# block 1

--- src/rtl/step_timer.sv ---
// Programmable down-counting step timer: counts out a loaded period and emits a
// registered one-cycle tick, with run/pause/stop control and a one-shot mode.
module step_timer #(
  parameter int unsigned WIDTH = 20
) (
  input  logic             clock,
  input  logic             reset,
  input  logic             load,
  input  logic [WIDTH-1:0] period,
  input  logic             start,
  input  logic             stop,
  input  logic             oneshot,
  output logic [WIDTH-1:0] count,
  output logic             tick,
  output logic             busy
);

  typedef enum logic [1:0] {
    IDLE  = 2'd0,
    RUN   = 2'd1,
    PAUSE = 2'd2
  } state_t;

  state_t           state_q, state_d;
  logic [WIDTH-1:0] reload_q, reload_d;
  logic [WIDTH-1:0] count_q, count_d;
  logic             mode_q, mode_d;
  logic             tick_q, tick_d;
  logic             busy_q, busy_d;

  always_comb begin
    state_d  = state_q;
    reload_d = reload_q;
    count_d  = count_q;
    mode_d   = mode_q;
    tick_d   = 1'b0;

    if (load) begin
      // load outranks stop/start/counting; a zero period disables the timer
      reload_d = period;
      count_d  = period;
      if (state_q == IDLE) begin
        if (start && (period != '0)) begin
          state_d = RUN;
          mode_d  = oneshot;
        end
      end else if (period == '0) begin
        state_d = IDLE;
      end
    end else begin
      unique case (state_q)
        IDLE: begin
          if (start && (reload_q != '0)) begin
            state_d = RUN;
            count_d = reload_q;
            mode_d  = oneshot;
          end
        end
        RUN: begin
          if (stop) begin
            state_d = PAUSE;
          end else if (count_q > WIDTH'(1)) begin
            count_d = count_q - WIDTH'(1);
          end else if (count_q == WIDTH'(1)) begin
            tick_d = 1'b1;
            if (mode_q) begin
              count_d = '0;
              state_d = IDLE;
            end else begin
              count_d = reload_q;
            end
          end
        end
        PAUSE: begin
          if (stop) begin
            state_d = IDLE;
            count_d = '0;
          end else if (start) begin
            state_d = RUN;
          end
        end
        default: begin
          state_d = IDLE;
          count_d = '0;
        end
      endcase
    end

    busy_d = (state_d != IDLE);
  end

  always_ff @(posedge clock or posedge reset) begin
    if (reset) begin
      state_q  <= IDLE;
      reload_q <= '0;
      count_q  <= '0;
      mode_q   <= 1'b0;
      tick_q   <= 1'b0;
      busy_q   <= 1'b0;
    end else begin
      state_q  <= state_d;
      reload_q <= reload_d;
      count_q  <= count_d;
      mode_q   <= mode_d;
      tick_q   <= tick_d;
      busy_q   <= busy_d;
    end
  end

  assign count = count_q;
  assign tick  = tick_q;
  assign busy  = busy_q;

endmodule

--- config.mk ---
export PLATFORM = sky130hd
export DESIGN_NAME = step_timer
export DESIGN_NICKNAME = d
export VERILOG_FILES = /design/src/rtl/step_timer.sv
export SDC_FILE = /design/constraint.sdc
export NUM_CORES = 1
export LEC_CHECK = 0
export CORE_ASPECT_RATIO = 0.9
export CORE_MARGIN = 1.5
export CORE_UTILIZATION = 55
export DETAILED_ROUTE_END_ITERATION = 10
export DONT_BUFFER_PORTS = 1
export PLACE_DENSITY = 0.73
export SYNTH_ARGS = -nofsm -noshare
export SYNTH_HDL_FRONTEND = slang
export SYNTH_SLANG_ARGS = --single-unit
--- constraint.sdc ---
create_clock -name clock -period 2 [get_ports clock]
set_input_delay 0.4 -clock clock [delete_from_list [all_inputs] [get_ports clock]]
set_output_delay 0.4 -clock clock [all_outputs]
set_load 0.005 [all_outputs]
Fig. 1: block 1, gate families picked out
Bar = 20 microns.
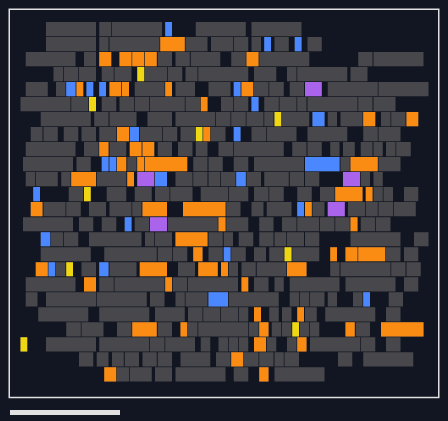
inverters: in yellow, cells 9. NOR gates: in orange, cells 58. NAND gates: in blue, cells 25. XOR/XNOR gates: in purple, cells 5.

Fig. 2: block 1, congestion heat map
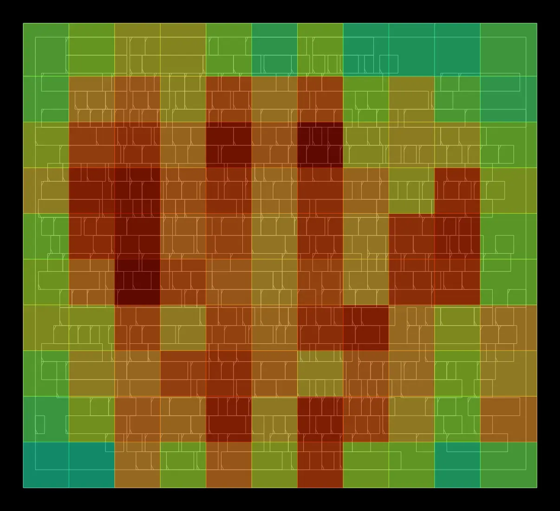
met3 Usage GRT: 0.0758
Most Used Layer, Global Route: met2
met2 Use GR: 0.538
met1 Resource Use GR: 0.459

Fig. 3: block 1, drive-strength map
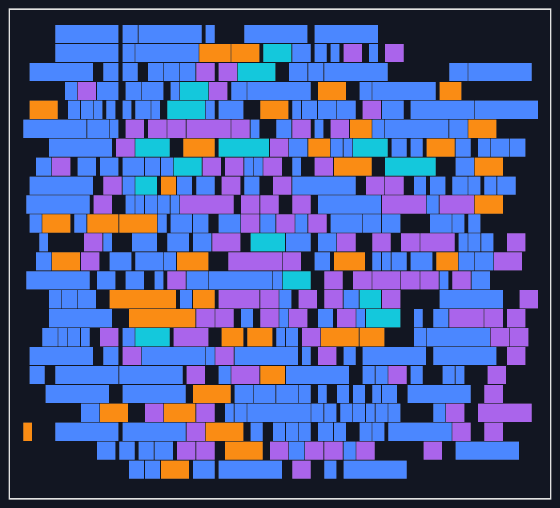
_0 and _1 cells: in blue, cells 232, share 61%, most used dfrtp_1. _2 cells: in orange, cells 37, share 9.7%, most used mux2_2. _3 and _4 cells: in purple, cells 97, share 25%, most used buf_4. _6 and larger: in cyan, cells 15, share 3.9%, most used clkbuf_8.
non-clock buffer count: 90
Final Instance Area: 3740 sq um

==> summary.txt <==
run metrics: violated checks setup timing, async set or reset register ratio after synthesis 1.00, H-tree Lvls 2, Top logic family AND-OR/OR-AND gates, max-cap viol count 0, Logic power comb 1.50 mW, Layout Area Growth over Synthesis 35.8%, post-synthesis xor/xnor area fraction 0.0159, Crit path largest cell delay 0.43 ns, 1st-iter DRT viols 319, logic share of the area 0.447, core area 4830 sq um, aoi share 0.251, # Taps 65, # setup viols final 20, status finished, violations left, internal reg-to-reg setup slack -0.21 ns, Final min period 2.21 ns, net count entering floorplan 328, post-route setup slack -0.207 ns, top layer in use met4, TNS Setup -2.31 ns, Power Total 3.34 mW, Rel. slew slack 0.535, Chip Area, Yosys 2750 sq um, CP Launch Point count[17], Synth flops 45, leakage 1.61 nW, # Cells Yosys 300
worst max-delay path: cells and delay by family, from the launching register on:
| family | cells | cell delay [ns] |
|---|---|---|
| simple gates | 3 | 1.01 |
| flops | 1 | 0.43 |
| buf+inv | 3 | 0.35 |
| compound gates | 2 | 0.30 |
stage by stage:
stage	instances	util	hold WS [ns]	setup slack (ns)
2_1_floorplan	300	-	0.472	-0.0701
3_3_place_gp	424	0.690	0.422	-0.109
3_5_place_dp	424	0.690	0.428	-0.187
4_1_cts	443	0.749	0.0864	-0.106
5_1_grt	446	0.773	0.115	-0.274
6_report	446	0.773	0.0595	-0.207

# block 2

<file path="config.mk">
export PLATFORM = sky130hd
export DESIGN_NAME = fifo_wr_arb
export DESIGN_NICKNAME = d
export VERILOG_FILES = /design/src/rtl/fifo_arb_pkg.sv /design/src/rtl/rr_pick.sv /design/src/rtl/fifo_wr_arb.sv
export SDC_FILE = /design/constraint.sdc
export NUM_CORES = 1
export LEC_CHECK = 0
export ABC_AREA = 1
export CORE_MARGIN = 1
export CORE_UTILIZATION = 40
export CTS_CLUSTER_SIZE = 25
export DETAILED_ROUTE_END_ITERATION = 8
export GPL_TIMING_DRIVEN = 0
export HOLD_SLACK_MARGIN = 0.08
export PLACE_DENSITY = 0.89
export SLEW_MARGIN = 10
export SYNTH_ARGS = -nofsm -noshare
export SYNTH_HDL_FRONTEND = slang
export SYNTH_SLANG_ARGS = --single-unit
</file>
<file path="constraint.sdc">
create_clock -name clk -period 2.49 [get_ports clk]
set_input_delay 0.249 -clock clk [delete_from_list [all_inputs] [get_ports clk]]
set_output_delay 0.249 -clock clk [all_outputs]
set_load 0.05 [all_outputs]
</file>
<file path="src/rtl/fifo_arb_pkg.sv">
`default_nettype none
// ============================================================================
// Module      : fifo_arb_pkg
// Description : Shared types and constants for the FIFO write arbiter.
//               - arb_state_e : two-state arbiter FSM encoding
//               - C_BURST_*   : legal range of the BURST parameter
//               - C_BEAT_W    : width of the per-grant beat counter
//               - C_STALL_*   : stall statistics counter width / saturation
// Revision    : 1.0 - initial release
// ============================================================================
package fifo_arb_pkg;

    typedef enum logic {
        IDLE  = 1'b0,
        GRANT = 1'b1
    } arb_state_e;

    localparam int C_BURST_MIN = 1;
    localparam int C_BURST_MAX = 16;
    // Beat counter only ever holds 0..BURST-1, so 4 bits cover BURST=16.
    localparam int C_BEAT_W    = $clog2(C_BURST_MAX);

    localparam int          C_STALL_W   = 16;
    localparam logic [15:0] C_STALL_MAX = 16'hFFFF;

endpackage : fifo_arb_pkg
`default_nettype wire

</file>
<file path="src/rtl/rr_pick.sv">
`default_nettype none
// ============================================================================
// Module      : rr_pick
// Description : Purely combinational round-robin picker. Searches the request
//               vector starting at last_i+1, wrapping to 0, and returns the
//               first set bit.
// Ports       : req_i   [NREQ-1:0] request vector
//               last_i  [IDW-1:0]  index of the previous winner
//               found_o            at least one request set
//               idx_o   [IDW-1:0]  winning index (last_i when none found)
// Revision    : 1.0 - initial release
// ============================================================================
module rr_pick #(
    parameter int NREQ = 4,
    parameter int IDW  = $clog2(NREQ)
) (
    input  logic [NREQ-1:0] req_i,
    input  logic [IDW-1:0]  last_i,
    output logic            found_o,
    output logic [IDW-1:0]  idx_o
);

    logic [IDW-1:0] cand;

    // Offsets 1..NREQ visit every requester once, ending at last_i itself,
    // so a sole requester that just finished its grant can win again.
    always_comb begin
        found_o = 1'b0;
        idx_o   = last_i;
        cand    = '0;
        for (int k = 1; k <= NREQ; k++) begin
            cand = IDW'((int'(last_i) + k) % NREQ);
            if (!found_o && req_i[cand]) begin
                found_o = 1'b1;
                idx_o   = cand;
            end
        end
    end

endmodule : rr_pick
`default_nettype wire

</file>
<file path="src/rtl/fifo_wr_arb.sv">
`default_nettype none
// ============================================================================
// Module      : fifo_wr_arb
// Description : Round-robin arbiter that lets NREQ requesters write bursts of
//               up to BURST beats into a single FIFO write port. One idle
//               bubble cycle is spent choosing each grant holder.
// Ports       : clk, rst (async, active-high)
//               req_valid[NREQ], req_data[NREQ*WIDTH], req_ready[NREQ]
//               wr_en, wr_data[WIDTH], wr_full
//               grant_id[$clog2(NREQ)], busy, stall_cnt[16]
// Options     : FIFO_WR_ARB_STATS_EN - when defined, stall_cnt counts GRANT
//               cycles blocked by wr_full (saturating); otherwise tied to 0.
// Revision    : 1.0 - initial release
// ============================================================================
module fifo_wr_arb
    import fifo_arb_pkg::*;
#(
    parameter int NREQ  = 4,
    parameter int WIDTH = 8,
    parameter int BURST = 4
) (
    input  logic                     clk,
    input  logic                     rst,
    input  logic [NREQ-1:0]          req_valid,
    input  logic [NREQ*WIDTH-1:0]    req_data,
    output logic [NREQ-1:0]          req_ready,
    output logic                     wr_en,
    output logic [WIDTH-1:0]         wr_data,
    input  logic                     wr_full,
    output logic [$clog2(NREQ)-1:0]  grant_id,
    output logic                     busy,
    output logic [C_STALL_W-1:0]     stall_cnt
);

    localparam int                  IDW       = $clog2(NREQ);
    localparam logic [C_BEAT_W-1:0] BEAT_LAST = C_BEAT_W'(BURST - 1);

    arb_state_e          state_q, state_d;
    logic [IDW-1:0]      grant_id_q, grant_id_d;
    logic [IDW-1:0]      last_q, last_d;
    logic [C_BEAT_W-1:0] beat_q, beat_d;

    logic                pick_found;
    logic [IDW-1:0]      pick_idx;
    logic                grant_valid;
    logic                xfer;

    rr_pick #(
        .NREQ (NREQ),
        .IDW  (IDW)
    ) u_rr_pick (
        .req_i   (req_valid),
        .last_i  (last_q),
        .found_o (pick_found),
        .idx_o   (pick_idx)
    );

    assign grant_valid = req_valid[grant_id_q];
    assign xfer        = (state_q == GRANT) && grant_valid && !wr_full;

    always_comb begin
        state_d    = state_q;
        grant_id_d = grant_id_q;
        last_d     = last_q;
        beat_d     = beat_q;
        case (state_q)
            IDLE: begin
                if (pick_found) begin
                    grant_id_d = pick_idx;
                    state_d    = GRANT;
                end
            end
            GRANT: begin
                // A full FIFO with the holder still valid simply holds the
                // grant: neither branch below fires.
                if ((xfer && (beat_q == BEAT_LAST)) || !grant_valid) begin
                    state_d = IDLE;
                    last_d  = grant_id_q;
                    beat_d  = '0;
                end else if (xfer) begin
                    beat_d = beat_q + C_BEAT_W'(1);
                end
            end
            default: begin
                state_d = IDLE;
            end
        endcase
    end

    always_ff @(posedge clk or posedge rst) begin
        if (rst) begin
            state_q    <= IDLE;
            grant_id_q <= '0;
            last_q     <= IDW'(NREQ - 1);
            beat_q     <= '0;
        end else begin
            state_q    <= state_d;
            grant_id_q <= grant_id_d;
            last_q     <= last_d;
            beat_q     <= beat_d;
        end
    end

    always_comb begin
        req_ready             = '0;
        req_ready[grant_id_q] = xfer;
    end

    assign wr_en    = xfer;
    assign wr_data  = req_data[grant_id_q*WIDTH +: WIDTH];
    assign grant_id = grant_id_q;
    assign busy     = (state_q == GRANT);

`ifdef FIFO_WR_ARB_STATS_EN
    logic [C_STALL_W-1:0] stall_q, stall_d;

    always_comb begin
        stall_d = stall_q;
        if (busy && grant_valid && wr_full && (stall_q != C_STALL_MAX)) begin
            stall_d = stall_q + C_STALL_W'(1);
        end
    end

    always_ff @(posedge clk or posedge rst) begin
        if (rst) begin
            stall_q <= '0;
        end else begin
            stall_q <= stall_d;
        end
    end

    assign stall_cnt = stall_q;
`else
    assign stall_cnt = '0;
`endif

endmodule : fifo_wr_arb
`default_nettype wire

</file>
Fig. 4: block 2, congestion heat map
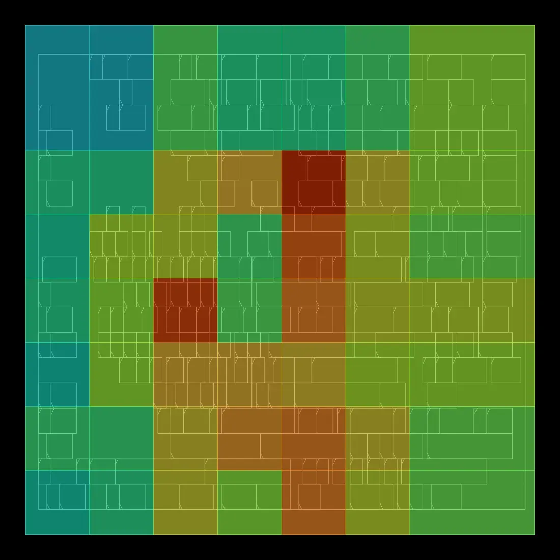
met1 Resource Use GR: 0.254
Most Used Layer, Global Route: met2
met3 Usage GRT: 0.0389
final core utilization: 0.690

-- through the flow --
| stage | setup TNS [ns] | std cells | worst slack (ns) | util |
|---|---|---|---|---|
| after floorplan | -0.627 | 184 | -0.157 | - |
| after global placement | 0 | 268 | 0.0462 | 0.682 |
| after detailed placement | 0 | 268 | 0.00120 | 0.682 |
| after CTS | 0 | 272 | 0.00426 | 0.689 |
| after global routing | 0 | 272 | 0.0120 | 0.690 |
| final | 0 | 272 | 0.113 | 0.690 |
-- critical path, delay by kind of cell, from the launching register on --
family	cells	cell delay (ns)
buf+inv	2	0.72
flops	1	0.39
simple gates	5	0.78
==> summary.txt <==
run metrics: CTS Buffer Depth 2, max-cap viol count 0, floorplan utilization 0.435, clock power share 0.051, Largest type area fraction 0.198, Setup Skew 0.00359 ns, Placer Congestion 0.819, RSZ-0062 raised after global routing false, Slowest-stage cell, CP dlygate4sd2_1, met1 WL 1270 microns, fin nets 283, Cell area leaders nand2_1, dfrtp_1, nand3_1, buf_4, a22oi_1, Chip Area, Yosys 1120 sq um, gr ovfl total 0, critical path arrival 2.13 ns, CP Cell Sequence buf_6 -> nor2_4 -> nand2_2 -> nand4_4 -> nand3_4 -> nor3_1 -> dlygate4sd2_1, flop count 9, DR vias/cell 4.64, Critical Path RT 2.24 ns, FMAX 421 MHz, antenna viol nets, final 0, Reg with most FFs beat_q, status finished clean

# block 3

## src/rtl/keyed_lut_lock_array.sv

```systemverilog
// keyed_lut_lock_array: NUM_CELLS key-programmable 2-input LUT cells.
// The key arrives serially on a frame of KEY_W data bits followed by one even-parity bit.
// A frame is verified on commit. Repeated bad commits end in a permanent lockout, which only rst clears.
// Each cell output is registered, so the datapath has a latency of one cycle.
module keyed_lut_lock_array #(
  parameter int NUM_CELLS = 6,
  parameter int MAX_FAIL  = 3
) (
  input  logic                 clk,
  input  logic                 rst,
  input  logic                 key_in_valid,
  output logic                 key_in_ready,
  input  logic                 key_in_bit,
  input  logic                 key_commit,
  input  logic                 in_valid,
  input  logic [NUM_CELLS-1:0] a_in,
  input  logic [NUM_CELLS-1:0] b_in,
  output logic [NUM_CELLS-1:0] y_out,
  output logic                 out_valid,
  output logic                 key_active,
  output logic                 key_locked,
  output logic [3:0]           fail_cnt
);

  localparam int KEY_W   = 4 * NUM_CELLS;
  localparam int FRAME_W = KEY_W + 1;
  localparam int CNT_W   = $clog2(KEY_W + 3);
  // The bit count reaches CNT_FULL after a complete frame.
  // It reaches CNT_OVF once a surplus bit has been seen.
  localparam logic [CNT_W-1:0] CNT_FULL   = CNT_W'(FRAME_W);
  localparam logic [CNT_W-1:0] CNT_OVF    = CNT_W'(FRAME_W + 1);
  localparam logic [3:0]       FAIL_LIMIT = 4'(MAX_FAIL);

  typedef enum logic [2:0] {
    S_IDLE,
    S_SHIFT,
    S_CHECK,
    S_ACTIVE,
    S_LOCKOUT
  } state_t;

  state_t                r_state;
  state_t                w_state_next;
  logic [KEY_W:0]        r_shadow;
  logic [CNT_W-1:0]      r_cnt;
  logic [KEY_W-1:0]      r_key;
  logic                  r_key_active;
  logic [3:0]            r_fail_cnt;
  logic [NUM_CELLS-1:0]  r_y;
  logic                  r_out_valid;

  logic                  w_commit;
  logic                  w_accept;
  logic                  w_ovf;
  logic                  w_pass;
  logic [3:0]            w_fail_next;
  logic                  w_lock;
  logic                  w_run;
  logic [NUM_CELLS-1:0]  w_y;

  assign key_in_ready = (r_state == S_IDLE) || (r_state == S_SHIFT) || (r_state == S_ACTIVE);

  // A commit inside a frame takes priority over a bit arriving in the same cycle.
  assign w_commit    = key_commit && (r_state == S_SHIFT);
  assign w_accept    = key_in_valid && key_in_ready && !w_commit;
  assign w_ovf       = (r_cnt == CNT_OVF);
  assign w_pass      = (r_cnt == CNT_FULL) && !w_ovf && !(^r_shadow);
  assign w_fail_next = r_fail_cnt + 4'd1;
  assign w_lock      = (w_fail_next == FAIL_LIMIT);

  // State register.
  // NOTE: every clocked block uses non-blocking assignments.
  // All registers therefore update together from values sampled before the edge.
  always_ff @(posedge clk) begin
    if (rst) r_state <= S_IDLE;
    else     r_state <= w_state_next;
  end

  // Next-state decode for the key loader.
  // NOTE: w_state_next is assigned a default first, so no path can leave it unassigned and infer a latch.
  always_comb begin
    w_state_next = r_state;
    unique case (r_state)
      S_IDLE, S_ACTIVE: if (w_accept) w_state_next = S_SHIFT;
      S_SHIFT:          if (w_commit) w_state_next = S_CHECK;
      S_CHECK: begin
        if (w_pass)            w_state_next = S_ACTIVE;
        else if (w_lock)       w_state_next = S_LOCKOUT;
        else if (r_key_active) w_state_next = S_ACTIVE;
        else                   w_state_next = S_IDLE;
      end
      S_LOCKOUT:        w_state_next = S_LOCKOUT;
      default:          w_state_next = S_IDLE;
    endcase
  end

  // Shadow shift register and frame bit counter.
  // Surplus bits are dropped; the count saturates to flag the overflow.
  always_ff @(posedge clk) begin
    if (rst || r_state == S_CHECK) begin
      r_shadow <= '0;
      r_cnt    <= '0;
    end else if (w_accept) begin
      if (r_cnt < CNT_FULL) r_shadow <= {r_shadow[KEY_W-1:0], key_in_bit};
      if (r_cnt != CNT_OVF) r_cnt    <= r_cnt + CNT_W'(1);
    end
  end

  // Verdict of the CHECK cycle: install the key, or count the failure and maybe lock out.
  // NOTE: the key store is explicitly reset, so no stale key is usable after rst.
  always_ff @(posedge clk) begin
    if (rst) begin
      r_key        <= '0;
      r_key_active <= 1'b0;
      r_fail_cnt   <= 4'd0;
    end else if (r_state == S_CHECK) begin
      if (w_pass) begin
        r_key        <= r_shadow[KEY_W:1];
        r_key_active <= 1'b1;
        r_fail_cnt   <= 4'd0;
      end else begin
        r_fail_cnt <= w_fail_next;
        if (w_lock) begin
          r_key        <= '0;
          r_key_active <= 1'b0;
        end
      end
    end
  end

  // Each cell is a 4-entry LUT slice of the key, addressed by {a, b}.
  for (genvar g = 0; g < NUM_CELLS; g++) begin : g_cell
    logic [3:0] w_lut;
    assign w_lut  = r_key[4*g +: 4];
    assign w_y[g] = w_lut[{a_in[g], b_in[g]}];
  end

  // The datapath runs on a verified key, and the old key keeps running during a reload.
  assign w_run = ((r_state == S_ACTIVE) ||
                  (((r_state == S_SHIFT) || (r_state == S_CHECK)) && r_key_active)) &&
                 (w_state_next != S_LOCKOUT);

  // Registered cell outputs.
  // y_out holds while idle and is forced to zero when no key is running.
  always_ff @(posedge clk) begin
    if (rst || !w_run) begin
      r_y         <= '0;
      r_out_valid <= 1'b0;
    end else if (in_valid) begin
      r_y         <= w_y;
      r_out_valid <= 1'b1;
    end else begin
      r_out_valid <= 1'b0;
    end
  end

  assign y_out      = r_y;
  assign out_valid  = r_out_valid;
  assign key_active = r_key_active;
  assign key_locked = (r_state == S_LOCKOUT);
  assign fail_cnt   = r_fail_cnt;

endmodule
```

## config.mk

```make
export PLATFORM = sky130hd
export DESIGN_NAME = keyed_lut_lock_array
export DESIGN_NICKNAME = d
export VERILOG_FILES = /design/src/rtl/keyed_lut_lock_array.sv
export SDC_FILE = /design/constraint.sdc
export NUM_CORES = 1
export LEC_CHECK = 0
export CORE_ASPECT_RATIO = 2
export CORE_UTILIZATION = 45
export DETAILED_ROUTE_END_ITERATION = 10
export PLACE_DENSITY = 0.65
export SLEW_MARGIN = 10
export SYNTH_ARGS = -nofsm -noshare
export SYNTH_HDL_FRONTEND = slang
export SYNTH_SLANG_ARGS = --single-unit
```

## constraint.sdc

```tcl
create_clock -name clk -period 2.4 [get_ports clk]
set_clock_uncertainty 0.2 [all_clocks]
set_input_delay 0.72 -clock clk [delete_from_list [all_inputs] [get_ports clk]]
set_output_delay 0.72 -clock clk [all_outputs]
set_load 0.01 [all_outputs]
```

Fig. 5: block 3, congestion heat map
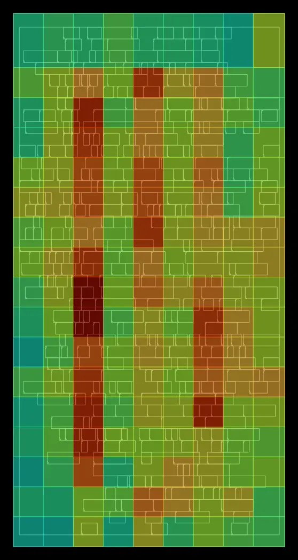
Most Used Layer, Global Route: met2
met2 Use GR: 0.382
Total Routing Usage GR: 0.194
WL per Instance: 14.0 microns
met3 Usage GRT: 0.0362

Fig. 6: block 3, drive-strength map
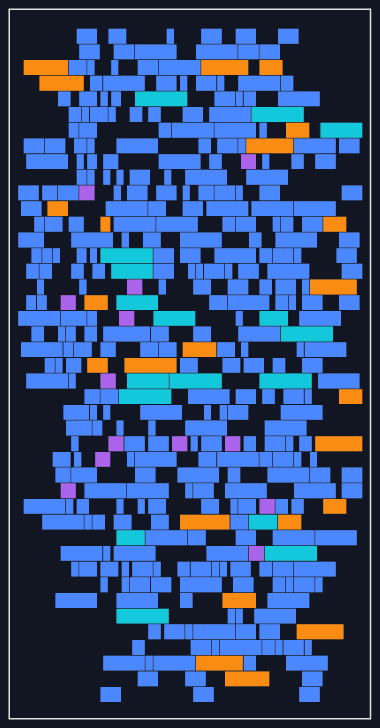
_0 and _1 cells: in blue, cells 322, share 86%, most used dfxtp_1. _3 and _4 cells: in purple, cells 13, share 3.5%, most used buf_4. _6 and larger: in cyan, cells 17, share 4.5%, most used clkbuf_16. _2 cells: in orange, cells 23, share 6.1%.

==> summary.txt <==
run metrics: # Taps 90, Chip Area 7670 sq um, CP Launch Point fail_cnt[1], Synth mux share 0.211, # Cells Yosys 328, Die Span Y 123 microns, yosys adder share 0.0190, aoi share 0.0476, post-synthesis xor/xnor area fraction 0.0876, Post-Syn Instances 328, hold path depth 2, Top logic family multiplexers, Seq/total area 0.338, Data buffer area share 0.123, Syn Area/Cell 10.0 sq um, fraction of layout cells with a size suffix above 1 0.141, Top Ports 32, Storage cell area 1390 sq um, Ys Warns 0, Hold Startpoint r_key[19], fin nets 394, status finished clean, Placer Congestion 0.771, number of buffers added on ports 31, Critical Path RT 1.48 ns, CTS Buffer Depth 2, 1st-iter DRT viols 71, critical path arrival 1.36 ns, # rows 43, vias in the first global route 2426, Largest type area fraction 0.420, area leader, netlist dfxtp_1, crit path max fanout 7, Top cell excl fill/tap dfxtp_1, Post-CTS Setup Repair Bufs 0, CLK BUF 14, Top class by area logic gates, CP Launch Type register, Synth flops 69, Clock transition at path regs 0.05 ns, DP Area 3810 sq um
==> through the flow <==
stage          total power, mW  worst slack (ns)  setup TNS, ns   util
2_1_floorplan             1.31             0.267              0      -
3_3_place_gp              1.39            -0.127          -3.41  0.545
3_5_place_dp              1.39            -0.180          -4.55  0.545
4_1_cts                   2.62            0.0956              0  0.584
5_1_grt                   2.68            0.0114              0  0.586
6_report                  2.59             0.124              0  0.586
==> power by group <==
group	switching, mW	total [mW]	internal [mW]
clock network	0.452	1.23	0.776
registers	0.0149	1.17	1.16
logic	0.0873	0.193	0.106
total	0.554	2.59	2.04

# block 4

Fig. 7: block 4, congestion heat map
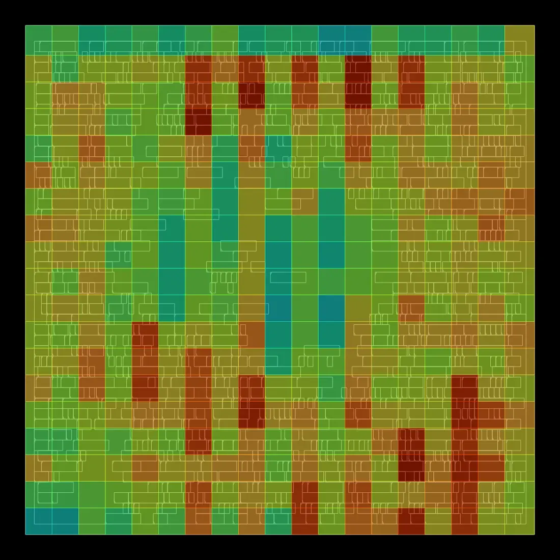
Fig. 8: block 4, clock wires, drivers and flops
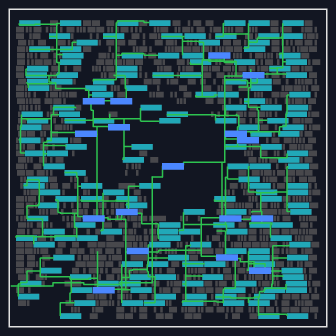
Fig. 9: block 4, drive-strength map
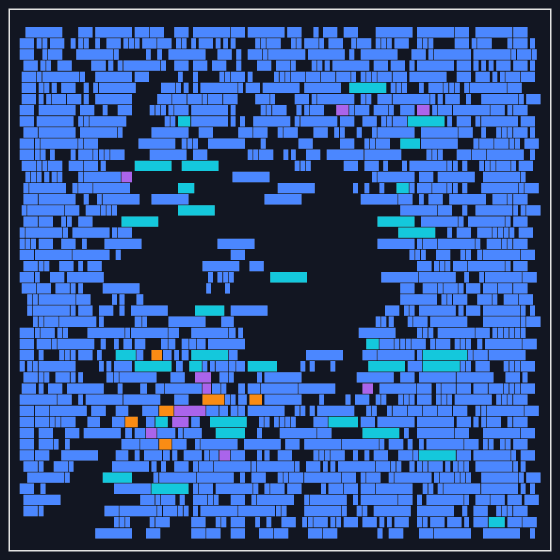
$ cat config.mk
export PLATFORM = sky130hd
export DESIGN_NAME = bram_wr_ctrl
export DESIGN_NICKNAME = d
export VERILOG_FILES = /design/src/rtl/bram_wr_ctrl.sv
export SDC_FILE = /design/constraint.sdc
export NUM_CORES = 1
export LEC_CHECK = 0
export CAP_MARGIN = 40
export CORE_MARGIN = 2
export CORE_UTILIZATION = 42
export DETAILED_ROUTE_END_ITERATION = 12
export GPL_ROUTABILITY_DRIVEN = 0
export MAX_ROUTING_LAYER = met4
export PLACE_DENSITY = 0.83
export SLEW_MARGIN = 20
export SYNTH_ARGS = -nofsm -noshare
export SYNTH_HDL_FRONTEND = slang
export SYNTH_SLANG_ARGS = --single-unit
$ cat constraint.sdc
create_clock -name m00_axis_aclk -period 3.65 [get_ports m00_axis_aclk]
set_input_delay 1.095 -clock m00_axis_aclk [delete_from_list [all_inputs] [get_ports m00_axis_aclk]]
set_output_delay 1.095 -clock m00_axis_aclk [all_outputs]
set_load 0.02 [all_outputs]
$ cat src/rtl/bram_wr_ctrl.sv
// AXI-Stream to BRAM frame writer: stores DEPTH beats per frame and flags bad tlast placement.
// Optional BRAM_WR_TSTRB_EN: derive per-lane write enables from s00_axis_tstrb.
module bram_wr_ctrl #(
    parameter int DATA_WIDTH    = 16,
    parameter int DEPTH         = 2500,
    parameter int ADDRESS_WIDTH = 12
) (
    input  logic                       m00_axis_aclk,
    input  logic                       m00_axis_aresetn,
    input  logic                       rx_enable,
    input  logic                       s00_axis_tvalid,
    output logic                       s00_axis_tready,
    input  logic [9*DATA_WIDTH-1:0]    s00_axis_tdata,
    input  logic [9*DATA_WIDTH/8-1:0]  s00_axis_tstrb,
    input  logic                       s00_axis_tlast,
    output logic [ADDRESS_WIDTH-1:0]   write_addr,
    output logic                       write_en,
    output logic [8:0]                 write_lane_en,
    output logic [9*DATA_WIDTH-1:0]    write_data,
    output logic                       frame_done,
    output logic                       frame_err,
    output logic                       busy
);
    localparam int LANE_BYTES = DATA_WIDTH / 8;
    localparam logic [ADDRESS_WIDTH-1:0] LAST_IDX = ADDRESS_WIDTH'(DEPTH - 1);

    typedef enum logic [1:0] {IDLE, RECV, FLUSH} state_t;

    state_t                   state, next_state;
    logic [ADDRESS_WIDTH-1:0] cnt;
    logic                     at_end;
    logic                     handshake;
    logic                     wr;
    logic [8:0]               lane_sel;

    assign at_end = (cnt == LAST_IDX);
    assign busy   = (state != IDLE);

    // NOTE: every signal assigned in an always_comb gets a default first, so no path can infer a latch.
    always_comb begin
        next_state      = state;
        s00_axis_tready = 1'b0;
        unique case (state)
            IDLE:        s00_axis_tready = rx_enable;
            RECV, FLUSH: s00_axis_tready = 1'b1;
            default:     s00_axis_tready = 1'b0;
        endcase
        // tready is forced low while reset is held so nothing is accepted before the block is live.
        s00_axis_tready = s00_axis_tready & m00_axis_aresetn;
        handshake       = s00_axis_tvalid & s00_axis_tready;
        wr              = handshake & (state != FLUSH);
        if (wr) begin
            if (s00_axis_tlast)  next_state = IDLE;
            else if (at_end)     next_state = FLUSH;
            else                 next_state = RECV;
        end else if (handshake && s00_axis_tlast) begin
            next_state = IDLE;
        end
    end

`ifdef BRAM_WR_TSTRB_EN
    always_comb begin
        lane_sel = '0;
        for (int i = 0; i < 9; i++) begin
            lane_sel[i] = &s00_axis_tstrb[i*LANE_BYTES +: LANE_BYTES];
        end
    end
`else
    logic unused_tstrb;
    assign unused_tstrb = ^s00_axis_tstrb;
    assign lane_sel     = '1;
`endif

    // NOTE: sequential state uses non-blocking assignments so every register samples pre-edge values.
    always_ff @(posedge m00_axis_aclk or negedge m00_axis_aresetn) begin
        if (!m00_axis_aresetn) begin
            state <= IDLE;
        end else begin
            state <= next_state;
        end
    end

    // Write port is registered: everything lands one cycle after the handshake.
    always_ff @(posedge m00_axis_aclk or negedge m00_axis_aresetn) begin
        if (!m00_axis_aresetn) begin
            cnt           <= '0;
            write_en      <= 1'b0;
            write_addr    <= '0;
            write_data    <= '0;
            write_lane_en <= '0;
            frame_done    <= 1'b0;
            frame_err     <= 1'b0;
        end else begin
            write_en      <= wr;
            write_lane_en <= wr ? lane_sel : 9'h000;
            frame_done    <= wr & s00_axis_tlast & at_end;
            frame_err     <= wr & (s00_axis_tlast ^ at_end);
            if (wr) begin
                write_addr <= cnt;
                write_data <= s00_axis_tdata;
                cnt        <= (s00_axis_tlast || at_end) ? '0 : cnt + 1'b1;
            end
        end
    end

endmodule

==> summary.txt <==
run metrics: met3 WL post-DR 1480 microns, final core utilization 0.676, Post-CTS Setup Repair Bufs 0, Syn Area/Cell 8.98 sq um, status finished clean, Cell Area, Synth 6870 sq um, Power Total 8.92 mW, 1st-iter DRT viols 363, H-tree Lvls 4, CP Cell Sequence clkdlybuf4s50_1 -> a21oi_1 -> nor3b_1 -> dlygate4sd2_1, Hold Crit Class primary input to asynchronous set/reset pin, pin count of the biggest net entering global routing 172, worst r2r dst cnt[3], Synth flops 173, # rows 46, CP Launch Point rx_enable, Rel. slew slack 0.272, fin nets 1235, number of cells on the critical path 4, Top cell excl fill/tap nand2_1, Die Span Y 132 microns, Reg power frac 0.352, Layout Area Growth over Synthesis 56.8%, post-route setup slack 0.245 ns, top layer in use met4, pre-CTS setup slack -0.0426 ns, vias in the first global route 5934, internal reg-to-reg setup slack 1.16 ns, Post-Syn Instances 765, DP Area 10200 sq um, Hold-fix buffers, CTS 0, max FFs per register 144, fillcell total 1235, post-synthesis xor/xnor area fraction 0.00127
## Picture notes: Fig. 7
WL per Instance: 15.1 microns
Most Used Layer, Global Route: met2
met2 Use GR: 0.370
met1 Resource Use GR: 0.277

## Picture notes: Fig. 8
clock drivers: in blue, count 17. flip-flops: in cyan, count 173. clock wires: in green, length 2010 microns.
There are 18 routed clock nets.
Clk power: 1.78 mW
clock power share: 0.200

## Picture notes: Fig. 9
_0 and _1 cells: in blue, cells 1027, share 96%, most used nand2_1. _2 cells: in orange, cells 6, share 0.56%, most used a21o_2. _6 and larger: in cyan, cells 32, share 3.0%, most used clkbuf_16. _3 and _4 cells: in purple, cells 10, share 0.93%, most used clkinvlp_4.

-- final cells by class --
cell class	instances	area share
Clock inverter	12	0.0116
Tap cell	216	0.0251
Multi-Input combinational cell	539	0.211
Inverter	7	0.00267
Antenna cell	1	0.000232
Sequential cell	173	0.402
Timing Repair Buffer	324	0.305
Clock buffer	20	0.0424
-- kinds of logic after synthesis --
logic type	after synthesis
AOI/OAI and AO/OA	23
adders and majority gates	6
xor gates and xnor gates	1
and+or+nand+nor	509
buffers and inverters	53
DFF	173

# block 5

**config.mk**
```make
export PLATFORM = sky130hd
export DESIGN_NAME = fifo_flit_reader
export DESIGN_NICKNAME = d
export VERILOG_FILES = /design/src/rtl/noc_flit_pkg.sv /design/src/rtl/flit_skid_buf.sv /design/src/rtl/fifo_flit_reader.sv
export SDC_FILE = /design/constraint.sdc
export NUM_CORES = 1
export LEC_CHECK = 0
export CAP_MARGIN = 20
export CORE_ASPECT_RATIO = 2
export CORE_MARGIN = 5
export CORE_UTILIZATION = 50
export CTS_CLUSTER_SIZE = 40
export DETAILED_ROUTE_END_ITERATION = 8
export PLACE_DENSITY_LB_ADDON = 0.1
export SLEW_MARGIN = 0
export SYNTH_ARGS = -nofsm -noshare
export SYNTH_HDL_FRONTEND = slang
export SYNTH_SLANG_ARGS = --single-unit
```
**constraint.sdc**
```tcl
create_clock -name clk_i -period 3 [get_ports clk_i]
set_input_delay 0.3 -clock clk_i [delete_from_list [all_inputs] [get_ports clk_i]]
set_output_delay 0.3 -clock clk_i [all_outputs]
set_load 0.05 [all_outputs]
```
**src/rtl/noc_flit_pkg.sv**
```systemverilog
// Shared flit framing definitions for the NoC datapath blocks.
package noc_flit_pkg;

    // The flit type lives in the top TYPE_W bits of every flit.
    localparam int TYPE_W = 2;

    localparam logic [TYPE_W-1:0] FLIT_HEAD   = 2'b10;
    localparam logic [TYPE_W-1:0] FLIT_BODY   = 2'b00;
    localparam logic [TYPE_W-1:0] FLIT_TAIL   = 2'b01;
    localparam logic [TYPE_W-1:0] FLIT_SINGLE = 2'b11;

    typedef enum logic {
        IDLE = 1'b0,
        PKT  = 1'b1
    } state_e;

endpackage

```
**src/rtl/flit_skid_buf.sv**
```systemverilog
// Two-entry register buffer absorbing the FIFO read latency; entry 0 is the output head.
module flit_skid_buf #(
    parameter int DATA_W = 8
) (
    input  logic              clk_i,
    input  logic              rst_ni,
    input  logic              wr_i,
    input  logic [DATA_W-1:0] wr_data_i,
    input  logic              pop_i,
    output logic [DATA_W-1:0] data_o,
    output logic              valid_o,
    output logic [1:0]        occ_o
);

    logic [DATA_W-1:0] ent0_q, ent0_d;
    logic [DATA_W-1:0] ent1_q, ent1_d;
    logic [1:0]        occ_q, occ_d;
    logic              valid_q, valid_d;

    always_comb begin
        ent0_d = ent0_q;
        ent1_d = ent1_q;
        occ_d  = occ_q;
        // Pop first so a simultaneous write lands behind whatever remains.
        if (pop_i && occ_q != 2'd0) begin
            ent0_d = ent1_q;
            occ_d  = occ_q - 2'd1;
        end
        if (wr_i && occ_d != 2'd2) begin
            if (occ_d == 2'd0) begin
                ent0_d = wr_data_i;
            end else begin
                ent1_d = wr_data_i;
            end
            occ_d = occ_d + 2'd1;
        end
        valid_d = (occ_d != 2'd0);
    end

    always_ff @(posedge clk_i or negedge rst_ni) begin
        if (!rst_ni) begin
            ent0_q  <= '0;
            ent1_q  <= '0;
            occ_q   <= 2'd0;
            valid_q <= 1'b0;
        end else begin
            ent0_q  <= ent0_d;
            ent1_q  <= ent1_d;
            occ_q   <= occ_d;
            valid_q <= valid_d;
        end
    end

    assign data_o  = ent0_q;
    assign valid_o = valid_q;
    assign occ_o   = occ_q;

    occ_bound_a: assert property (@(posedge clk_i) disable iff (!rst_ni) occ_q != 2'd3);

endmodule

```
**src/rtl/fifo_flit_reader.sv**
```systemverilog
// Drains a one-cycle-latency FIFO onto a valid/ready flit stream and checks packet framing.
module fifo_flit_reader
    import noc_flit_pkg::*;
#(
    parameter int DATA_W = 8,
    parameter int CNT_W  = 16,
    parameter int ID     = 0
) (
    input  logic              clk_i,
    input  logic              rst_ni,
    input  logic              fifo_empty_i,
    input  logic [DATA_W-1:0] fifo_data_i,
    output logic              fifo_rd_en_o,
    output logic [DATA_W-1:0] flit_o,
    output logic              valid_o,
    input  logic              ready_i,
    output logic              in_pkt_o,
    output logic              frame_err_o,
    output logic [CNT_W-1:0]  pkt_cnt_o
);

    logic              pop;
    logic              inflight_q, inflight_d;
    logic [1:0]        occ;
    logic              skid_valid;
    logic [DATA_W-1:0] skid_data;
    logic [TYPE_W-1:0] ftype;
    state_e            state_q, state_d;
    logic              frame_err_q, frame_err_d;
    logic [CNT_W-1:0]  pkt_cnt_q, pkt_cnt_d;

    assign pop = skid_valid && ready_i;

    // Flits already owed to the skid (held + in flight) must leave room for the new read.
    assign fifo_rd_en_o = rst_ni && !fifo_empty_i &&
                          (({1'b0, occ} + {2'b00, inflight_q}) <= (3'd1 + {2'b00, pop}));
    assign inflight_d   = fifo_rd_en_o;

    flit_skid_buf #(
        .DATA_W (DATA_W)
    ) u_skid (
        .clk_i     (clk_i),
        .rst_ni    (rst_ni),
        .wr_i      (inflight_q),
        .wr_data_i (fifo_data_i),
        .pop_i     (pop),
        .data_o    (skid_data),
        .valid_o   (skid_valid),
        .occ_o     (occ)
    );

    assign ftype = skid_data[DATA_W-1 -: TYPE_W];

    always_comb begin
        state_d     = state_q;
        frame_err_d = 1'b0;
        pkt_cnt_d   = pkt_cnt_q;
        if (pop) begin
            case (ftype)
                FLIT_HEAD: begin
                    state_d     = PKT;
                    frame_err_d = (state_q == PKT);
                end
                FLIT_BODY: begin
                    frame_err_d = (state_q == IDLE);
                end
                FLIT_TAIL: begin
                    state_d     = IDLE;
                    frame_err_d = (state_q == IDLE);
                    if (state_q == PKT) begin
                        pkt_cnt_d = pkt_cnt_q + CNT_W'(1);
                    end
                end
                default: begin
                    state_d     = IDLE;
                    frame_err_d = (state_q == PKT);
                    pkt_cnt_d   = pkt_cnt_q + CNT_W'(1);
                end
            endcase
        end
    end

    always_ff @(posedge clk_i or negedge rst_ni) begin
        if (!rst_ni) begin
            inflight_q  <= 1'b0;
            state_q     <= IDLE;
            frame_err_q <= 1'b0;
            pkt_cnt_q   <= '0;
        end else begin
            inflight_q  <= inflight_d;
            state_q     <= state_d;
            frame_err_q <= frame_err_d;
            pkt_cnt_q   <= pkt_cnt_d;
        end
    end

    assign flit_o      = skid_data;
    assign valid_o     = skid_valid;
    assign in_pkt_o    = (state_q == PKT);
    assign frame_err_o = frame_err_q;
    assign pkt_cnt_o   = pkt_cnt_q;

    no_overrun_a: assert property (@(posedge clk_i) disable iff (!rst_ni)
        !(occ == 2'd2 && inflight_q && !pop))
        else $error("fifo_flit_reader %0d: skid overrun", ID);

endmodule

```
Fig. 10: block 5, clock wires, drivers and flops
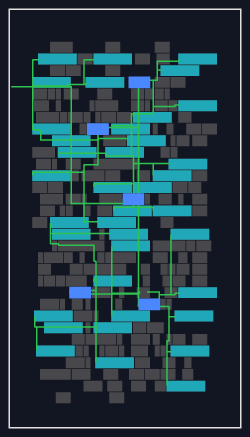
flip-flops: in cyan, count 38. clock wires: in green, length 509 microns. clock drivers: in blue, count 5.
There are 6 routed clock nets.
worst skew pair latency: 0.29 ns
clock power share: 0.198
Setup Skew: 0.00906 ns

==> summary.txt <==
run metrics: Top Layout Cells dfrtp_1, clkdlybuf4s50_1, nand2_1, CP Launch Type primary input, Power Total 2.65 mW, pin count of the biggest net entering global routing 39, Power Internal 1.57 mW, fillcell total 299, CP Cell Sequence clkdlybuf4s50_1 -> nand2_1 -> inv_1 -> fa_1 -> o31a_1 -> a21oi_1 -> nor3b_2 -> buf_12, max FFs per register 16, initial antenna violation count 0, max-cap viol count 0, RSZ-0062 raised after global routing false, Reg2Reg Depth 9, diode count 0, Hold-fix buffers, CTS 0, count of unique library cells instantiated by Yosys 36, Chip Area 5200 sq um, Final Instance Area 2460 sq um, Rel. slew slack 0.660, placed cells 242, Pwr Density 1080 nW/um^2, Chip Area, Yosys 1900 sq um, Critical Path RT 2.70 ns, inverter count 9, fraction of layout cells with a size suffix above 1 0.139, multi-input logic area 876 sq um, crit end category output pin, status finished clean, final hold vios 0, Power Sequential 841 uW, Logic power comb 1.29 mW, area leader, netlist dfrtp_1, final WL 3720 microns, top layer in use met4, clk sinks 38, Cell area leaders dfrtp_1, mux2_4, ha_1, mux2i_1, xnor2_1, reg-to-reg startpoint u_skid.occ_o[1], met1 WL 1420 microns, Worst-Margin Slew 0.509 ns, kind of critical path primary input to output pin, WL per Instance 14.9 microns
Fig. 11: block 5, gate families picked out
Bar = 20 microns.
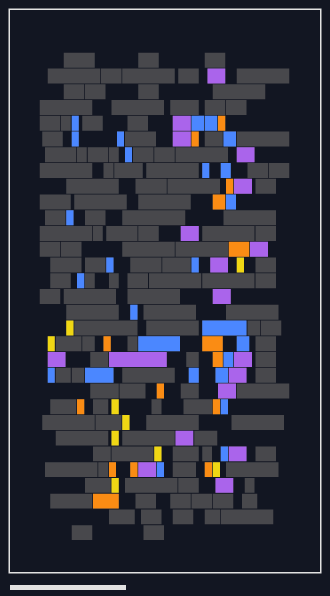
NOR gates: in orange, cells 15. NAND gates: in blue, cells 26. inverters: in yellow, cells 9. XOR/XNOR gates: in purple, cells 18.
logic share of the area: 0.356
post-route insts no fill: 250
Top cell excl fill/tap: dfrtp_1

[how the worst max path moves through the flow]
| stage | end | slack [ns] |
|---|---|---|
| 4_1_cts | fifo_rd_en_o | 0.43 |
| 2_1_floorplan | fifo_rd_en_o | 0.45 |
| 6_report | fifo_rd_en_o | 0.45 |
| 3_5_place_dp | u_skid.data_o[5] | 0.30 |
| 5_1_grt | u_skid.data_o[5] | 0.28 |
| 3_3_place_gp | u_skid.data_o[1] | 0.44 |

# block 6

<file path="src/rtl/bb_pwm_pkg.sv">
// ============================================================================
// Module      : bb_pwm_pkg
// Description : Shared channel state type, default constants and target clamp
//               for the bb_pwm_multi ESC PWM generator.
// Revision    : 1.0 - initial release
// ============================================================================
`default_nettype none

package bb_pwm_pkg;

  typedef enum logic [0:0] {
    CH_IDLE = 1'b0,
    CH_RAMP = 1'b1
  } ch_state_t;

  localparam int c_MIN_SPEED = 256;
  localparam int c_ACC       = 2560;
  localparam int c_CNT_STEP  = 256;

  function automatic logic [31:0] clamp_speed(input logic [31:0] val,
                                              input logic [31:0] lo,
                                              input logic [31:0] hi);
    logic [31:0] res;
    res = val;
    if (val < lo) begin
      res = lo;
    end else if (val > hi) begin
      res = hi;
    end
    return res;
  endfunction

endpackage

`default_nettype wire

</file>
<file path="src/rtl/bb_pwm_ramp_ch.sv">
// ============================================================================
// Module      : bb_pwm_ramp_ch
// Description : One PWM channel: target/duty registers, IDLE/RAMP FSM, slew
//               step and output comparator. BB_PWM_RAMP_EN selects the
//               slew-limited ramp; otherwise duty jumps to target per frame.
// Revision    : 1.0 - initial release
// ============================================================================
`default_nettype none

module bb_pwm_ramp_ch
  import bb_pwm_pkg::*;
#(
  parameter int CNT_W     = 16,
  parameter int MIN_SPEED = c_MIN_SPEED,
  parameter int MAX_SPEED = 65535
`ifdef BB_PWM_RAMP_EN
  ,
  parameter int ACC       = c_ACC,
  parameter int DEAD_ZONE = c_ACC / 2
`endif
) (
  input  logic             clk,
  input  logic             rst,
  input  logic             tick_i,
  input  logic             capture_i,
  input  logic             disarm_i,
  input  logic             armed_i,
  input  logic [CNT_W-1:0] speed_i,
  input  logic [CNT_W-1:0] cnt_i,
  output logic             pwm_o,
  output logic             busy_o
);

  localparam logic [CNT_W-1:0] c_MIN = CNT_W'(MIN_SPEED);

  logic [CNT_W-1:0] target_q, target_d;
  logic [CNT_W-1:0] duty_q, duty_d;
  logic [CNT_W-1:0] w_duty_step;
  ch_state_t        state_q, state_d;

`ifdef BB_PWM_RAMP_EN
  localparam logic [CNT_W:0] c_ACC_X = (CNT_W+1)'(ACC);
  localparam logic [CNT_W:0] c_DZ_X  = (CNT_W+1)'(DEAD_ZONE);

  logic [CNT_W:0] w_tgt_x, w_duty_x, w_diff, w_step;
  logic           w_up;

  // One extra bit keeps the difference and the stepped duty from wrapping.
  always_comb begin
    w_tgt_x  = {1'b0, target_q};
    w_duty_x = {1'b0, duty_q};
    w_up     = (w_tgt_x > w_duty_x);
    w_diff   = w_up ? (w_tgt_x - w_duty_x) : (w_duty_x - w_tgt_x);
    w_step   = (w_diff > c_ACC_X) ? c_ACC_X : w_diff;
    if (w_diff <= c_DZ_X) begin
      w_duty_step = target_q;
    end else if (w_up) begin
      w_duty_step = CNT_W'(w_duty_x + w_step);
    end else begin
      w_duty_step = CNT_W'(w_duty_x - w_step);
    end
  end
`else
  assign w_duty_step = target_q;
`endif

  // The step uses the pre-capture target, so a capture on a tick edge
  // only affects the following frame.
  always_comb begin
    target_d = target_q;
    duty_d   = duty_q;
    state_d  = state_q;
    if (disarm_i) begin
      target_d = c_MIN;
      duty_d   = c_MIN;
      state_d  = CH_IDLE;
    end else begin
      if (tick_i && (state_q == CH_RAMP)) begin
        duty_d = w_duty_step;
      end
      if (capture_i) begin
        target_d = CNT_W'(clamp_speed(32'(speed_i), 32'(MIN_SPEED), 32'(MAX_SPEED)));
      end
      state_d = (duty_d != target_d) ? CH_RAMP : CH_IDLE;
    end
  end

  always_ff @(posedge clk or posedge rst) begin
    if (rst) begin
      target_q <= c_MIN;
      duty_q   <= c_MIN;
      state_q  <= CH_IDLE;
    end else begin
      target_q <= target_d;
      duty_q   <= duty_d;
      state_q  <= state_d;
    end
  end

  assign busy_o = (state_q == CH_RAMP);
  assign pwm_o  = armed_i && (cnt_i < duty_q);

endmodule

`default_nettype wire

</file>
<file path="src/rtl/bb_pwm_multi.sv">
// ============================================================================
// Module      : bb_pwm_multi
// Description : Multi-channel slew-limited ESC PWM generator: shared frame
//               counter, frame tick, arm gating and target handshake.
//               Macro BB_PWM_RAMP_EN enables the per-frame slew limit.
// Revision    : 1.0 - initial release
// ============================================================================
`default_nettype none

module bb_pwm_multi
  import bb_pwm_pkg::*;
#(
  parameter int N_CH      = 4,
  parameter int CNT_W     = 16,
  parameter int CNT_STEP  = c_CNT_STEP,
  parameter int MIN_SPEED = c_MIN_SPEED,
  parameter int MAX_SPEED = (1 << CNT_W) - 1
`ifdef BB_PWM_RAMP_EN
  ,
  parameter int ACC       = c_ACC,
  parameter int DEAD_ZONE = ACC / 2
`endif
) (
  input  logic                  clk,
  input  logic                  rst,
  input  logic                  arm,
  input  logic [N_CH*CNT_W-1:0] speed_in,
  input  logic                  speed_valid,
  output logic                  speed_ready,
  output logic [N_CH-1:0]       pwm_out,
  output logic [N_CH-1:0]       busy,
  output logic                  frame_tick
);

  localparam logic [CNT_W-1:0] c_STEP = CNT_W'(CNT_STEP);
  localparam logic [CNT_W-1:0] c_LAST = {CNT_W{1'b0}} - c_STEP;

  logic [CNT_W-1:0] cnt_q;
  logic             ready_q;
  logic             armed_q;
  logic             w_tick;
  logic             w_capture;
  logic             w_disarm;

  assign w_tick    = (cnt_q == c_LAST);
  assign w_capture = speed_valid && ready_q;
  assign w_disarm  = !arm;

  // Output gating waits for a frame boundary so the first pulse is whole.
  always_ff @(posedge clk or posedge rst) begin
    if (rst) begin
      cnt_q   <= '0;
      ready_q <= 1'b0;
      armed_q <= 1'b0;
    end else begin
      cnt_q   <= cnt_q + c_STEP;
      ready_q <= arm;
      armed_q <= arm && (armed_q || w_tick);
    end
  end

  assign speed_ready = ready_q;
  assign frame_tick  = w_tick;

  for (genvar i = 0; i < N_CH; i++) begin : g_ch
    bb_pwm_ramp_ch #(
      .CNT_W     (CNT_W),
      .MIN_SPEED (MIN_SPEED),
      .MAX_SPEED (MAX_SPEED)
`ifdef BB_PWM_RAMP_EN
      ,
      .ACC       (ACC),
      .DEAD_ZONE (DEAD_ZONE)
`endif
    ) u_ch (
      .clk       (clk),
      .rst       (rst),
      .tick_i    (w_tick),
      .capture_i (w_capture),
      .disarm_i  (w_disarm),
      .armed_i   (armed_q),
      .speed_i   (speed_in[i*CNT_W +: CNT_W]),
      .cnt_i     (cnt_q),
      .pwm_o     (pwm_out[i]),
      .busy_o    (busy[i])
    );
  end

endmodule

`default_nettype wire

</file>
<file path="config.mk">
export PLATFORM = sky130hd
export DESIGN_NAME = bb_pwm_multi
export DESIGN_NICKNAME = d
export VERILOG_FILES = /design/src/rtl/bb_pwm_pkg.sv /design/src/rtl/bb_pwm_ramp_ch.sv /design/src/rtl/bb_pwm_multi.sv
export SDC_FILE = /design/constraint.sdc
export NUM_CORES = 1
export LEC_CHECK = 0
export CAP_MARGIN = 20
export CORE_MARGIN = 1.5
export CORE_UTILIZATION = 35
export CTS_CLUSTER_DIAMETER = 40
export CTS_CLUSTER_SIZE = 24
export DETAILED_ROUTE_END_ITERATION = 10
export PLACE_DENSITY = 0.52
export SLEW_MARGIN = 20
export SYNTH_ARGS = -nofsm -noshare
export SYNTH_HDL_FRONTEND = slang
export SYNTH_SLANG_ARGS = --single-unit
</file>
<file path="constraint.sdc">
create_clock -name clk -period 4.1 [get_ports clk]
set_clock_uncertainty 0.2 [all_clocks]
set_input_delay 0.41 -clock clk [delete_from_list [all_inputs] [get_ports clk]]
set_output_delay 0.41 -clock clk [all_outputs]
set_load 0.05 [all_outputs]
</file>
Fig. 12: block 6, metal 3
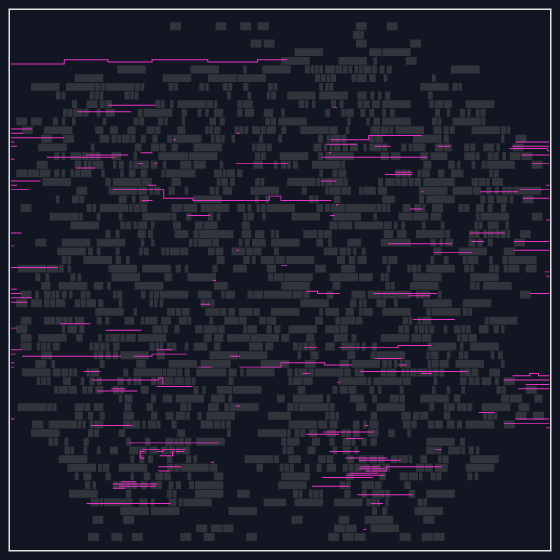
The wires run mostly horizontal. The layer holds 4.2% of the routed length.

Fig. 13: block 6, gate families picked out
Bar = 50 microns.
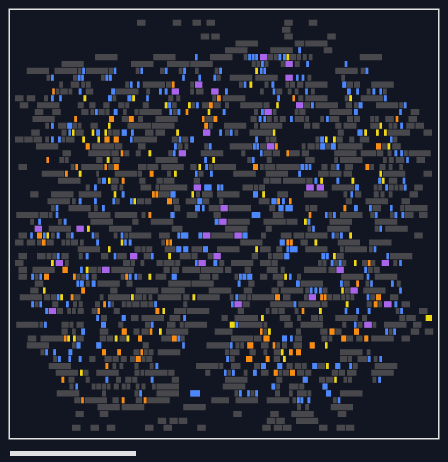
inverters: in yellow, cells 78. NOR gates: in orange, cells 89. NAND gates: in blue, cells 283, where widely spread. XOR/XNOR gates: in purple, cells 33.
Top cell excl fill/tap: nand2_1
logic share of the area: 0.482
post-route insts no fill: 1651

==> summary.txt <==
run metrics: Top logic family AND-OR/OR-AND gates, Syn Area/Cell 7.95 sq um, yosys adder share 0.0425, ys flop type dfrtp_1, # setup viols final 0, reg-to-reg startpoint cnt_q[8], Post-Syn Instances 1223, mi-comb count 922, clock power share 0.442, Clk power 1.51 mW, final hold vios 0, Synth flops 142, Crit path largest cell delay 0.85 ns, DP Area 10800 sq um, yosys simple share 0.183, Comb power frac 0.127, async set or reset register ratio after synthesis 1.00, met2 wire len 14300 microns, CP Launch Type register, Pins Over Slew Limit 0, Post-CTS Setup Repair Bufs 0, aoi share 0.290, initial antenna violation count 0, Most Used Layer, Global Route met2, Ys Warns 0, Die Span Y 170 microns, Hold Startpoint g_ch[3].u_ch.duty_q[11], leakage 4.45 nW, Layout Area Growth over Synthesis 17.3%, floorplan utilization 0.359, met3 WL post-DR 1310 microns, # rows 60, Die Span X 170 microns, Resized Gates After CTS 0, number of buffers added on ports 77, gr ovfl total 0, Top Ports 78, Power Total 3.42 mW, core area 27100 sq um, tool warnings 26, Chip Area 28800 sq um, Chip Area, Yosys 9720 sq um, internal reg-to-reg setup slack 0.32 ns, clock network area share 0.0484, status finished clean
==> cells in the mapped netlist (17+ instances only) <==
library cell | instances | area share
a21oi_1 | 171 | 0.088
a22oi_1 | 17 | 0.013
a31oi_1 | 17 | 0.011
clkbuf_1 | 50 | 0.019
dfrtp_1 | 134 | 0.34
ha_1 | 33 | 0.042
inv_1 | 78 | 0.030
nand2_1 | 219 | 0.085
nand3_1 | 30 | 0.015
nand4_1 | 21 | 0.014
nor2_1 | 48 | 0.019
nor3_1 | 18 | 0.0093
o211ai_1 | 27 | 0.021
o21ai_0 | 68 | 0.035
o22ai_1 | 35 | 0.023
xor2_1 | 18 | 0.016

# block 7

File: config.mk
export PLATFORM = sky130hd
export DESIGN_NAME = scalar_mul_sequencer_flat
export DESIGN_NICKNAME = d
export VERILOG_FILES = /design/src/rtl/scalar_mul_if.sv /design/src/rtl/scalar_mul_sequencer.sv /design/src/flat_wrapper.sv
export SDC_FILE = /design/constraint.sdc
export NUM_CORES = 2
export LEC_CHECK = 0
export CAP_MARGIN = 20
export CORE_AREA = 2 2 239 241
export CTS_CLUSTER_SIZE = 16
export DETAILED_ROUTE_END_ITERATION = 10
export DIE_AREA = 0 0 241 243
export PLACE_DENSITY = 0.77
export SYNTH_ARGS = -nofsm -noshare
export SYNTH_HDL_FRONTEND = slang
export SYNTH_SLANG_ARGS = --single-unit
File: constraint.sdc
create_clock -name clk -period 3.79 [get_ports clk]
set_input_delay 0.758 -clock clk [delete_from_list [all_inputs] [get_ports clk]]
set_output_delay 0.758 -clock clk [all_outputs]
set_load 0.005 [all_outputs]
File: src/rtl/scalar_mul_if.sv
// ============================================================================
// Module      : scalar_mul_if
// Description : Command/status and engine handshake bundle for the ECC
//               double-and-add scalar multiplication sequencer.
// Revision    : 1.0 - initial release
// ============================================================================
`default_nettype none

interface scalar_mul_if #(
  parameter int KEY_W  = 576,
  parameter int ADDR_W = 6,
  parameter int IDX_W  = 10
);
  logic              start;
  logic [KEY_W-1:0]  scalar;
  logic              irq_double;
  logic              irq_add;
  logic              irq_transfer;
  logic [1:0]        command_add_double;
  logic              cmd_transfer;
  logic              read_write_command;
  logic [ADDR_W-1:0] read_address;
  logic [ADDR_W-1:0] write_address;
  logic              busy;
  logic              done;
  logic [1:0]        err_code;
  logic [IDX_W-1:0]  bit_index;

  // Sequencer side: takes commands and engine interrupts, drives everything else.
  modport slave (
    input  start, scalar, irq_double, irq_add, irq_transfer,
    output command_add_double, cmd_transfer, read_write_command,
           read_address, write_address, busy, done, err_code, bit_index
  );

  // Environment side: host command plus point engine and RAM transfer unit.
  modport master (
    output start, scalar, irq_double, irq_add, irq_transfer,
    input  command_add_double, cmd_transfer, read_write_command,
           read_address, write_address, busy, done, err_code, bit_index
  );
endinterface

`default_nettype wire

File: src/rtl/scalar_mul_sequencer.sv
// ============================================================================
// Module      : scalar_mul_sequencer
// Description : Left-to-right double-and-add controller computing Q = k*P.
//               Loads P into the accumulator, walks the key MSB->LSB issuing
//               point-double / point-add commands, then stores the result.
// Revision    : 1.0 - initial release
// ============================================================================
`default_nettype none

module scalar_mul_sequencer #(
  parameter int                KEY_W  = 576,
  parameter int                ADDR_W = 6,
  parameter int                IDX_W  = 10,
  parameter logic [ADDR_W-1:0] ADDR_P = 6'h04,
  parameter logic [ADDR_W-1:0] ADDR_Q = 6'h08,
  parameter logic [ADDR_W-1:0] ADDR_R = 6'h0C,
  parameter logic [15:0]       TMO    = 16'hFFFF
) (
  input  wire logic   clk,
  input  wire logic   rst_n,
  scalar_mul_if.slave bus
);

  typedef enum logic [3:0] {
    S_IDLE  = 4'd0,
    S_SCAN  = 4'd1,
    S_LOAD  = 4'd2,
    S_W_LD  = 4'd3,
    S_NEXT  = 4'd4,
    S_DBL   = 4'd5,
    S_W_DBL = 4'd6,
    S_ADD   = 4'd7,
    S_W_ADD = 4'd8,
    S_STORE = 4'd9,
    S_W_ST  = 4'd10,
    S_FIN   = 4'd11
  } state_t;

  localparam logic [IDX_W-1:0] c_idx_top = IDX_W'(KEY_W - 1);
  localparam logic [IDX_W-1:0] c_idx_one = IDX_W'(1);
  // Wait is abandoned here so that done lands exactly TMO cycles after the
  // command pulse: the FIN cycle and the registered done take the last two.
  localparam logic [15:0]      c_tmo_last = TMO - 16'd2;

  state_t            r_state,   w_state_n;
  logic [KEY_W-1:0]  r_k,       w_k_n;
  logic [IDX_W-1:0]  r_idx,     w_idx_n;
  logic [15:0]       r_tmo,     w_tmo_n;
  logic [1:0]        r_cmd,     w_cmd_n;
  logic              r_xfer,    w_xfer_n;
  logic              r_rw,      w_rw_n;
  logic [ADDR_W-1:0] r_rd_addr, w_rd_addr_n;
  logic [ADDR_W-1:0] r_wr_addr, w_wr_addr_n;
  logic              r_busy,    w_busy_n;
  logic              r_done,    w_done_n;
  logic [1:0]        r_err,     w_err_n;

  logic w_bit;
  logic w_irq_ok;
  logic w_tmo_hit;

  assign w_bit     = r_k[r_idx];
  // The cycle carrying a command pulse never accepts its own interrupt.
  assign w_irq_ok  = !(r_xfer || (r_cmd != 2'b00));
  assign w_tmo_hit = (r_tmo == c_tmo_last);

  // State and output register bank; every output is registered.
  always_ff @(posedge clk) begin
    if (!rst_n) begin
      r_state   <= S_IDLE;
      r_k       <= '0;
      r_idx     <= '0;
      r_tmo     <= '0;
      r_cmd     <= 2'b00;
      r_xfer    <= 1'b0;
      r_rw      <= 1'b0;
      r_rd_addr <= '0;
      r_wr_addr <= '0;
      r_busy    <= 1'b0;
      r_done    <= 1'b0;
      r_err     <= 2'b00;
    end else begin
      r_state   <= w_state_n;
      r_k       <= w_k_n;
      r_idx     <= w_idx_n;
      r_tmo     <= w_tmo_n;
      r_cmd     <= w_cmd_n;
      r_xfer    <= w_xfer_n;
      r_rw      <= w_rw_n;
      r_rd_addr <= w_rd_addr_n;
      r_wr_addr <= w_wr_addr_n;
      r_busy    <= w_busy_n;
      r_done    <= w_done_n;
      r_err     <= w_err_n;
    end
  end

  // Next-state and next-output decode for the double-and-add walk.
  always_comb begin
    w_state_n   = r_state;
    w_k_n       = r_k;
    w_idx_n     = r_idx;
    w_tmo_n     = r_tmo;
    w_cmd_n     = 2'b00;
    w_xfer_n    = 1'b0;
    w_rw_n      = r_rw;
    w_rd_addr_n = r_rd_addr;
    w_wr_addr_n = r_wr_addr;
    w_busy_n    = r_busy;
    w_done_n    = 1'b0;
    w_err_n     = r_err;

    case (r_state)
      S_IDLE: begin
        if (bus.start) begin
          w_k_n     = bus.scalar;
          w_idx_n   = c_idx_top;
          w_err_n   = 2'b00;
          w_busy_n  = 1'b1;
          w_state_n = S_SCAN;
        end
      end
      S_SCAN: begin
        if (w_bit) begin
          w_state_n = S_LOAD;
        end else if (r_idx != '0) begin
          w_idx_n = r_idx - c_idx_one;
        end else begin
          w_err_n   = 2'b01;
          w_state_n = S_FIN;
        end
      end
      S_LOAD: begin
        w_xfer_n    = 1'b1;
        w_rw_n      = 1'b1;
        w_rd_addr_n = ADDR_P;
        w_wr_addr_n = ADDR_Q;
        w_tmo_n     = '0;
        w_state_n   = S_W_LD;
      end
      S_NEXT: begin
        if (r_idx == '0) begin
          w_state_n = S_STORE;
        end else begin
          w_idx_n   = r_idx - c_idx_one;
          w_state_n = S_DBL;
        end
      end
      S_DBL: begin
        w_cmd_n   = 2'b01;
        w_tmo_n   = '0;
        w_state_n = S_W_DBL;
      end
      S_ADD: begin
        w_cmd_n   = 2'b10;
        w_tmo_n   = '0;
        w_state_n = S_W_ADD;
      end
      S_STORE: begin
        w_xfer_n    = 1'b1;
        w_rw_n      = 1'b0;
        w_rd_addr_n = ADDR_Q;
        w_wr_addr_n = ADDR_R;
        w_tmo_n     = '0;
        w_state_n   = S_W_ST;
      end
      S_W_LD, S_W_DBL, S_W_ADD, S_W_ST: begin
        w_tmo_n = r_tmo + 16'd1;
        if (w_irq_ok && (r_state == S_W_LD) && bus.irq_transfer) begin
          w_state_n = S_NEXT;
        end else if (w_irq_ok && (r_state == S_W_DBL) && bus.irq_double) begin
          w_state_n = w_bit ? S_ADD : S_NEXT;
        end else if (w_irq_ok && (r_state == S_W_ADD) && bus.irq_add) begin
          w_state_n = S_NEXT;
        end else if (w_irq_ok && (r_state == S_W_ST) && bus.irq_transfer) begin
          w_state_n = S_FIN;
        end else if (w_tmo_hit) begin
          w_err_n   = 2'b10;
          w_state_n = S_FIN;
        end
      end
      S_FIN: begin
        w_done_n  = 1'b1;
        w_busy_n  = 1'b0;
        w_state_n = S_IDLE;
      end
      default: begin
        w_state_n = S_IDLE;
      end
    endcase
  end

  assign bus.command_add_double = r_cmd;
  assign bus.cmd_transfer       = r_xfer;
  assign bus.read_write_command = r_rw;
  assign bus.read_address       = r_rd_addr;
  assign bus.write_address      = r_wr_addr;
  assign bus.busy               = r_busy;
  assign bus.done               = r_done;
  assign bus.err_code           = r_err;
  assign bus.bit_index          = r_idx;

endmodule

`default_nettype wire
File: src/flat_wrapper.sv
// flat-port wrapper written by rule: the top's interface ports become plain ports
module scalar_mul_sequencer_flat 
#(
  parameter int                KEY_W  = 576,
  parameter int                ADDR_W = 6,
  parameter int                IDX_W  = 10,
  parameter logic [ADDR_W-1:0] ADDR_P = 6'h04,
  parameter logic [ADDR_W-1:0] ADDR_Q = 6'h08,
  parameter logic [ADDR_W-1:0] ADDR_R = 6'h0C,
  parameter logic [15:0]       TMO    = 16'hFFFF
)
  (clk, rst_n, bus_start, bus_scalar, bus_irq_double, bus_irq_add, bus_irq_transfer, bus_command_add_double, bus_cmd_transfer, bus_read_write_command, bus_read_address, bus_write_address, bus_busy, bus_done, bus_err_code, bus_bit_index);
  scalar_mul_if #(.KEY_W(KEY_W), .ADDR_W(ADDR_W), .IDX_W(IDX_W)) bus_i ();
  input  wire logic clk;
  input  wire logic rst_n;
  input wire logic [$bits(bus_i.start)-1:0] bus_start;
  input wire logic [$bits(bus_i.scalar)-1:0] bus_scalar;
  input wire logic [$bits(bus_i.irq_double)-1:0] bus_irq_double;
  input wire logic [$bits(bus_i.irq_add)-1:0] bus_irq_add;
  input wire logic [$bits(bus_i.irq_transfer)-1:0] bus_irq_transfer;
  output wire logic [$bits(bus_i.command_add_double)-1:0] bus_command_add_double;
  output wire logic [$bits(bus_i.cmd_transfer)-1:0] bus_cmd_transfer;
  output wire logic [$bits(bus_i.read_write_command)-1:0] bus_read_write_command;
  output wire logic [$bits(bus_i.read_address)-1:0] bus_read_address;
  output wire logic [$bits(bus_i.write_address)-1:0] bus_write_address;
  output wire logic [$bits(bus_i.busy)-1:0] bus_busy;
  output wire logic [$bits(bus_i.done)-1:0] bus_done;
  output wire logic [$bits(bus_i.err_code)-1:0] bus_err_code;
  output wire logic [$bits(bus_i.bit_index)-1:0] bus_bit_index;
  assign bus_i.start = bus_start;
  assign bus_i.scalar = bus_scalar;
  assign bus_i.irq_double = bus_irq_double;
  assign bus_i.irq_add = bus_irq_add;
  assign bus_i.irq_transfer = bus_irq_transfer;
  assign bus_command_add_double = bus_i.command_add_double;
  assign bus_cmd_transfer = bus_i.cmd_transfer;
  assign bus_read_write_command = bus_i.read_write_command;
  assign bus_read_address = bus_i.read_address;
  assign bus_write_address = bus_i.write_address;
  assign bus_busy = bus_i.busy;
  assign bus_done = bus_i.done;
  assign bus_err_code = bus_i.err_code;
  assign bus_bit_index = bus_i.bit_index;
  scalar_mul_sequencer #(.KEY_W(KEY_W), .ADDR_W(ADDR_W), .IDX_W(IDX_W), .ADDR_P(ADDR_P), .ADDR_Q(ADDR_Q), .ADDR_R(ADDR_R), .TMO(TMO)) u_core (.clk(clk), .rst_n(rst_n), .bus(bus_i));
endmodule
Fig. 14: block 7, congestion heat map
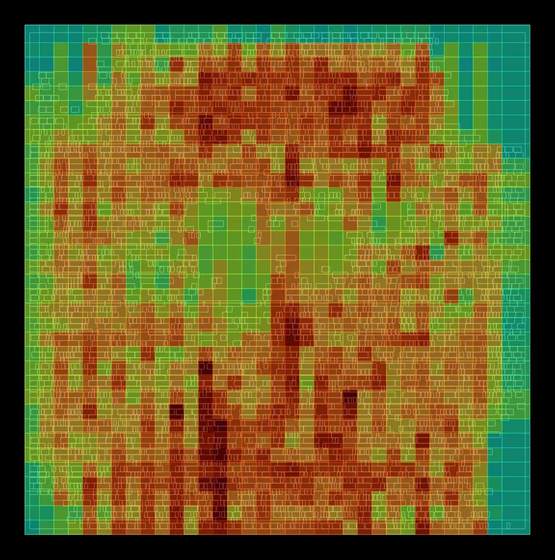
met3 Usage GRT: 0.0575
met1 Resource Use GR: 0.410
met2 Use GR: 0.526
Most Used Layer, Global Route: met2

==> summary.txt <==
run metrics: Synth top cell by count nand2_1, Post-CTS Setup Repair Bufs 0, met1 WL 38600 microns, # Taps 756, Cell Area, Synth 26800 sq um, Reg2Reg Depth 12, # setup viols final 0, number of enable flip-flop cells 0, logic share of the area 0.368, mi-comb count 2370, status finished clean, number of buffers added on ports 603, Largest type area fraction 0.461, WL per Instance 21.0 microns, detailed-route via count 25928, clock network area share 0.0588
==> power breakdown <==
part | internal, mW | switching, mW | total, mW
sequential | 7.72 | 0.948 | 8.67
clock | 3.77 | 2.65 | 6.42
combinational | 4.13 | 5.86 | 10.0
total | 15.6 | 9.46 | 25.1
==> worst max-delay path, cell delays in order, from the launching register on <==
cell      delay, ns
dfxtp_4        0.46
buf_16         0.20
mux4_2         0.55
a22oi_1        0.17
a21boi_1       0.11
nor4_2         0.46
buf_4          0.18
a211oi_1       0.14
a31oi_2        0.28
nand3_1        0.15
buf_12         0.18
or4_1          0.46
a31oi_1        0.17

# block 8

Fig. 15: block 8, clock wires, drivers and flops
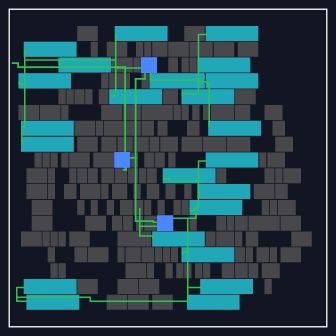
Fig. 16: block 8, gate families picked out
Bar = 20 microns.
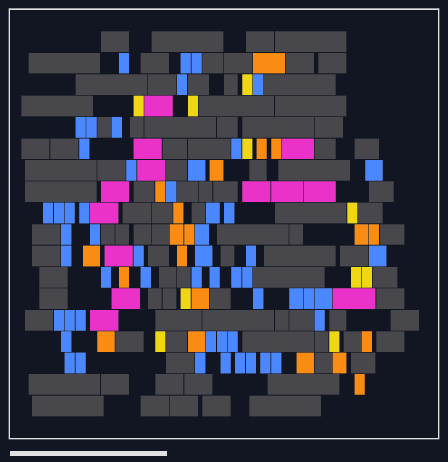
==> src/rtl/demux_seq_pkg.sv <==
// demux_seq_pkg -- shared constants and types for the demux bit sequencer.
//   SEL_W      : demux select width
//   NUM_CH     : channel count (2**SEL_W)
//   GAP_CNT_W  : width of the inter-word gap counter (GAP range 0..15)
//   seq_state_t: sequencer FSM states
package demux_seq_pkg;

  localparam int unsigned SEL_W     = 3;
  localparam int unsigned NUM_CH    = 2**SEL_W;
  localparam int unsigned GAP_CNT_W = 4;

  typedef enum logic [1:0] {
    IDLE  = 2'd0,
    SHIFT = 2'd1,
    GAP   = 2'd2
  } seq_state_t;

endpackage

==> src/rtl/demux_next_ch.sv <==
// demux_next_ch -- combinational search for the next enabled channel.
// Build option: SEQ_MSB_FIRST_EN selects a downward scan (next lower set
// mask bit); otherwise the scan goes upward (next higher set mask bit).
// Ports:
//   mask : channel enables of the word being shifted
//   idx  : channel currently on the demux
//   nxt  : next enabled channel in scan order (0 when none)
//   last : no enabled channel remains after idx
module demux_next_ch #(
  parameter  int unsigned SEL_W  = demux_seq_pkg::SEL_W,
  localparam int unsigned NUM_CH = 2**SEL_W
) (
  input  logic [NUM_CH-1:0] mask,
  input  logic [SEL_W-1:0]  idx,
  output logic [SEL_W-1:0]  nxt,
  output logic              last
);

  // last doubles as the "nothing found yet" flag so the first hit in scan
  // order wins.
  always_comb begin
    nxt  = '0;
    last = 1'b1;
    for (int unsigned j = 0; j < NUM_CH; j++) begin
`ifdef SEQ_MSB_FIRST_EN
      if (last && (SEL_W'(NUM_CH - 1 - j) < idx) && mask[SEL_W'(NUM_CH - 1 - j)]) begin
        nxt  = SEL_W'(NUM_CH - 1 - j);
        last = 1'b0;
      end
`else
      if (last && (SEL_W'(j) > idx) && mask[SEL_W'(j)]) begin
        nxt  = SEL_W'(j);
        last = 1'b0;
      end
`endif
    end
  end

endmodule

==> src/rtl/demux_bit_sequencer.sv <==
// demux_bit_sequencer -- serialises 8-bit words onto a 1-to-8 demux, one bit
// per cycle, skipping channels whose mask bit is clear, with an optional
// idle gap after every word.
// Build option: SEQ_MSB_FIRST_EN scans from the highest enabled channel
// downward; default scans from the lowest upward.
// Ports:
//   clk, rst_n  : clock (rising edge), asynchronous active-low reset
//   word_in     : data word, bit i goes to channel i
//   word_valid  : word_in / ch_mask valid
//   word_ready  : sequencer accepts a word on this edge if word_valid
//   ch_mask     : per-word channel enables, 1 = emit
//   dmx_in      : data bit to the demux (0 whenever dmx_valid is 0)
//   dmx_sel     : demux channel select
//   dmx_valid   : dmx_in / dmx_sel carry a real bit this cycle
//   word_done   : one-cycle pulse in the cycle after a word's last bit
//   busy        : high while shifting or in the gap
module demux_bit_sequencer #(
  parameter  int unsigned SEL_W  = demux_seq_pkg::SEL_W,
  localparam int unsigned NUM_CH = 2**SEL_W,
  parameter  int unsigned GAP    = 0
) (
  input  logic              clk,
  input  logic              rst_n,
  input  logic [NUM_CH-1:0] word_in,
  input  logic              word_valid,
  output logic              word_ready,
  input  logic [NUM_CH-1:0] ch_mask,
  output logic              dmx_in,
  output logic [SEL_W-1:0]  dmx_sel,
  output logic              dmx_valid,
  output logic              word_done,
  output logic              busy
);

  import demux_seq_pkg::*;

  // The GAP parameter shadows the GAP state label, so states are always
  // referenced through the package scope below.

  // The word_done cycle is the first gap cycle, so the counter loads GAP-1.
  localparam logic [GAP_CNT_W-1:0] GAP_LOAD =
    (GAP == 0) ? '0 : GAP_CNT_W'(GAP - 1);

  demux_seq_pkg::seq_state_t state;

  logic [NUM_CH-1:0]    word_q;
  logic [NUM_CH-1:0]    mask_q;
  logic [GAP_CNT_W-1:0] gap_cnt;
  logic [SEL_W-1:0]     first_idx;
  logic                 first_none;
  logic [SEL_W-1:0]     nxt_idx;
  logic                 last;
  logic                 accept;
  logic                 end_word;

  // dmx_sel is the shift index itself: it only moves while shifting and
  // must hold its value through the gap anyway.
  demux_next_ch #(
    .SEL_W (SEL_W)
  ) u_next_ch (
    .mask (mask_q),
    .idx  (dmx_sel),
    .nxt  (nxt_idx),
    .last (last)
  );

  // First enabled channel of the incoming (not yet captured) mask.
  always_comb begin
    first_idx  = '0;
    first_none = 1'b1;
    for (int unsigned j = 0; j < NUM_CH; j++) begin
`ifdef SEQ_MSB_FIRST_EN
      if (first_none && ch_mask[SEL_W'(NUM_CH - 1 - j)]) begin
        first_idx  = SEL_W'(NUM_CH - 1 - j);
        first_none = 1'b0;
      end
`else
      if (first_none && ch_mask[SEL_W'(j)]) begin
        first_idx  = SEL_W'(j);
        first_none = 1'b0;
      end
`endif
    end
  end

  // A zero-mask word ends in the same way as the last bit of a normal word:
  // the following cycle is the word_done cycle.
  always_comb begin
    accept   = word_valid && word_ready;
    end_word = (accept && first_none) ||
               ((state == demux_seq_pkg::SHIFT) && last);
  end

  always_ff @(posedge clk or negedge rst_n) begin
    if (!rst_n) begin
      state      <= demux_seq_pkg::IDLE;
      word_q     <= '0;
      mask_q     <= '0;
      gap_cnt    <= '0;
      word_ready <= 1'b1;
      dmx_in     <= 1'b0;
      dmx_sel    <= '0;
      dmx_valid  <= 1'b0;
      word_done  <= 1'b0;
      busy       <= 1'b0;
    end else begin
      word_done <= 1'b0;

      if (accept) begin
        word_q <= word_in;
        mask_q <= ch_mask;
      end

      if (end_word) begin
        word_done <= 1'b1;
        dmx_valid <= 1'b0;
        dmx_in    <= 1'b0;
        if (GAP != 0) begin
          state      <= demux_seq_pkg::GAP;
          gap_cnt    <= GAP_LOAD;
          word_ready <= 1'b0;
          busy       <= 1'b1;
        end else begin
          state      <= demux_seq_pkg::IDLE;
          word_ready <= 1'b1;
          busy       <= 1'b0;
        end
      end else begin
        case (state)
          demux_seq_pkg::IDLE: begin
            dmx_valid <= 1'b0;
            dmx_in    <= 1'b0;
            if (accept) begin
              state      <= demux_seq_pkg::SHIFT;
              word_ready <= 1'b0;
              busy       <= 1'b1;
              dmx_valid  <= 1'b1;
              dmx_sel    <= first_idx;
              dmx_in     <= word_in[first_idx];
            end
          end
          demux_seq_pkg::SHIFT: begin
            dmx_valid <= 1'b1;
            dmx_sel   <= nxt_idx;
            dmx_in    <= word_q[nxt_idx];
          end
          demux_seq_pkg::GAP: begin
            dmx_valid <= 1'b0;
            dmx_in    <= 1'b0;
            if (gap_cnt == '0) begin
              state      <= demux_seq_pkg::IDLE;
              word_ready <= 1'b1;
              busy       <= 1'b0;
            end else begin
              gap_cnt <= gap_cnt - 1'b1;
            end
          end
          default: begin
            state      <= demux_seq_pkg::IDLE;
            word_ready <= 1'b1;
            busy       <= 1'b0;
            dmx_valid  <= 1'b0;
            dmx_in     <= 1'b0;
          end
        endcase
      end
    end
  end

endmodule

==> config.mk <==
export PLATFORM = sky130hd
export DESIGN_NAME = demux_bit_sequencer
export DESIGN_NICKNAME = d
export VERILOG_FILES = /design/src/rtl/demux_seq_pkg.sv /design/src/rtl/demux_next_ch.sv /design/src/rtl/demux_bit_sequencer.sv
export SDC_FILE = /design/constraint.sdc
export NUM_CORES = 1
export LEC_CHECK = 0
export CAP_MARGIN = 20
export CORE_UTILIZATION = 51
export DETAILED_ROUTE_END_ITERATION = 8
export PLACE_DENSITY = 0.87
export REMOVE_ABC_BUFFERS = 1
export SETUP_SLACK_MARGIN = 0.2
export SLEW_MARGIN = 5
export SYNTH_ARGS = -nofsm -noshare
export SYNTH_HDL_FRONTEND = slang
export SYNTH_SLANG_ARGS = --single-unit
==> constraint.sdc <==
create_clock -name clk -period 2.7 [get_ports clk]
set_input_delay 0.54 -clock clk [delete_from_list [all_inputs] [get_ports clk]]
set_output_delay 0.54 -clock clk [all_outputs]
set_load 0.01 [all_outputs]
==> summary.txt <==
run metrics: status finished clean, Die Span X 54.4 microns, HPWL after DPL 2470 microns, VDD IR max 0.688 mV, Critical Path RT 2.91 ns, max FFs per register 8, Worst-Margin Slew 0.491 ns, Power Total 1.92 mW, WL per Instance 14.2 microns, async set or reset register ratio after synthesis 1.00, post-layout period usage 0.783, gr ovfl total 0, ys flop type dfrtp_1, diode count 0, Chip Area 2950 sq um, Data buffer area share 0.161, Seq/total area 0.338, DP Area 1680 sq um, Synth mux share 0.0994, Rel. slew slack 0.670, CP Cell Sequence nand2b_1 -> and2_4 -> a211o_1 -> nand2_1 -> o21a_2 -> inv_2 -> nor2_4 -> mux2_1, WHS Endpoint word_q[0], Syn Area/Cell 8.42 sq um, number of buffers added on ports 26, TritonCTS Buffers 3, Setup crit end dmx_sel[2], drt first pass iters 4, worst skew pair latency 0.31 ns, most common library cells after synthesis nand2_1, dfrtp_1, nor2_1, aoi share 0.189, antenna viol nets, final 0, Final min period 2.12 ns, initial antenna violation count 0, biggest regs word_q x8, mask_q x7, dmx_sel x3, Reg2Reg Depth 8, CP Launch Point dmx_sel[0], hold path depth 2, Setup Skew 0.000974 ns, yosys adder share 0, vias in the first global route 1170, Synth flops 23, fraction of layout cells with a size suffix above 1 0.0833
Notes on Fig. 15 above:
flip-flops: in cyan, count 23. clock wires: in green, length 256 microns. clock drivers: in blue, count 3.
There are 4 routed clock nets.

Notes on Fig. 16 above:
NAND gates: in blue, cells 54. multiplexers: in magenta, cells 13. inverters: in yellow, cells 10. NOR gates: in orange, cells 20.
post-route insts no fill: 222
logic share of the area: 0.441
Top cell excl fill/tap: nand2_1

## routing by layer
layer | up-vias | global-route usage | wire length [microns]
li1 | 628 | - | -
met1 | 605 | 0.304 | 1350
met2 | 39 | 0.423 | 1650
met4 | 0 | 0.107 | 47
met5 | - | 0 | 0
met3 | 7 | 0.0278 | 114
## power breakdown
part / total [mW] / leakage [nW] / switching (mW) / internal (mW)
Combinational: 1.07 / 0.493 / 0.552 / 0.517
Sequential: 0.692 / 0.281 / 0.177 / 0.515
Clock: 0.160 / 0.0177 / 0.104 / 0.0555

# block 9

Fig. 17: block 9, gate families picked out
Bar = 20 microns.
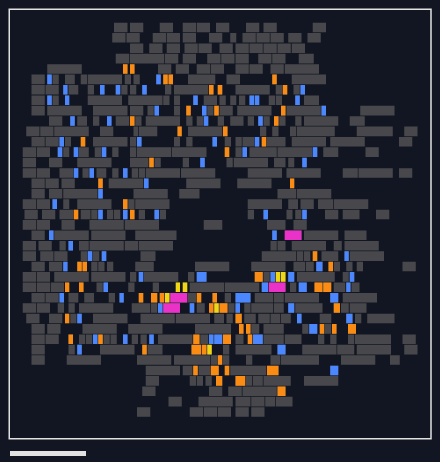
Fig. 18: block 9, clock wires, drivers and flops
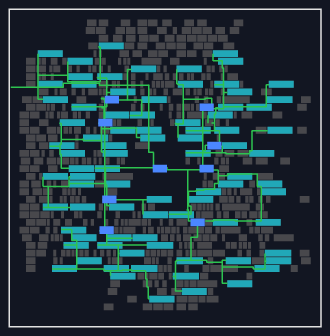
--- src/rtl/fx2_out_arbiter.sv ---
// FX2 slave-FIFO bus arbiter: serializes register replies and timetag records
// onto the 8-bit FX2 data bus and hands the bus to the command reader.
module fx2_out_arbiter #(
    parameter logic [1:0]  SAMPLE_ADR   = 2'b10,
    parameter logic [1:0]  REPLY_ADR    = 2'b11,
    parameter logic [1:0]  CMD_ADR      = 2'b00,
    parameter int unsigned FLUSH_CYCLES = 1024
) (
    input  logic        fx2_clk,
    input  logic        reset_n,
    input  logic [31:0] reply_data,
    input  logic        reply_valid,
    output logic        reply_ack,
    input  logic [47:0] sample_data,
    input  logic        sample_valid,
    output logic        sample_ack,
    input  logic        cmd_req,
    output logic        cmd_gnt,
    input  logic        fx2_full_n,
    output logic [7:0]  fx2_fd,
    output logic        fx2_fd_oe,
    output logic        fx2_slwr_n,
    output logic        fx2_pktend_n,
    output logic [1:0]  fx2_fifoadr
);

    localparam int unsigned CW = $clog2(FLUSH_CYCLES + 1);
    localparam logic [CW-1:0] FLUSH_MAX = CW'(FLUSH_CYCLES);

    typedef enum logic [2:0] {IDLE, GRANT, SETTLE, SEND, COMMIT} state_t;

    state_t          state;
    logic [47:0]     shreg;
    logic [2:0]      bytes_left;
    logic            is_reply;
    logic            is_flush;
    logic            sample_dirty;
    logic [CW-1:0]   idle_cnt;

    always_ff @(posedge fx2_clk or negedge reset_n) begin
        if (!reset_n) begin
            state        <= IDLE;
            shreg        <= '0;
            bytes_left   <= '0;
            is_reply     <= 1'b0;
            is_flush     <= 1'b0;
            sample_dirty <= 1'b0;
            idle_cnt     <= '0;
            reply_ack    <= 1'b0;
            sample_ack   <= 1'b0;
            cmd_gnt      <= 1'b0;
            fx2_fd       <= '0;
            fx2_fd_oe    <= 1'b0;
            fx2_slwr_n   <= 1'b1;
            fx2_pktend_n <= 1'b1;
            fx2_fifoadr  <= SAMPLE_ADR;
        end else begin
            reply_ack    <= 1'b0;
            sample_ack   <= 1'b0;
            fx2_slwr_n   <= 1'b1;
            fx2_pktend_n <= 1'b1;
            case (state)
                IDLE: begin
                    fx2_fd_oe <= 1'b0;
                    if (reply_valid) begin
                        // Byte-swapped on load so both record types shift out MSB first.
                        shreg       <= {reply_data[7:0], reply_data[15:8],
                                        reply_data[23:16], reply_data[31:24], 16'h0000};
                        bytes_left  <= 3'd4;
                        is_reply    <= 1'b1;
                        is_flush    <= 1'b0;
                        reply_ack   <= 1'b1;
                        fx2_fifoadr <= REPLY_ADR;
                        fx2_fd_oe   <= 1'b1;
                        state       <= SETTLE;
                    end else if (cmd_req) begin
                        cmd_gnt     <= 1'b1;
                        fx2_fifoadr <= CMD_ADR;
                        state       <= GRANT;
                    end else if (sample_valid) begin
                        shreg       <= sample_data;
                        bytes_left  <= 3'd6;
                        is_reply    <= 1'b0;
                        is_flush    <= 1'b0;
                        sample_ack  <= 1'b1;
                        fx2_fifoadr <= SAMPLE_ADR;
                        fx2_fd_oe   <= 1'b1;
                        state       <= SETTLE;
                    end else if (sample_dirty) begin
                        if (idle_cnt == FLUSH_MAX) begin
                            is_reply    <= 1'b0;
                            is_flush    <= 1'b1;
                            fx2_fifoadr <= SAMPLE_ADR;
                            fx2_fd_oe   <= 1'b1;
                            state       <= SETTLE;
                        end else begin
                            idle_cnt <= idle_cnt + 1'b1;
                        end
                    end
                end
                GRANT: begin
                    if (!cmd_req) begin
                        cmd_gnt <= 1'b0;
                        state   <= IDLE;
                    end
                end
                SETTLE: begin
                    state <= is_flush ? COMMIT : SEND;
                end
                SEND: begin
                    if (fx2_full_n) begin
                        fx2_fd     <= shreg[47:40];
                        shreg      <= {shreg[39:0], 8'h00};
                        fx2_slwr_n <= 1'b0;
                        bytes_left <= bytes_left - 1'b1;
                        if (!is_reply) begin
                            idle_cnt <= '0;
                        end
                        if (bytes_left == 3'd1) begin
                            if (is_reply) begin
                                state <= COMMIT;
                            end else begin
                                sample_dirty <= 1'b1;
                                state        <= IDLE;
                            end
                        end
                    end
                end
                COMMIT: begin
                    fx2_pktend_n <= 1'b0;
                    if (!is_reply) begin
                        sample_dirty <= 1'b0;
                        idle_cnt     <= '0;
                    end
                    state <= IDLE;
                end
                default: state <= IDLE;
            endcase
        end
    end

endmodule
--- config.mk ---
export PLATFORM = sky130hd
export DESIGN_NAME = fx2_out_arbiter
export DESIGN_NICKNAME = d
export VERILOG_FILES = /design/src/rtl/fx2_out_arbiter.sv
export SDC_FILE = /design/constraint.sdc
export NUM_CORES = 1
export LEC_CHECK = 0
export CAP_MARGIN = 25
export CORE_AREA = 3 3 107 109
export DETAILED_ROUTE_END_ITERATION = 10
export DIE_AREA = 0 0 110 112
export GPL_TIMING_DRIVEN = 0
export PLACE_DENSITY = 0.78
export REMOVE_ABC_BUFFERS = 1
export SKIP_LAST_GASP = 1
export SYNTH_ARGS = -nofsm -noshare
export SYNTH_HDL_FRONTEND = slang
export SYNTH_SLANG_ARGS = --single-unit
export TNS_END_PERCENT = 10
--- constraint.sdc ---
create_clock -name fx2_clk -period 2.4 [get_ports fx2_clk]
set_clock_uncertainty 0.05 [all_clocks]
set_input_delay 0.24 -clock fx2_clk [delete_from_list [all_inputs] [get_ports fx2_clk]]
set_output_delay 0.24 -clock fx2_clk [all_outputs]
set_load 0.01 [all_outputs]
==> summary.txt <==
run metrics: final hold vios 0, NetSw 2.31 mW, status finished clean, logic share of the area 0.351, CP delay by family, top simple AND/OR/NAND/NOR gates, antenna viol nets, final 0, Top Ports 102, ys flop type dfrtp_1, # Cells Yosys 460, # rows 38, Top logic family AND-OR/OR-AND gates, most common library cells after synthesis dfrtp_1, nand2_1, o21ai_1, DR vias/cell 5.12, worst r2r dst idle_cnt[3], Hold Slack 0.376 ns, HPWL after DPL 6810 microns, max FFs per register 48, CTS tree yes
About Fig. 17:
NAND gates: in blue, cells 80. adder and majority cells: in magenta, cells 4. inverters: in yellow, cells 7. NOR gates: in orange, cells 64.

About Fig. 18:
flip-flops: in cyan, count 84. clock drivers: in blue, count 9. clock wires: in green, length 961 microns.
There are 10 routed clock nets.
worst skew pair latency: 0.34 ns
Clk power: 978 uW
clock power share: 0.162

per-stage QoR:
step                      area [sq um]  std cells  setup slack (ns)   util
final                             5740        701             0.139  0.537
after floorplan                   4080        427             -2.84      -
after detailed placement          5400        674            -0.682  0.505
after global placement            5270        668             -5.40  0.492
after global routing              5740        701           -0.0572  0.537
after CTS                         5690        698           -0.0142  0.532

# block 10

<file path="config.mk">
export PLATFORM = sky130hd
export DESIGN_NAME = mul_booth_csa_seq
export DESIGN_NICKNAME = d
export VERILOG_FILES = /design/src/rtl/mul_pkg.sv /design/src/rtl/csa32.sv /design/src/rtl/mul_booth_csa_seq.sv
export SDC_FILE = /design/constraint.sdc
export NUM_CORES = 1
export LEC_CHECK = 0
export ABC_AREA = 1
export CAP_MARGIN = 5
export CORE_MARGIN = 1.5
export CORE_UTILIZATION = 35
export DETAILED_ROUTE_END_ITERATION = 10
export DONT_BUFFER_PORTS = 1
export SKIP_CTS_REPAIR_TIMING = 1
export SLEW_MARGIN = 30
export SYNTH_ARGS = -nofsm -noshare
export SYNTH_HDL_FRONTEND = slang
export SYNTH_HIERARCHICAL = 1
export SYNTH_SLANG_ARGS = --single-unit
export TNS_END_PERCENT = 5
</file>
<file path="constraint.sdc">
create_clock -name clk -period 6.8 [get_ports clk]
set_input_delay 1.02 -clock clk [delete_from_list [all_inputs] [get_ports clk]]
set_output_delay 1.02 -clock clk [all_outputs]
set_load 0.01 [all_outputs]
</file>
<file path="src/rtl/mul_pkg.sv">
// Shared definitions for the sequential radix-4 Booth / carry-save multiplier:
// sizes, controller state encoding and Booth digit decode.
package mul_pkg;

    localparam int DW = 16;
    localparam int PW = 2 * DW;
    localparam int ND = DW / 2;
    localparam int CW = $clog2(ND);

    typedef enum logic [1:0] {
        IDLE,
        ACC,
        FIX,
        OUT
    } state_t;

    typedef enum logic [1:0] {
        SEL_ZERO,
        SEL_ONE,
        SEL_TWO
    } sel_t;

    typedef struct packed {
        sel_t sel;
        logic neg;
    } booth_t;

    // Triplet is {b[2i+1], b[2i], b[2i-1]}; value is -2*t[2] + t[1] + t[0].
    function automatic booth_t booth_decode(input logic [2:0] t);
        booth_t d;
        case (t)
            3'b001, 3'b010: d = '{sel: SEL_ONE,  neg: 1'b0};
            3'b011:         d = '{sel: SEL_TWO,  neg: 1'b0};
            3'b100:         d = '{sel: SEL_TWO,  neg: 1'b1};
            3'b101, 3'b110: d = '{sel: SEL_ONE,  neg: 1'b1};
            default:        d = '{sel: SEL_ZERO, neg: 1'b0};
        endcase
        return d;
    endfunction

endpackage

</file>
<file path="src/rtl/csa32.sv">
// PW-bit 3:2 carry-save compressor; the carry output is already shifted to its
// true weight so s + c == x + y + z (mod 2^W).
module csa32
    import mul_pkg::*;
#(
    parameter int W = PW
) (
    input  logic [W-1:0] x,
    input  logic [W-1:0] y,
    input  logic [W-1:0] z,
    output logic [W-1:0] s,
    output logic [W-1:0] c
);

    logic [W-1:0] maj;

    assign s   = x ^ y ^ z;
    assign maj = (x & y) | (x & z) | (y & z);
    // The majority out of the top bit has weight 2^W and is dropped.
    assign c   = {maj[W-2:0], 1'b0};

endmodule

</file>
<file path="src/rtl/mul_booth_csa_seq.sv">
// Sequential radix-4 Booth multiplier front end: one Booth digit per cycle into a
// carry-save accumulator, followed by a single pass that folds in the +1 corrections.
module mul_booth_csa_seq
    import mul_pkg::*;
(
    input  logic          clk,
    input  logic          rst_n,
    input  logic          in_vld,
    output logic          in_rdy,
    input  logic [DW-1:0] a,
    input  logic [DW-1:0] b,
    output logic          out_vld,
    input  logic          out_rdy,
    output logic [PW-1:0] sum,
    output logic [PW-1:0] carry
);

    state_t        state, state_nxt;
    logic [DW-1:0] a_q;
    logic [DW:0]   bx_q;      // {b, 1'b0}: bit 0 plays the role of b[-1]
    logic [PW-1:0] corr_q;
    logic [CW-1:0] cnt_q;

    logic [CW:0]   sh;
    booth_t        digit;
    logic [PW-1:0] a_ext, m, pp, z, corr_bit, csa_s, csa_c;

    assign sh    = {cnt_q, 1'b0};
    assign a_ext = {{(PW-DW){a_q[DW-1]}}, a_q};

    // NOTE: every always_comb output gets a default first, so no path can infer a latch.
    always_comb begin
        digit    = booth_decode(bx_q[sh +: 3]);
        m        = '0;
        pp       = '0;
        corr_bit = '0;
        case (digit.sel)
            SEL_ONE: m = a_ext;
            SEL_TWO: m = a_ext << 1;
            default: m = '0;
        endcase
        // Negative digits add the one's complement here; the +1 lands in corr.
        if (digit.sel != SEL_ZERO) begin
            pp = digit.neg ? (~m) << sh : m << sh;
        end
        if (digit.neg) begin
            corr_bit = PW'(1) << sh;
        end
        z = (state == FIX) ? corr_q : pp;
    end

    csa32 #(.W(PW)) u_csa (
        .x (sum),
        .y (carry),
        .z (z),
        .s (csa_s),
        .c (csa_c)
    );

    always_comb begin
        state_nxt = state;
        case (state)
            IDLE: if (in_vld)                 state_nxt = ACC;
            ACC:  if (cnt_q == CW'(ND - 1))   state_nxt = FIX;
            FIX:                              state_nxt = OUT;
            OUT:  if (out_rdy)                state_nxt = IDLE;
            default:                          state_nxt = IDLE;
        endcase
    end

    assign in_rdy  = (state == IDLE);
    assign out_vld = (state == OUT);

    // NOTE: registered state is written only with non-blocking assignments so every
    // flop samples pre-edge values regardless of process evaluation order.
    always_ff @(posedge clk or negedge rst_n) begin
        if (!rst_n) begin
            state  <= IDLE;
            a_q    <= '0;
            bx_q   <= '0;
            corr_q <= '0;
            cnt_q  <= '0;
            sum    <= '0;
            carry  <= '0;
        end else begin
            state <= state_nxt;
            case (state)
                IDLE: if (in_vld) begin
                    a_q    <= a;
                    bx_q   <= {b, 1'b0};
                    corr_q <= '0;
                    cnt_q  <= '0;
                    sum    <= '0;
                    carry  <= '0;
                end
                ACC: begin
                    sum    <= csa_s;
                    carry  <= csa_c;
                    corr_q <= corr_q | corr_bit;
                    cnt_q  <= cnt_q + CW'(1);
                end
                FIX: begin
                    sum   <= csa_s;
                    carry <= csa_c;
                end
                default: ;
            endcase
        end
    end

endmodule

</file>
Fig. 19: block 10, congestion heat map
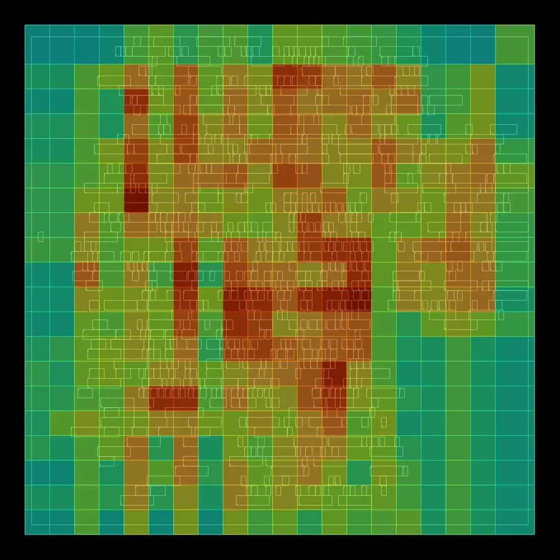
Total Routing Usage GR: 0.184
met3 Usage GRT: 0.0572
met1 Resource Use GR: 0.239

==> summary.txt <==
run metrics: number of enable flip-flop cells 0, yosys simple share 0.253, Final min period 5.11 ns, # Taps 260, placed cells 1025, Top cell excl fill/tap nand3_1, diode count 0, fraction of layout cells with a size suffix above 1 0.0819, FMAX 196 MHz, TritonCTS Buffers 9, worst r2r dst sum[28], logic share of the area 0.489, CP Launch Point cnt_q[1], core area 18800 sq um, Synth top cell by count nand3_1, Seq/total area 0.380, async set or reset register ratio after synthesis 1.00, status finished clean, inverter count 70, Cell Area, Synth 6760 sq um, max-cap viol count 0, number of buffers added on ports 0, Seq/Total Area, Yosys 0.403, Rel. slew slack 0.415, Storage cell area 2730 sq um, Die Span X 142 microns, drt first pass iters 5, mi-comb count 579, detailed-route via count 5458
registers in the layout (all words and copies together) (netlist names):
name    count
carry      32
sum        32
a_q        16
bx_q       16
corr_q      8
cnt_q       3
state       2
per-layer routing:
metal  track usage  vias to the layer above  wire (microns)
li1              -                     2634               -
met5             0                        -               0
met4        0.0760                        0             503
met1         0.239                     2637            7650
met3        0.0572                       41            1230
met2         0.284                      146            8240

# block 11

Fig. 20: block 11, gate families picked out
Bar = 20 microns.
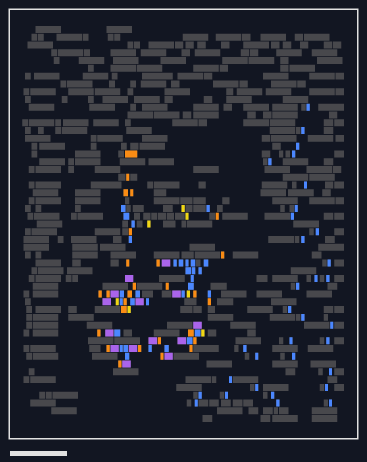
Fig. 21: block 11, clock wires, drivers and flops
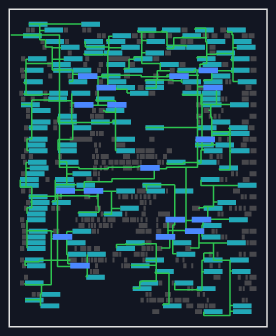
**src/rtl/mem_arbiter_if.sv**
```systemverilog
// Bundle of the fetch, load/store and memory-side handshake signals around mem_arbiter.
// The slave modport is the arbiter's view; master is the core/memory environment's view.
interface mem_arbiter_if #(
  parameter int unsigned ADDR_W = 32,
  parameter int unsigned DATA_W = 32
) ();
  logic                  imem_req;
  logic [ADDR_W-1:0]     imem_addr;
  logic                  imem_gnt;
  logic                  imem_valid;
  logic [DATA_W-1:0]     imem_rdata;

  logic                  dmem_req;
  logic                  dmem_we;
  logic [ADDR_W-1:0]     dmem_addr;
  logic [DATA_W-1:0]     dmem_wdata;
  logic [DATA_W/8-1:0]   dmem_wmask;
  logic                  dmem_gnt;
  logic                  dmem_valid;
  logic [DATA_W-1:0]     dmem_rdata;

  logic                  mem_req;
  logic                  mem_we;
  logic [ADDR_W-1:0]     mem_addr;
  logic [DATA_W-1:0]     mem_wdata;
  logic [DATA_W/8-1:0]   mem_wmask;
  logic                  mem_ready;
  logic                  mem_rvalid;
  logic [DATA_W-1:0]     mem_rdata;

  logic                  stall;
  logic                  bus_err;

  modport slave (
    input  imem_req, imem_addr,
    input  dmem_req, dmem_we, dmem_addr, dmem_wdata, dmem_wmask,
    input  mem_ready, mem_rvalid, mem_rdata,
    output imem_gnt, imem_valid, imem_rdata,
    output dmem_gnt, dmem_valid, dmem_rdata,
    output mem_req, mem_we, mem_addr, mem_wdata, mem_wmask,
    output stall, bus_err
  );

  modport master (
    output imem_req, imem_addr,
    output dmem_req, dmem_we, dmem_addr, dmem_wdata, dmem_wmask,
    output mem_ready, mem_rvalid, mem_rdata,
    input  imem_gnt, imem_valid, imem_rdata,
    input  dmem_gnt, dmem_valid, dmem_rdata,
    input  mem_req, mem_we, mem_addr, mem_wdata, mem_wmask,
    input  stall, bus_err
  );
endinterface

```
**src/rtl/mem_arbiter.sv**
```systemverilog
// Single-outstanding arbiter sharing one variable-latency memory between fetch and load/store.
// Define MEM_ARB_RR_EN for round-robin on contested grants; default is dmem-over-imem priority.
module mem_arbiter #(
  parameter int unsigned ADDR_W  = 32,
  parameter int unsigned DATA_W  = 32,
  parameter int unsigned TIMEOUT = 256
) (
  input  logic         clk,
  input  logic         reset,
  mem_arbiter_if.slave bus
);
  localparam int unsigned MaskW = DATA_W / 8;
  localparam logic OwnImem = 1'b0;
  localparam logic OwnDmem = 1'b1;
  localparam logic [15:0] TimeoutLast = 16'(TIMEOUT - 1);

  typedef enum logic [1:0] {StIdle, StReq, StWait, StResp} state_e;

  state_e              state_q, state_d;
  logic                owner_q, owner_d;
  logic [15:0]         cnt_q, cnt_d;
  logic                mem_req_q, mem_req_d;
  logic                mem_we_q, mem_we_d;
  logic [ADDR_W-1:0]   mem_addr_q, mem_addr_d;
  logic [DATA_W-1:0]   mem_wdata_q, mem_wdata_d;
  logic [MaskW-1:0]    mem_wmask_q, mem_wmask_d;
  logic                imem_gnt_q, imem_gnt_d;
  logic                dmem_gnt_q, dmem_gnt_d;
  logic                imem_valid_q, imem_valid_d;
  logic                dmem_valid_q, dmem_valid_d;
  logic [DATA_W-1:0]   imem_rdata_q, imem_rdata_d;
  logic [DATA_W-1:0]   dmem_rdata_q, dmem_rdata_d;
  logic                bus_err_q, bus_err_d;

  logic                prefer_dmem;
  logic                timed_out;
  logic                resp_go;
  logic                abort;
  logic [DATA_W-1:0]   resp_data;

`ifdef MEM_ARB_RR_EN
  // owner_q still holds the previous owner while idle, so it doubles as the round-robin pointer.
  assign prefer_dmem = (owner_q == OwnImem);
`else
  assign prefer_dmem = 1'b1;
`endif

  assign timed_out = (cnt_q == TimeoutLast);

  always_comb begin
    state_d      = state_q;
    owner_d      = owner_q;
    cnt_d        = cnt_q;
    mem_req_d    = mem_req_q;
    mem_we_d     = mem_we_q;
    mem_addr_d   = mem_addr_q;
    mem_wdata_d  = mem_wdata_q;
    mem_wmask_d  = mem_wmask_q;
    imem_gnt_d   = 1'b0;
    dmem_gnt_d   = 1'b0;
    imem_valid_d = 1'b0;
    dmem_valid_d = 1'b0;
    imem_rdata_d = '0;
    dmem_rdata_d = '0;
    bus_err_d    = bus_err_q;
    resp_go      = 1'b0;
    abort        = 1'b0;
    resp_data    = '0;

    unique case (state_q)
      StIdle: begin
        if (bus.dmem_req && (!bus.imem_req || prefer_dmem)) begin
          owner_d     = OwnDmem;
          dmem_gnt_d  = 1'b1;
          mem_req_d   = 1'b1;
          mem_we_d    = bus.dmem_we;
          mem_addr_d  = bus.dmem_addr;
          mem_wdata_d = bus.dmem_wdata;
          mem_wmask_d = bus.dmem_wmask;
          cnt_d       = '0;
          state_d     = StReq;
        end else if (bus.imem_req) begin
          owner_d     = OwnImem;
          imem_gnt_d  = 1'b1;
          mem_req_d   = 1'b1;
          mem_we_d    = 1'b0;
          mem_addr_d  = bus.imem_addr;
          mem_wdata_d = '0;
          mem_wmask_d = '0;
          cnt_d       = '0;
          state_d     = StReq;
        end
      end
      StReq: begin
        cnt_d = cnt_q + 16'd1;
        if (bus.mem_ready && bus.mem_rvalid) begin
          resp_go   = 1'b1;
          resp_data = bus.mem_rdata;
        end else if (timed_out) begin
          abort = 1'b1;
        end else if (bus.mem_ready) begin
          mem_req_d = 1'b0;
          state_d   = StWait;
        end
      end
      StWait: begin
        cnt_d = cnt_q + 16'd1;
        // A response in the timeout cycle still wins over the abort.
        if (bus.mem_rvalid) begin
          resp_go   = 1'b1;
          resp_data = bus.mem_rdata;
        end else if (timed_out) begin
          abort = 1'b1;
        end
      end
      StResp: begin
        state_d = StIdle;
      end
      default: begin
        state_d = StIdle;
      end
    endcase

    if (resp_go || abort) begin
      state_d   = StResp;
      mem_req_d = 1'b0;
      if (owner_q == OwnDmem) begin
        dmem_valid_d = 1'b1;
        dmem_rdata_d = mem_we_q ? '0 : resp_data;
      end else begin
        imem_valid_d = 1'b1;
        imem_rdata_d = resp_data;
      end
    end
    if (abort) begin
      bus_err_d = 1'b1;
    end
  end

  always_ff @(posedge clk or negedge reset) begin
    if (!reset) begin
      state_q      <= StIdle;
      owner_q      <= OwnImem;
      cnt_q        <= '0;
      mem_req_q    <= 1'b0;
      mem_we_q     <= 1'b0;
      mem_addr_q   <= '0;
      mem_wdata_q  <= '0;
      mem_wmask_q  <= '0;
      imem_gnt_q   <= 1'b0;
      dmem_gnt_q   <= 1'b0;
      imem_valid_q <= 1'b0;
      dmem_valid_q <= 1'b0;
      imem_rdata_q <= '0;
      dmem_rdata_q <= '0;
      bus_err_q    <= 1'b0;
    end else begin
      state_q      <= state_d;
      owner_q      <= owner_d;
      cnt_q        <= cnt_d;
      mem_req_q    <= mem_req_d;
      mem_we_q     <= mem_we_d;
      mem_addr_q   <= mem_addr_d;
      mem_wdata_q  <= mem_wdata_d;
      mem_wmask_q  <= mem_wmask_d;
      imem_gnt_q   <= imem_gnt_d;
      dmem_gnt_q   <= dmem_gnt_d;
      imem_valid_q <= imem_valid_d;
      dmem_valid_q <= dmem_valid_d;
      imem_rdata_q <= imem_rdata_d;
      dmem_rdata_q <= dmem_rdata_d;
      bus_err_q    <= bus_err_d;
    end
  end

  assign bus.imem_gnt   = imem_gnt_q;
  assign bus.dmem_gnt   = dmem_gnt_q;
  assign bus.imem_valid = imem_valid_q;
  assign bus.dmem_valid = dmem_valid_q;
  assign bus.imem_rdata = imem_rdata_q;
  assign bus.dmem_rdata = dmem_rdata_q;
  assign bus.mem_req    = mem_req_q;
  assign bus.mem_we     = mem_we_q;
  assign bus.mem_addr   = mem_addr_q;
  assign bus.mem_wdata  = mem_wdata_q;
  assign bus.mem_wmask  = mem_wmask_q;
  assign bus.bus_err    = bus_err_q;
  assign bus.stall      = bus.imem_req | bus.dmem_req | (state_q == StReq) | (state_q == StWait);

endmodule
```
**src/flat_wrapper.sv**
```systemverilog
// flat-port wrapper written by rule: the top's interface ports become plain ports
module mem_arbiter_flat 
#(
  parameter int unsigned ADDR_W  = 32,
  parameter int unsigned DATA_W  = 32,
  parameter int unsigned TIMEOUT = 256
)
  (clk, reset, bus_imem_req, bus_imem_addr, bus_dmem_req, bus_dmem_we, bus_dmem_addr, bus_dmem_wdata, bus_dmem_wmask, bus_mem_ready, bus_mem_rvalid, bus_mem_rdata, bus_imem_gnt, bus_imem_valid, bus_imem_rdata, bus_dmem_gnt, bus_dmem_valid, bus_dmem_rdata, bus_mem_req, bus_mem_we, bus_mem_addr, bus_mem_wdata, bus_mem_wmask, bus_stall, bus_bus_err);
  mem_arbiter_if #(.ADDR_W(ADDR_W), .DATA_W(DATA_W)) bus_i ();
  input  logic clk;
  input  logic reset;
  input wire logic [$bits(bus_i.imem_req)-1:0] bus_imem_req;
  input wire logic [$bits(bus_i.imem_addr)-1:0] bus_imem_addr;
  input wire logic [$bits(bus_i.dmem_req)-1:0] bus_dmem_req;
  input wire logic [$bits(bus_i.dmem_we)-1:0] bus_dmem_we;
  input wire logic [$bits(bus_i.dmem_addr)-1:0] bus_dmem_addr;
  input wire logic [$bits(bus_i.dmem_wdata)-1:0] bus_dmem_wdata;
  input wire logic [$bits(bus_i.dmem_wmask)-1:0] bus_dmem_wmask;
  input wire logic [$bits(bus_i.mem_ready)-1:0] bus_mem_ready;
  input wire logic [$bits(bus_i.mem_rvalid)-1:0] bus_mem_rvalid;
  input wire logic [$bits(bus_i.mem_rdata)-1:0] bus_mem_rdata;
  output wire logic [$bits(bus_i.imem_gnt)-1:0] bus_imem_gnt;
  output wire logic [$bits(bus_i.imem_valid)-1:0] bus_imem_valid;
  output wire logic [$bits(bus_i.imem_rdata)-1:0] bus_imem_rdata;
  output wire logic [$bits(bus_i.dmem_gnt)-1:0] bus_dmem_gnt;
  output wire logic [$bits(bus_i.dmem_valid)-1:0] bus_dmem_valid;
  output wire logic [$bits(bus_i.dmem_rdata)-1:0] bus_dmem_rdata;
  output wire logic [$bits(bus_i.mem_req)-1:0] bus_mem_req;
  output wire logic [$bits(bus_i.mem_we)-1:0] bus_mem_we;
  output wire logic [$bits(bus_i.mem_addr)-1:0] bus_mem_addr;
  output wire logic [$bits(bus_i.mem_wdata)-1:0] bus_mem_wdata;
  output wire logic [$bits(bus_i.mem_wmask)-1:0] bus_mem_wmask;
  output wire logic [$bits(bus_i.stall)-1:0] bus_stall;
  output wire logic [$bits(bus_i.bus_err)-1:0] bus_bus_err;
  assign bus_i.imem_req = bus_imem_req;
  assign bus_i.imem_addr = bus_imem_addr;
  assign bus_i.dmem_req = bus_dmem_req;
  assign bus_i.dmem_we = bus_dmem_we;
  assign bus_i.dmem_addr = bus_dmem_addr;
  assign bus_i.dmem_wdata = bus_dmem_wdata;
  assign bus_i.dmem_wmask = bus_dmem_wmask;
  assign bus_i.mem_ready = bus_mem_ready;
  assign bus_i.mem_rvalid = bus_mem_rvalid;
  assign bus_i.mem_rdata = bus_mem_rdata;
  assign bus_imem_gnt = bus_i.imem_gnt;
  assign bus_imem_valid = bus_i.imem_valid;
  assign bus_imem_rdata = bus_i.imem_rdata;
  assign bus_dmem_gnt = bus_i.dmem_gnt;
  assign bus_dmem_valid = bus_i.dmem_valid;
  assign bus_dmem_rdata = bus_i.dmem_rdata;
  assign bus_mem_req = bus_i.mem_req;
  assign bus_mem_we = bus_i.mem_we;
  assign bus_mem_addr = bus_i.mem_addr;
  assign bus_mem_wdata = bus_i.mem_wdata;
  assign bus_mem_wmask = bus_i.mem_wmask;
  assign bus_stall = bus_i.stall;
  assign bus_bus_err = bus_i.bus_err;
  mem_arbiter #(.ADDR_W(ADDR_W), .DATA_W(DATA_W), .TIMEOUT(TIMEOUT)) u_core (.clk(clk), .reset(reset), .bus(bus_i));
endmodule
```
**config.mk**
```make
export PLATFORM = sky130hd
export DESIGN_NAME = mem_arbiter_flat
export DESIGN_NICKNAME = d
export VERILOG_FILES = /design/src/rtl/mem_arbiter_if.sv /design/src/rtl/mem_arbiter.sv /design/src/flat_wrapper.sv
export SDC_FILE = /design/constraint.sdc
export NUM_CORES = 1
export LEC_CHECK = 0
export CAP_MARGIN = 30
export CELL_PAD_IN_SITES_DETAIL_PLACEMENT = 0
export CELL_PAD_IN_SITES_GLOBAL_PLACEMENT = 1
export CORE_ASPECT_RATIO = 1.25
export CORE_MARGIN = 4
export CORE_UTILIZATION = 38
export CTS_CLUSTER_DIAMETER = 50
export DETAILED_ROUTE_END_ITERATION = 8
export DONT_BUFFER_PORTS = 1
export PLACE_DENSITY_LB_ADDON = 0.1
export SETUP_SLACK_MARGIN = 0.4
export SKIP_CTS_REPAIR_TIMING = 1
export SYNTH_ARGS = -nofsm -noshare
export SYNTH_HDL_FRONTEND = slang
export SYNTH_SLANG_ARGS = --single-unit
export TNS_END_PERCENT = 20
```
**constraint.sdc**
```tcl
create_clock -name clk -period 5.9 [get_ports clk]
set_input_delay 0.885 -clock clk [delete_from_list [all_inputs] [get_ports clk]]
set_output_delay 0.885 -clock clk [all_outputs]
set_load 0.01 [all_outputs]
```
==> summary.txt <==
run metrics: CTS tree yes, CP Cell Sequence inv_1 -> ha_1 -> o21ai_4 -> buf_4 -> nand2_1 -> nand4_1 -> xor2_1 -> nor2_1, Crit path largest cell delay 0.75 ns, CTS Buffer Depth 2, Cell Area, Synth 6090 sq um, aoi share 0.104, H-tree Lvls 4, vias in the first global route 3901, FMAX 405 MHz, clock power share 0.312, Most Used Layer, Global Route met2, Top Ports 279, non-clock buffer count 4, # Taps 212, floorplan utilization 0.390, Power Total 3.56 mW, diode count 0, CP Launch Type register, NetSw 1.23 mW, antenna viol nets, final 0, status finished clean, critical path arrival 2.73 ns, yosys adder share 0.0123, DR vias/cell 5.02, leakage 3.35 nW, core area 15600 sq um, Worst-Margin Slew 0.952 ns, async set or reset register ratio after synthesis 1.00, met2 wire len 7070 microns, Synth flops 158, Layout Area Growth over Synthesis 13.0%, max-cap viol count 0, TritonCTS Buffers 17, fin nets 635, post-synthesis xor/xnor area fraction 0.0201
## Picture notes: Fig. 20
NOR gates: in orange, cells 27. XOR/XNOR gates: in purple, cells 14. NAND gates: in blue, cells 62. inverters: in yellow, cells 7.

## Picture notes: Fig. 21
flip-flops: in cyan, count 158. clock wires: in green, length 1950 microns. clock drivers: in blue, count 17.
Position of the flops: widely spread. There are 18 routed clock nets.

power by group through the flow:
stage | logic (mW) | registers (mW) | clock network, mW
floorplan | 0.550 | 1.72 | 0
detailed placement | 0.655 | 1.82 | 0
CTS | 0.662 | 1.81 | 1.14
global route | 0.752 | 1.84 | 1.20
global placement | 0.636 | 1.83 | 0
finish | 0.651 | 1.80 | 1.11
layout by cell type, fill, tap and decap left out, drive strengths merged, types with 4 or more instances in the layout:
master  count
dfrtp     158
and2       67
nand2      46
a22o       37
o21ai      36
mux2i      32
nor2       22
clkbuf     17
inv        14
nand3      10
xor2       10
ha          6
xnor2       4
buf         4
clkinv      4

# block 12

<file path="src/rtl/instruction_fetch.sv">
// rtl/instruction_fetch.sv - fetch stage: PC, instruction register and imem request/ready handshake
//
// Ports:
//   clk, rst_n              clock, asynchronous active-low reset
//   fetch_en                level request to fetch the word at pc
//   pc_update, pc_src,      one-cycle PC commit; pc_src selects pc+4 (0) or
//   pc_target               pc_target (1)
//   imem_req, imem_addr     request and address towards instruction memory
//   imem_ready, imem_rdata  memory response, captured on the first ready edge
//   instr, opcode           instruction register and its opcode field
//   pc, pc_plus4            current PC and its sequential successor
//   instr_valid             instr holds the word fetched from pc
//   fetch_busy              request outstanding
//   misalign_err            sticky: unaligned branch/jump target rejected
//   protocol_err            sticky: pc_update seen while a fetch was outstanding
module instruction_fetch #(
    parameter int                    WORDSIZE         = 64,
    parameter int                    INSTRUCTION_SIZE = 32,
    parameter logic [WORDSIZE-1:0]   RESET_PC         = '0
) (
    input  logic                        clk,
    input  logic                        rst_n,
    input  logic                        fetch_en,
    input  logic                        pc_update,
    input  logic                        pc_src,
    input  logic [WORDSIZE-1:0]         pc_target,
    output logic                        imem_req,
    output logic [WORDSIZE-1:0]         imem_addr,
    input  logic                        imem_ready,
    input  logic [INSTRUCTION_SIZE-1:0] imem_rdata,
    output logic [INSTRUCTION_SIZE-1:0] instr,
    output logic [6:0]                  opcode,
    output logic [WORDSIZE-1:0]         pc,
    output logic [WORDSIZE-1:0]         pc_plus4,
    output logic                        instr_valid,
    output logic                        fetch_busy,
    output logic                        misalign_err,
    output logic                        protocol_err
);

    localparam logic [INSTRUCTION_SIZE-1:0] NOP     = INSTRUCTION_SIZE'(32'h0000_0013);
    localparam logic [WORDSIZE-1:0]         PC_STEP = WORDSIZE'(4);

    typedef enum logic {
        S_IDLE = 1'b0,
        S_WAIT = 1'b1
    } state_t;

    state_t                        state_q, state_d;
    logic [WORDSIZE-1:0]           pc_q, pc_d;
    logic [INSTRUCTION_SIZE-1:0]   instr_q, instr_d;
    logic                          valid_q, valid_d;
    logic                          misalign_q, misalign_d;
    logic                          protocol_q, protocol_d;

    always_ff @(posedge clk or negedge rst_n) begin
        if (!rst_n) begin
            state_q    <= S_IDLE;
            pc_q       <= RESET_PC;
            instr_q    <= NOP;
            valid_q    <= 1'b0;
            misalign_q <= 1'b0;
            protocol_q <= 1'b0;
        end else begin
            state_q    <= state_d;
            pc_q       <= pc_d;
            instr_q    <= instr_d;
            valid_q    <= valid_d;
            misalign_q <= misalign_d;
            protocol_q <= protocol_d;
        end
    end

    always_comb begin
        state_d    = state_q;
        pc_d       = pc_q;
        instr_d    = instr_q;
        valid_d    = valid_q;
        misalign_d = misalign_q;
        protocol_d = protocol_q;
        case (state_q)
            S_IDLE: begin
                // A PC commit wins over a fetch request in the same cycle;
                // instr no longer describes pc, even if the target is rejected.
                if (pc_update) begin
                    valid_d = 1'b0;
                    if (!pc_src) begin
                        pc_d = pc_q + PC_STEP;
                    end else if (pc_target[1:0] == 2'b00) begin
                        pc_d = pc_target;
                    end else begin
                        misalign_d = 1'b1;
                    end
                end else if (fetch_en) begin
                    state_d = S_WAIT;
                    valid_d = 1'b0;
                end
            end
            S_WAIT: begin
                // pc must stay stable while the request is outstanding.
                if (pc_update) begin
                    protocol_d = 1'b1;
                end
                if (imem_ready) begin
                    instr_d = imem_rdata;
                    valid_d = 1'b1;
                    state_d = S_IDLE;
                end
            end
            default: state_d = S_IDLE;
        endcase
    end

    assign imem_req     = (state_q == S_WAIT);
    assign fetch_busy   = (state_q == S_WAIT);
    assign imem_addr    = pc_q;
    assign instr        = instr_q;
    assign opcode       = instr_q[6:0];
    assign pc           = pc_q;
    assign pc_plus4     = pc_q + PC_STEP;
    assign instr_valid  = valid_q;
    assign misalign_err = misalign_q;
    assign protocol_err = protocol_q;

endmodule

</file>
<file path="config.mk">
export PLATFORM = sky130hd
export DESIGN_NAME = instruction_fetch
export DESIGN_NICKNAME = d
export VERILOG_FILES = /design/src/rtl/instruction_fetch.sv
export SDC_FILE = /design/constraint.sdc
export NUM_CORES = 1
export LEC_CHECK = 0
export ABC_AREA = 1
export CAP_MARGIN = 10
export CELL_PAD_IN_SITES_DETAIL_PLACEMENT = 0
export CELL_PAD_IN_SITES_GLOBAL_PLACEMENT = 1
export CORE_MARGIN = 4
export CORE_UTILIZATION = 28
export CTS_CLUSTER_DIAMETER = 50
export DETAILED_ROUTE_END_ITERATION = 8
export GPL_TIMING_DRIVEN = 0
export PLACE_DENSITY_LB_ADDON = 0.1
export SYNTH_ARGS = -nofsm -noshare
export SYNTH_HDL_FRONTEND = slang
export SYNTH_SLANG_ARGS = --single-unit
</file>
<file path="constraint.sdc">
create_clock -name clk -period 2.3 [get_ports clk]
set_clock_uncertainty 0.05 [all_clocks]
set_input_delay 0.345 -clock clk [delete_from_list [all_inputs] [get_ports clk]]
set_output_delay 0.345 -clock clk [all_outputs]
set_load 0.02 [all_outputs]
</file>
Fig. 22: block 12, gate families picked out
Bar = 50 microns.
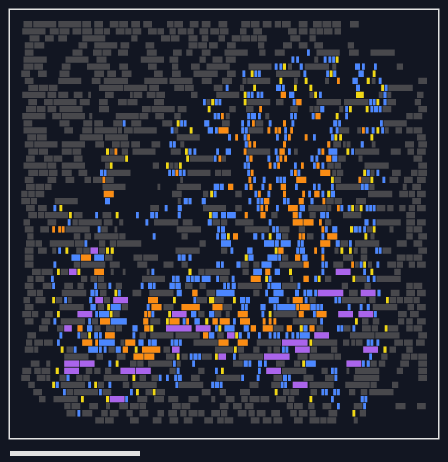
NOR gates: in orange, cells 125. XOR/XNOR gates: in purple, cells 31, where a horizontal strip, bottom. inverters: in yellow, cells 109, where widely spread. NAND gates: in blue, cells 409.
Top cell excl fill/tap: nand2_1
post-route insts no fill: 1757
logic share of the area: 0.324

==> summary.txt <==
run metrics: critical path arrival 2.14 ns, area leader, netlist dfrtp_1, Layout Area Growth over Synthesis 83.5%, Comb power frac 0.669, met1 WL 12800 microns, inverter count 109, mi-comb count 675, drt first pass iters 5, pin count of the biggest net entering global routing 53, status finished, violations left, Post-Syn Instances 978, Power Total 15.4 mW, # setup viols final 45, Reg power frac 0.223, Hold-fix buffers, CTS 1, pre-CTS setup slack -0.716 ns, Top Layout Cells nand2_1, clkdlybuf4s50_1, buf_4, Cell area leaders dfrtp_1, nand2_1, buf_4, nor2_1, inv_1, post-route setup slack -0.235 ns, Synth flops 100, non-clock buffer count 533, gr ovfl total 0, violated checks setup timing, Final Instance Area 12600 sq um, Synth top cell by count nand2_1, kind of critical path register to output pin
Fig. 23: block 12, clock wires, drivers and flops
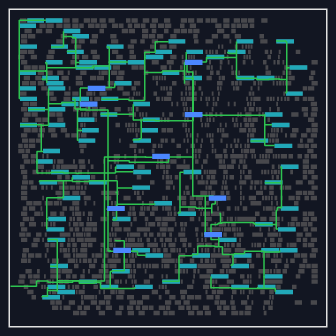
flip-flops: in cyan, count 100. clock drivers: in blue, count 9. clock wires: in green, length 1770 microns.
Position of the flops: widely spread. There are 10 routed clock nets.
clock power share: 0.108
Clk power: 1.66 mW
worst skew pair latency: 0.37 ns

## critical path: cells and delay by family, from the launching register on
kind | cells | cell delay [ns]
XOR/XNOR | 1 | 0.17
buffers and inverters | 4 | 0.58
flip-flops | 1 | 0.42
AND/OR/NAND/NOR | 4 | 0.59
## power by group through the flow
stage | sequential [mW] | clock (mW) | combinational [mW]
2_1_floorplan | 4.09 | 0 | 3.97
3_3_place_gp | 3.61 | 0 | 9.01
3_5_place_dp | 3.62 | 0 | 9.01
4_1_cts | 3.47 | 1.72 | 9.93
5_1_grt | 3.56 | 1.77 | 11.1
6_report | 3.43 | 1.66 | 10.3


## Gallery

Drive-strength map.
(a)
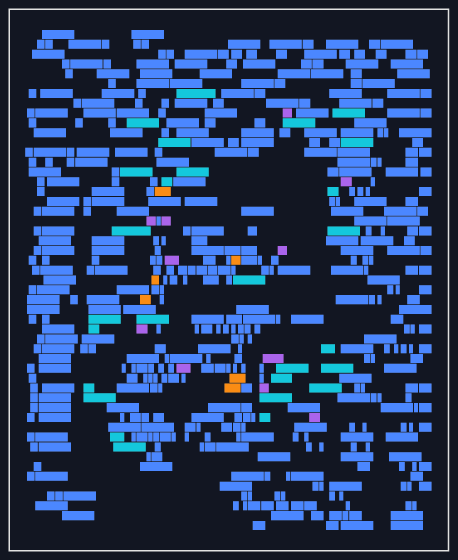
(b)
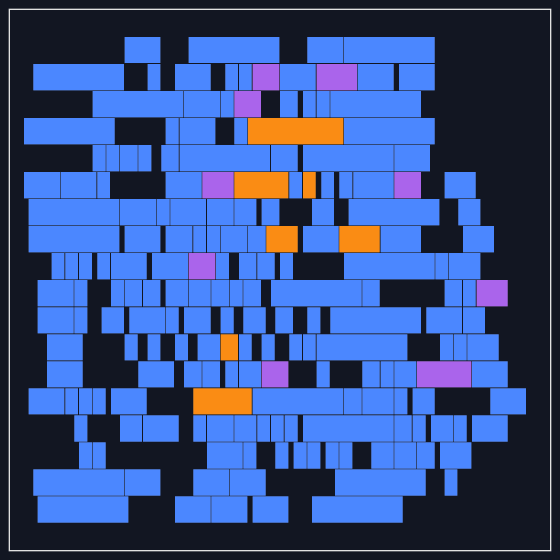
(c)
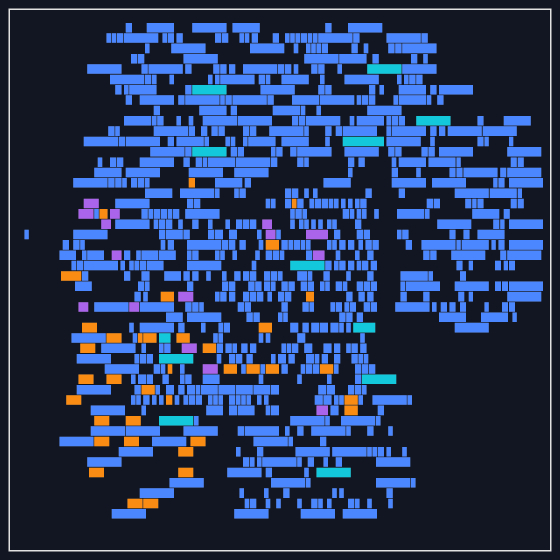
(d)
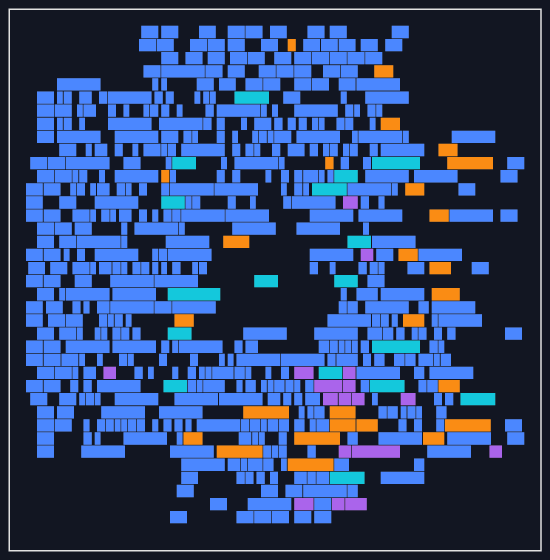
(e)
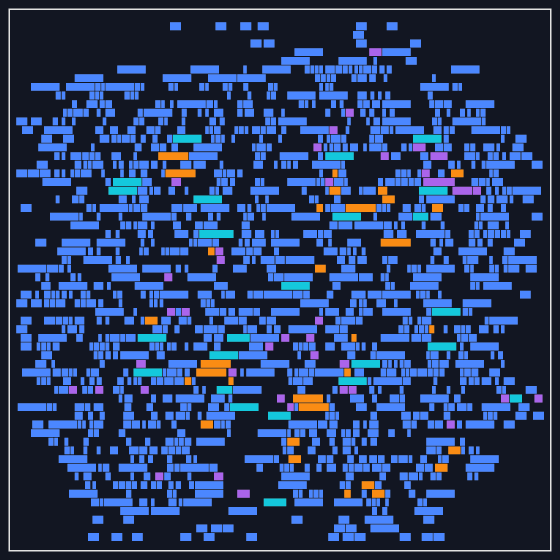
(f)
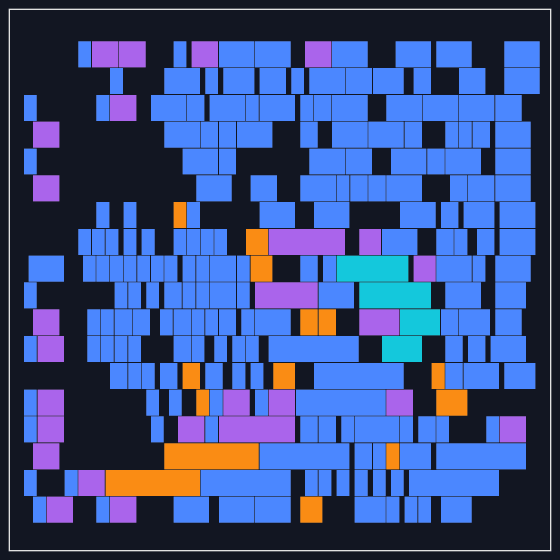
- most cells: (e)
- fewest cells: (b)
block 9 -> (d)
block 2 -> (f)
block 6 -> (e)
block 8 -> (b)
block 10 -> (c)
block 11 -> (a)


## Gallery

Clock wires, drivers and flops.
picture 1
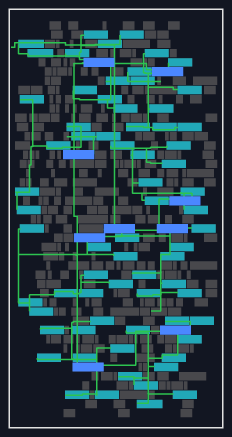
picture 2
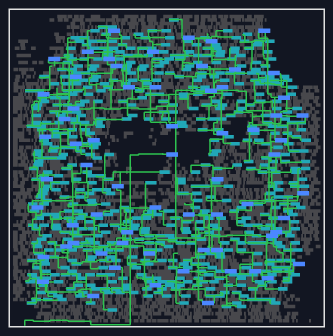
picture 3
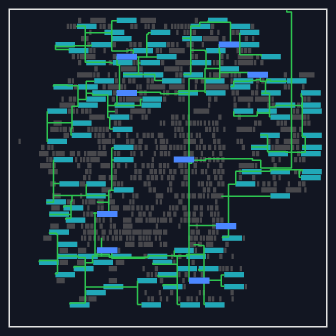
picture 4
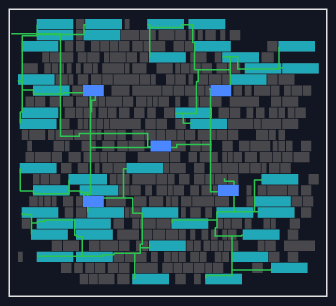
picture 5
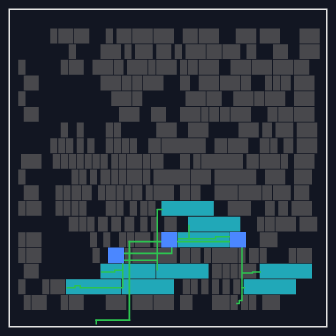
picture 6
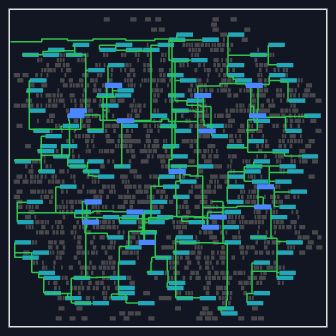
picture 5: block 2
picture 2: block 7
picture 1: block 3
picture 6: block 6
picture 4: block 1
picture 3: block 10

Key to picture 5:
flip-flops: in cyan, count 9. clock wires: in green, length 116 microns. clock drivers: in blue, count 3.
There are 4 routed clock nets.

Power is estimated from default activity; no workload was simulated.
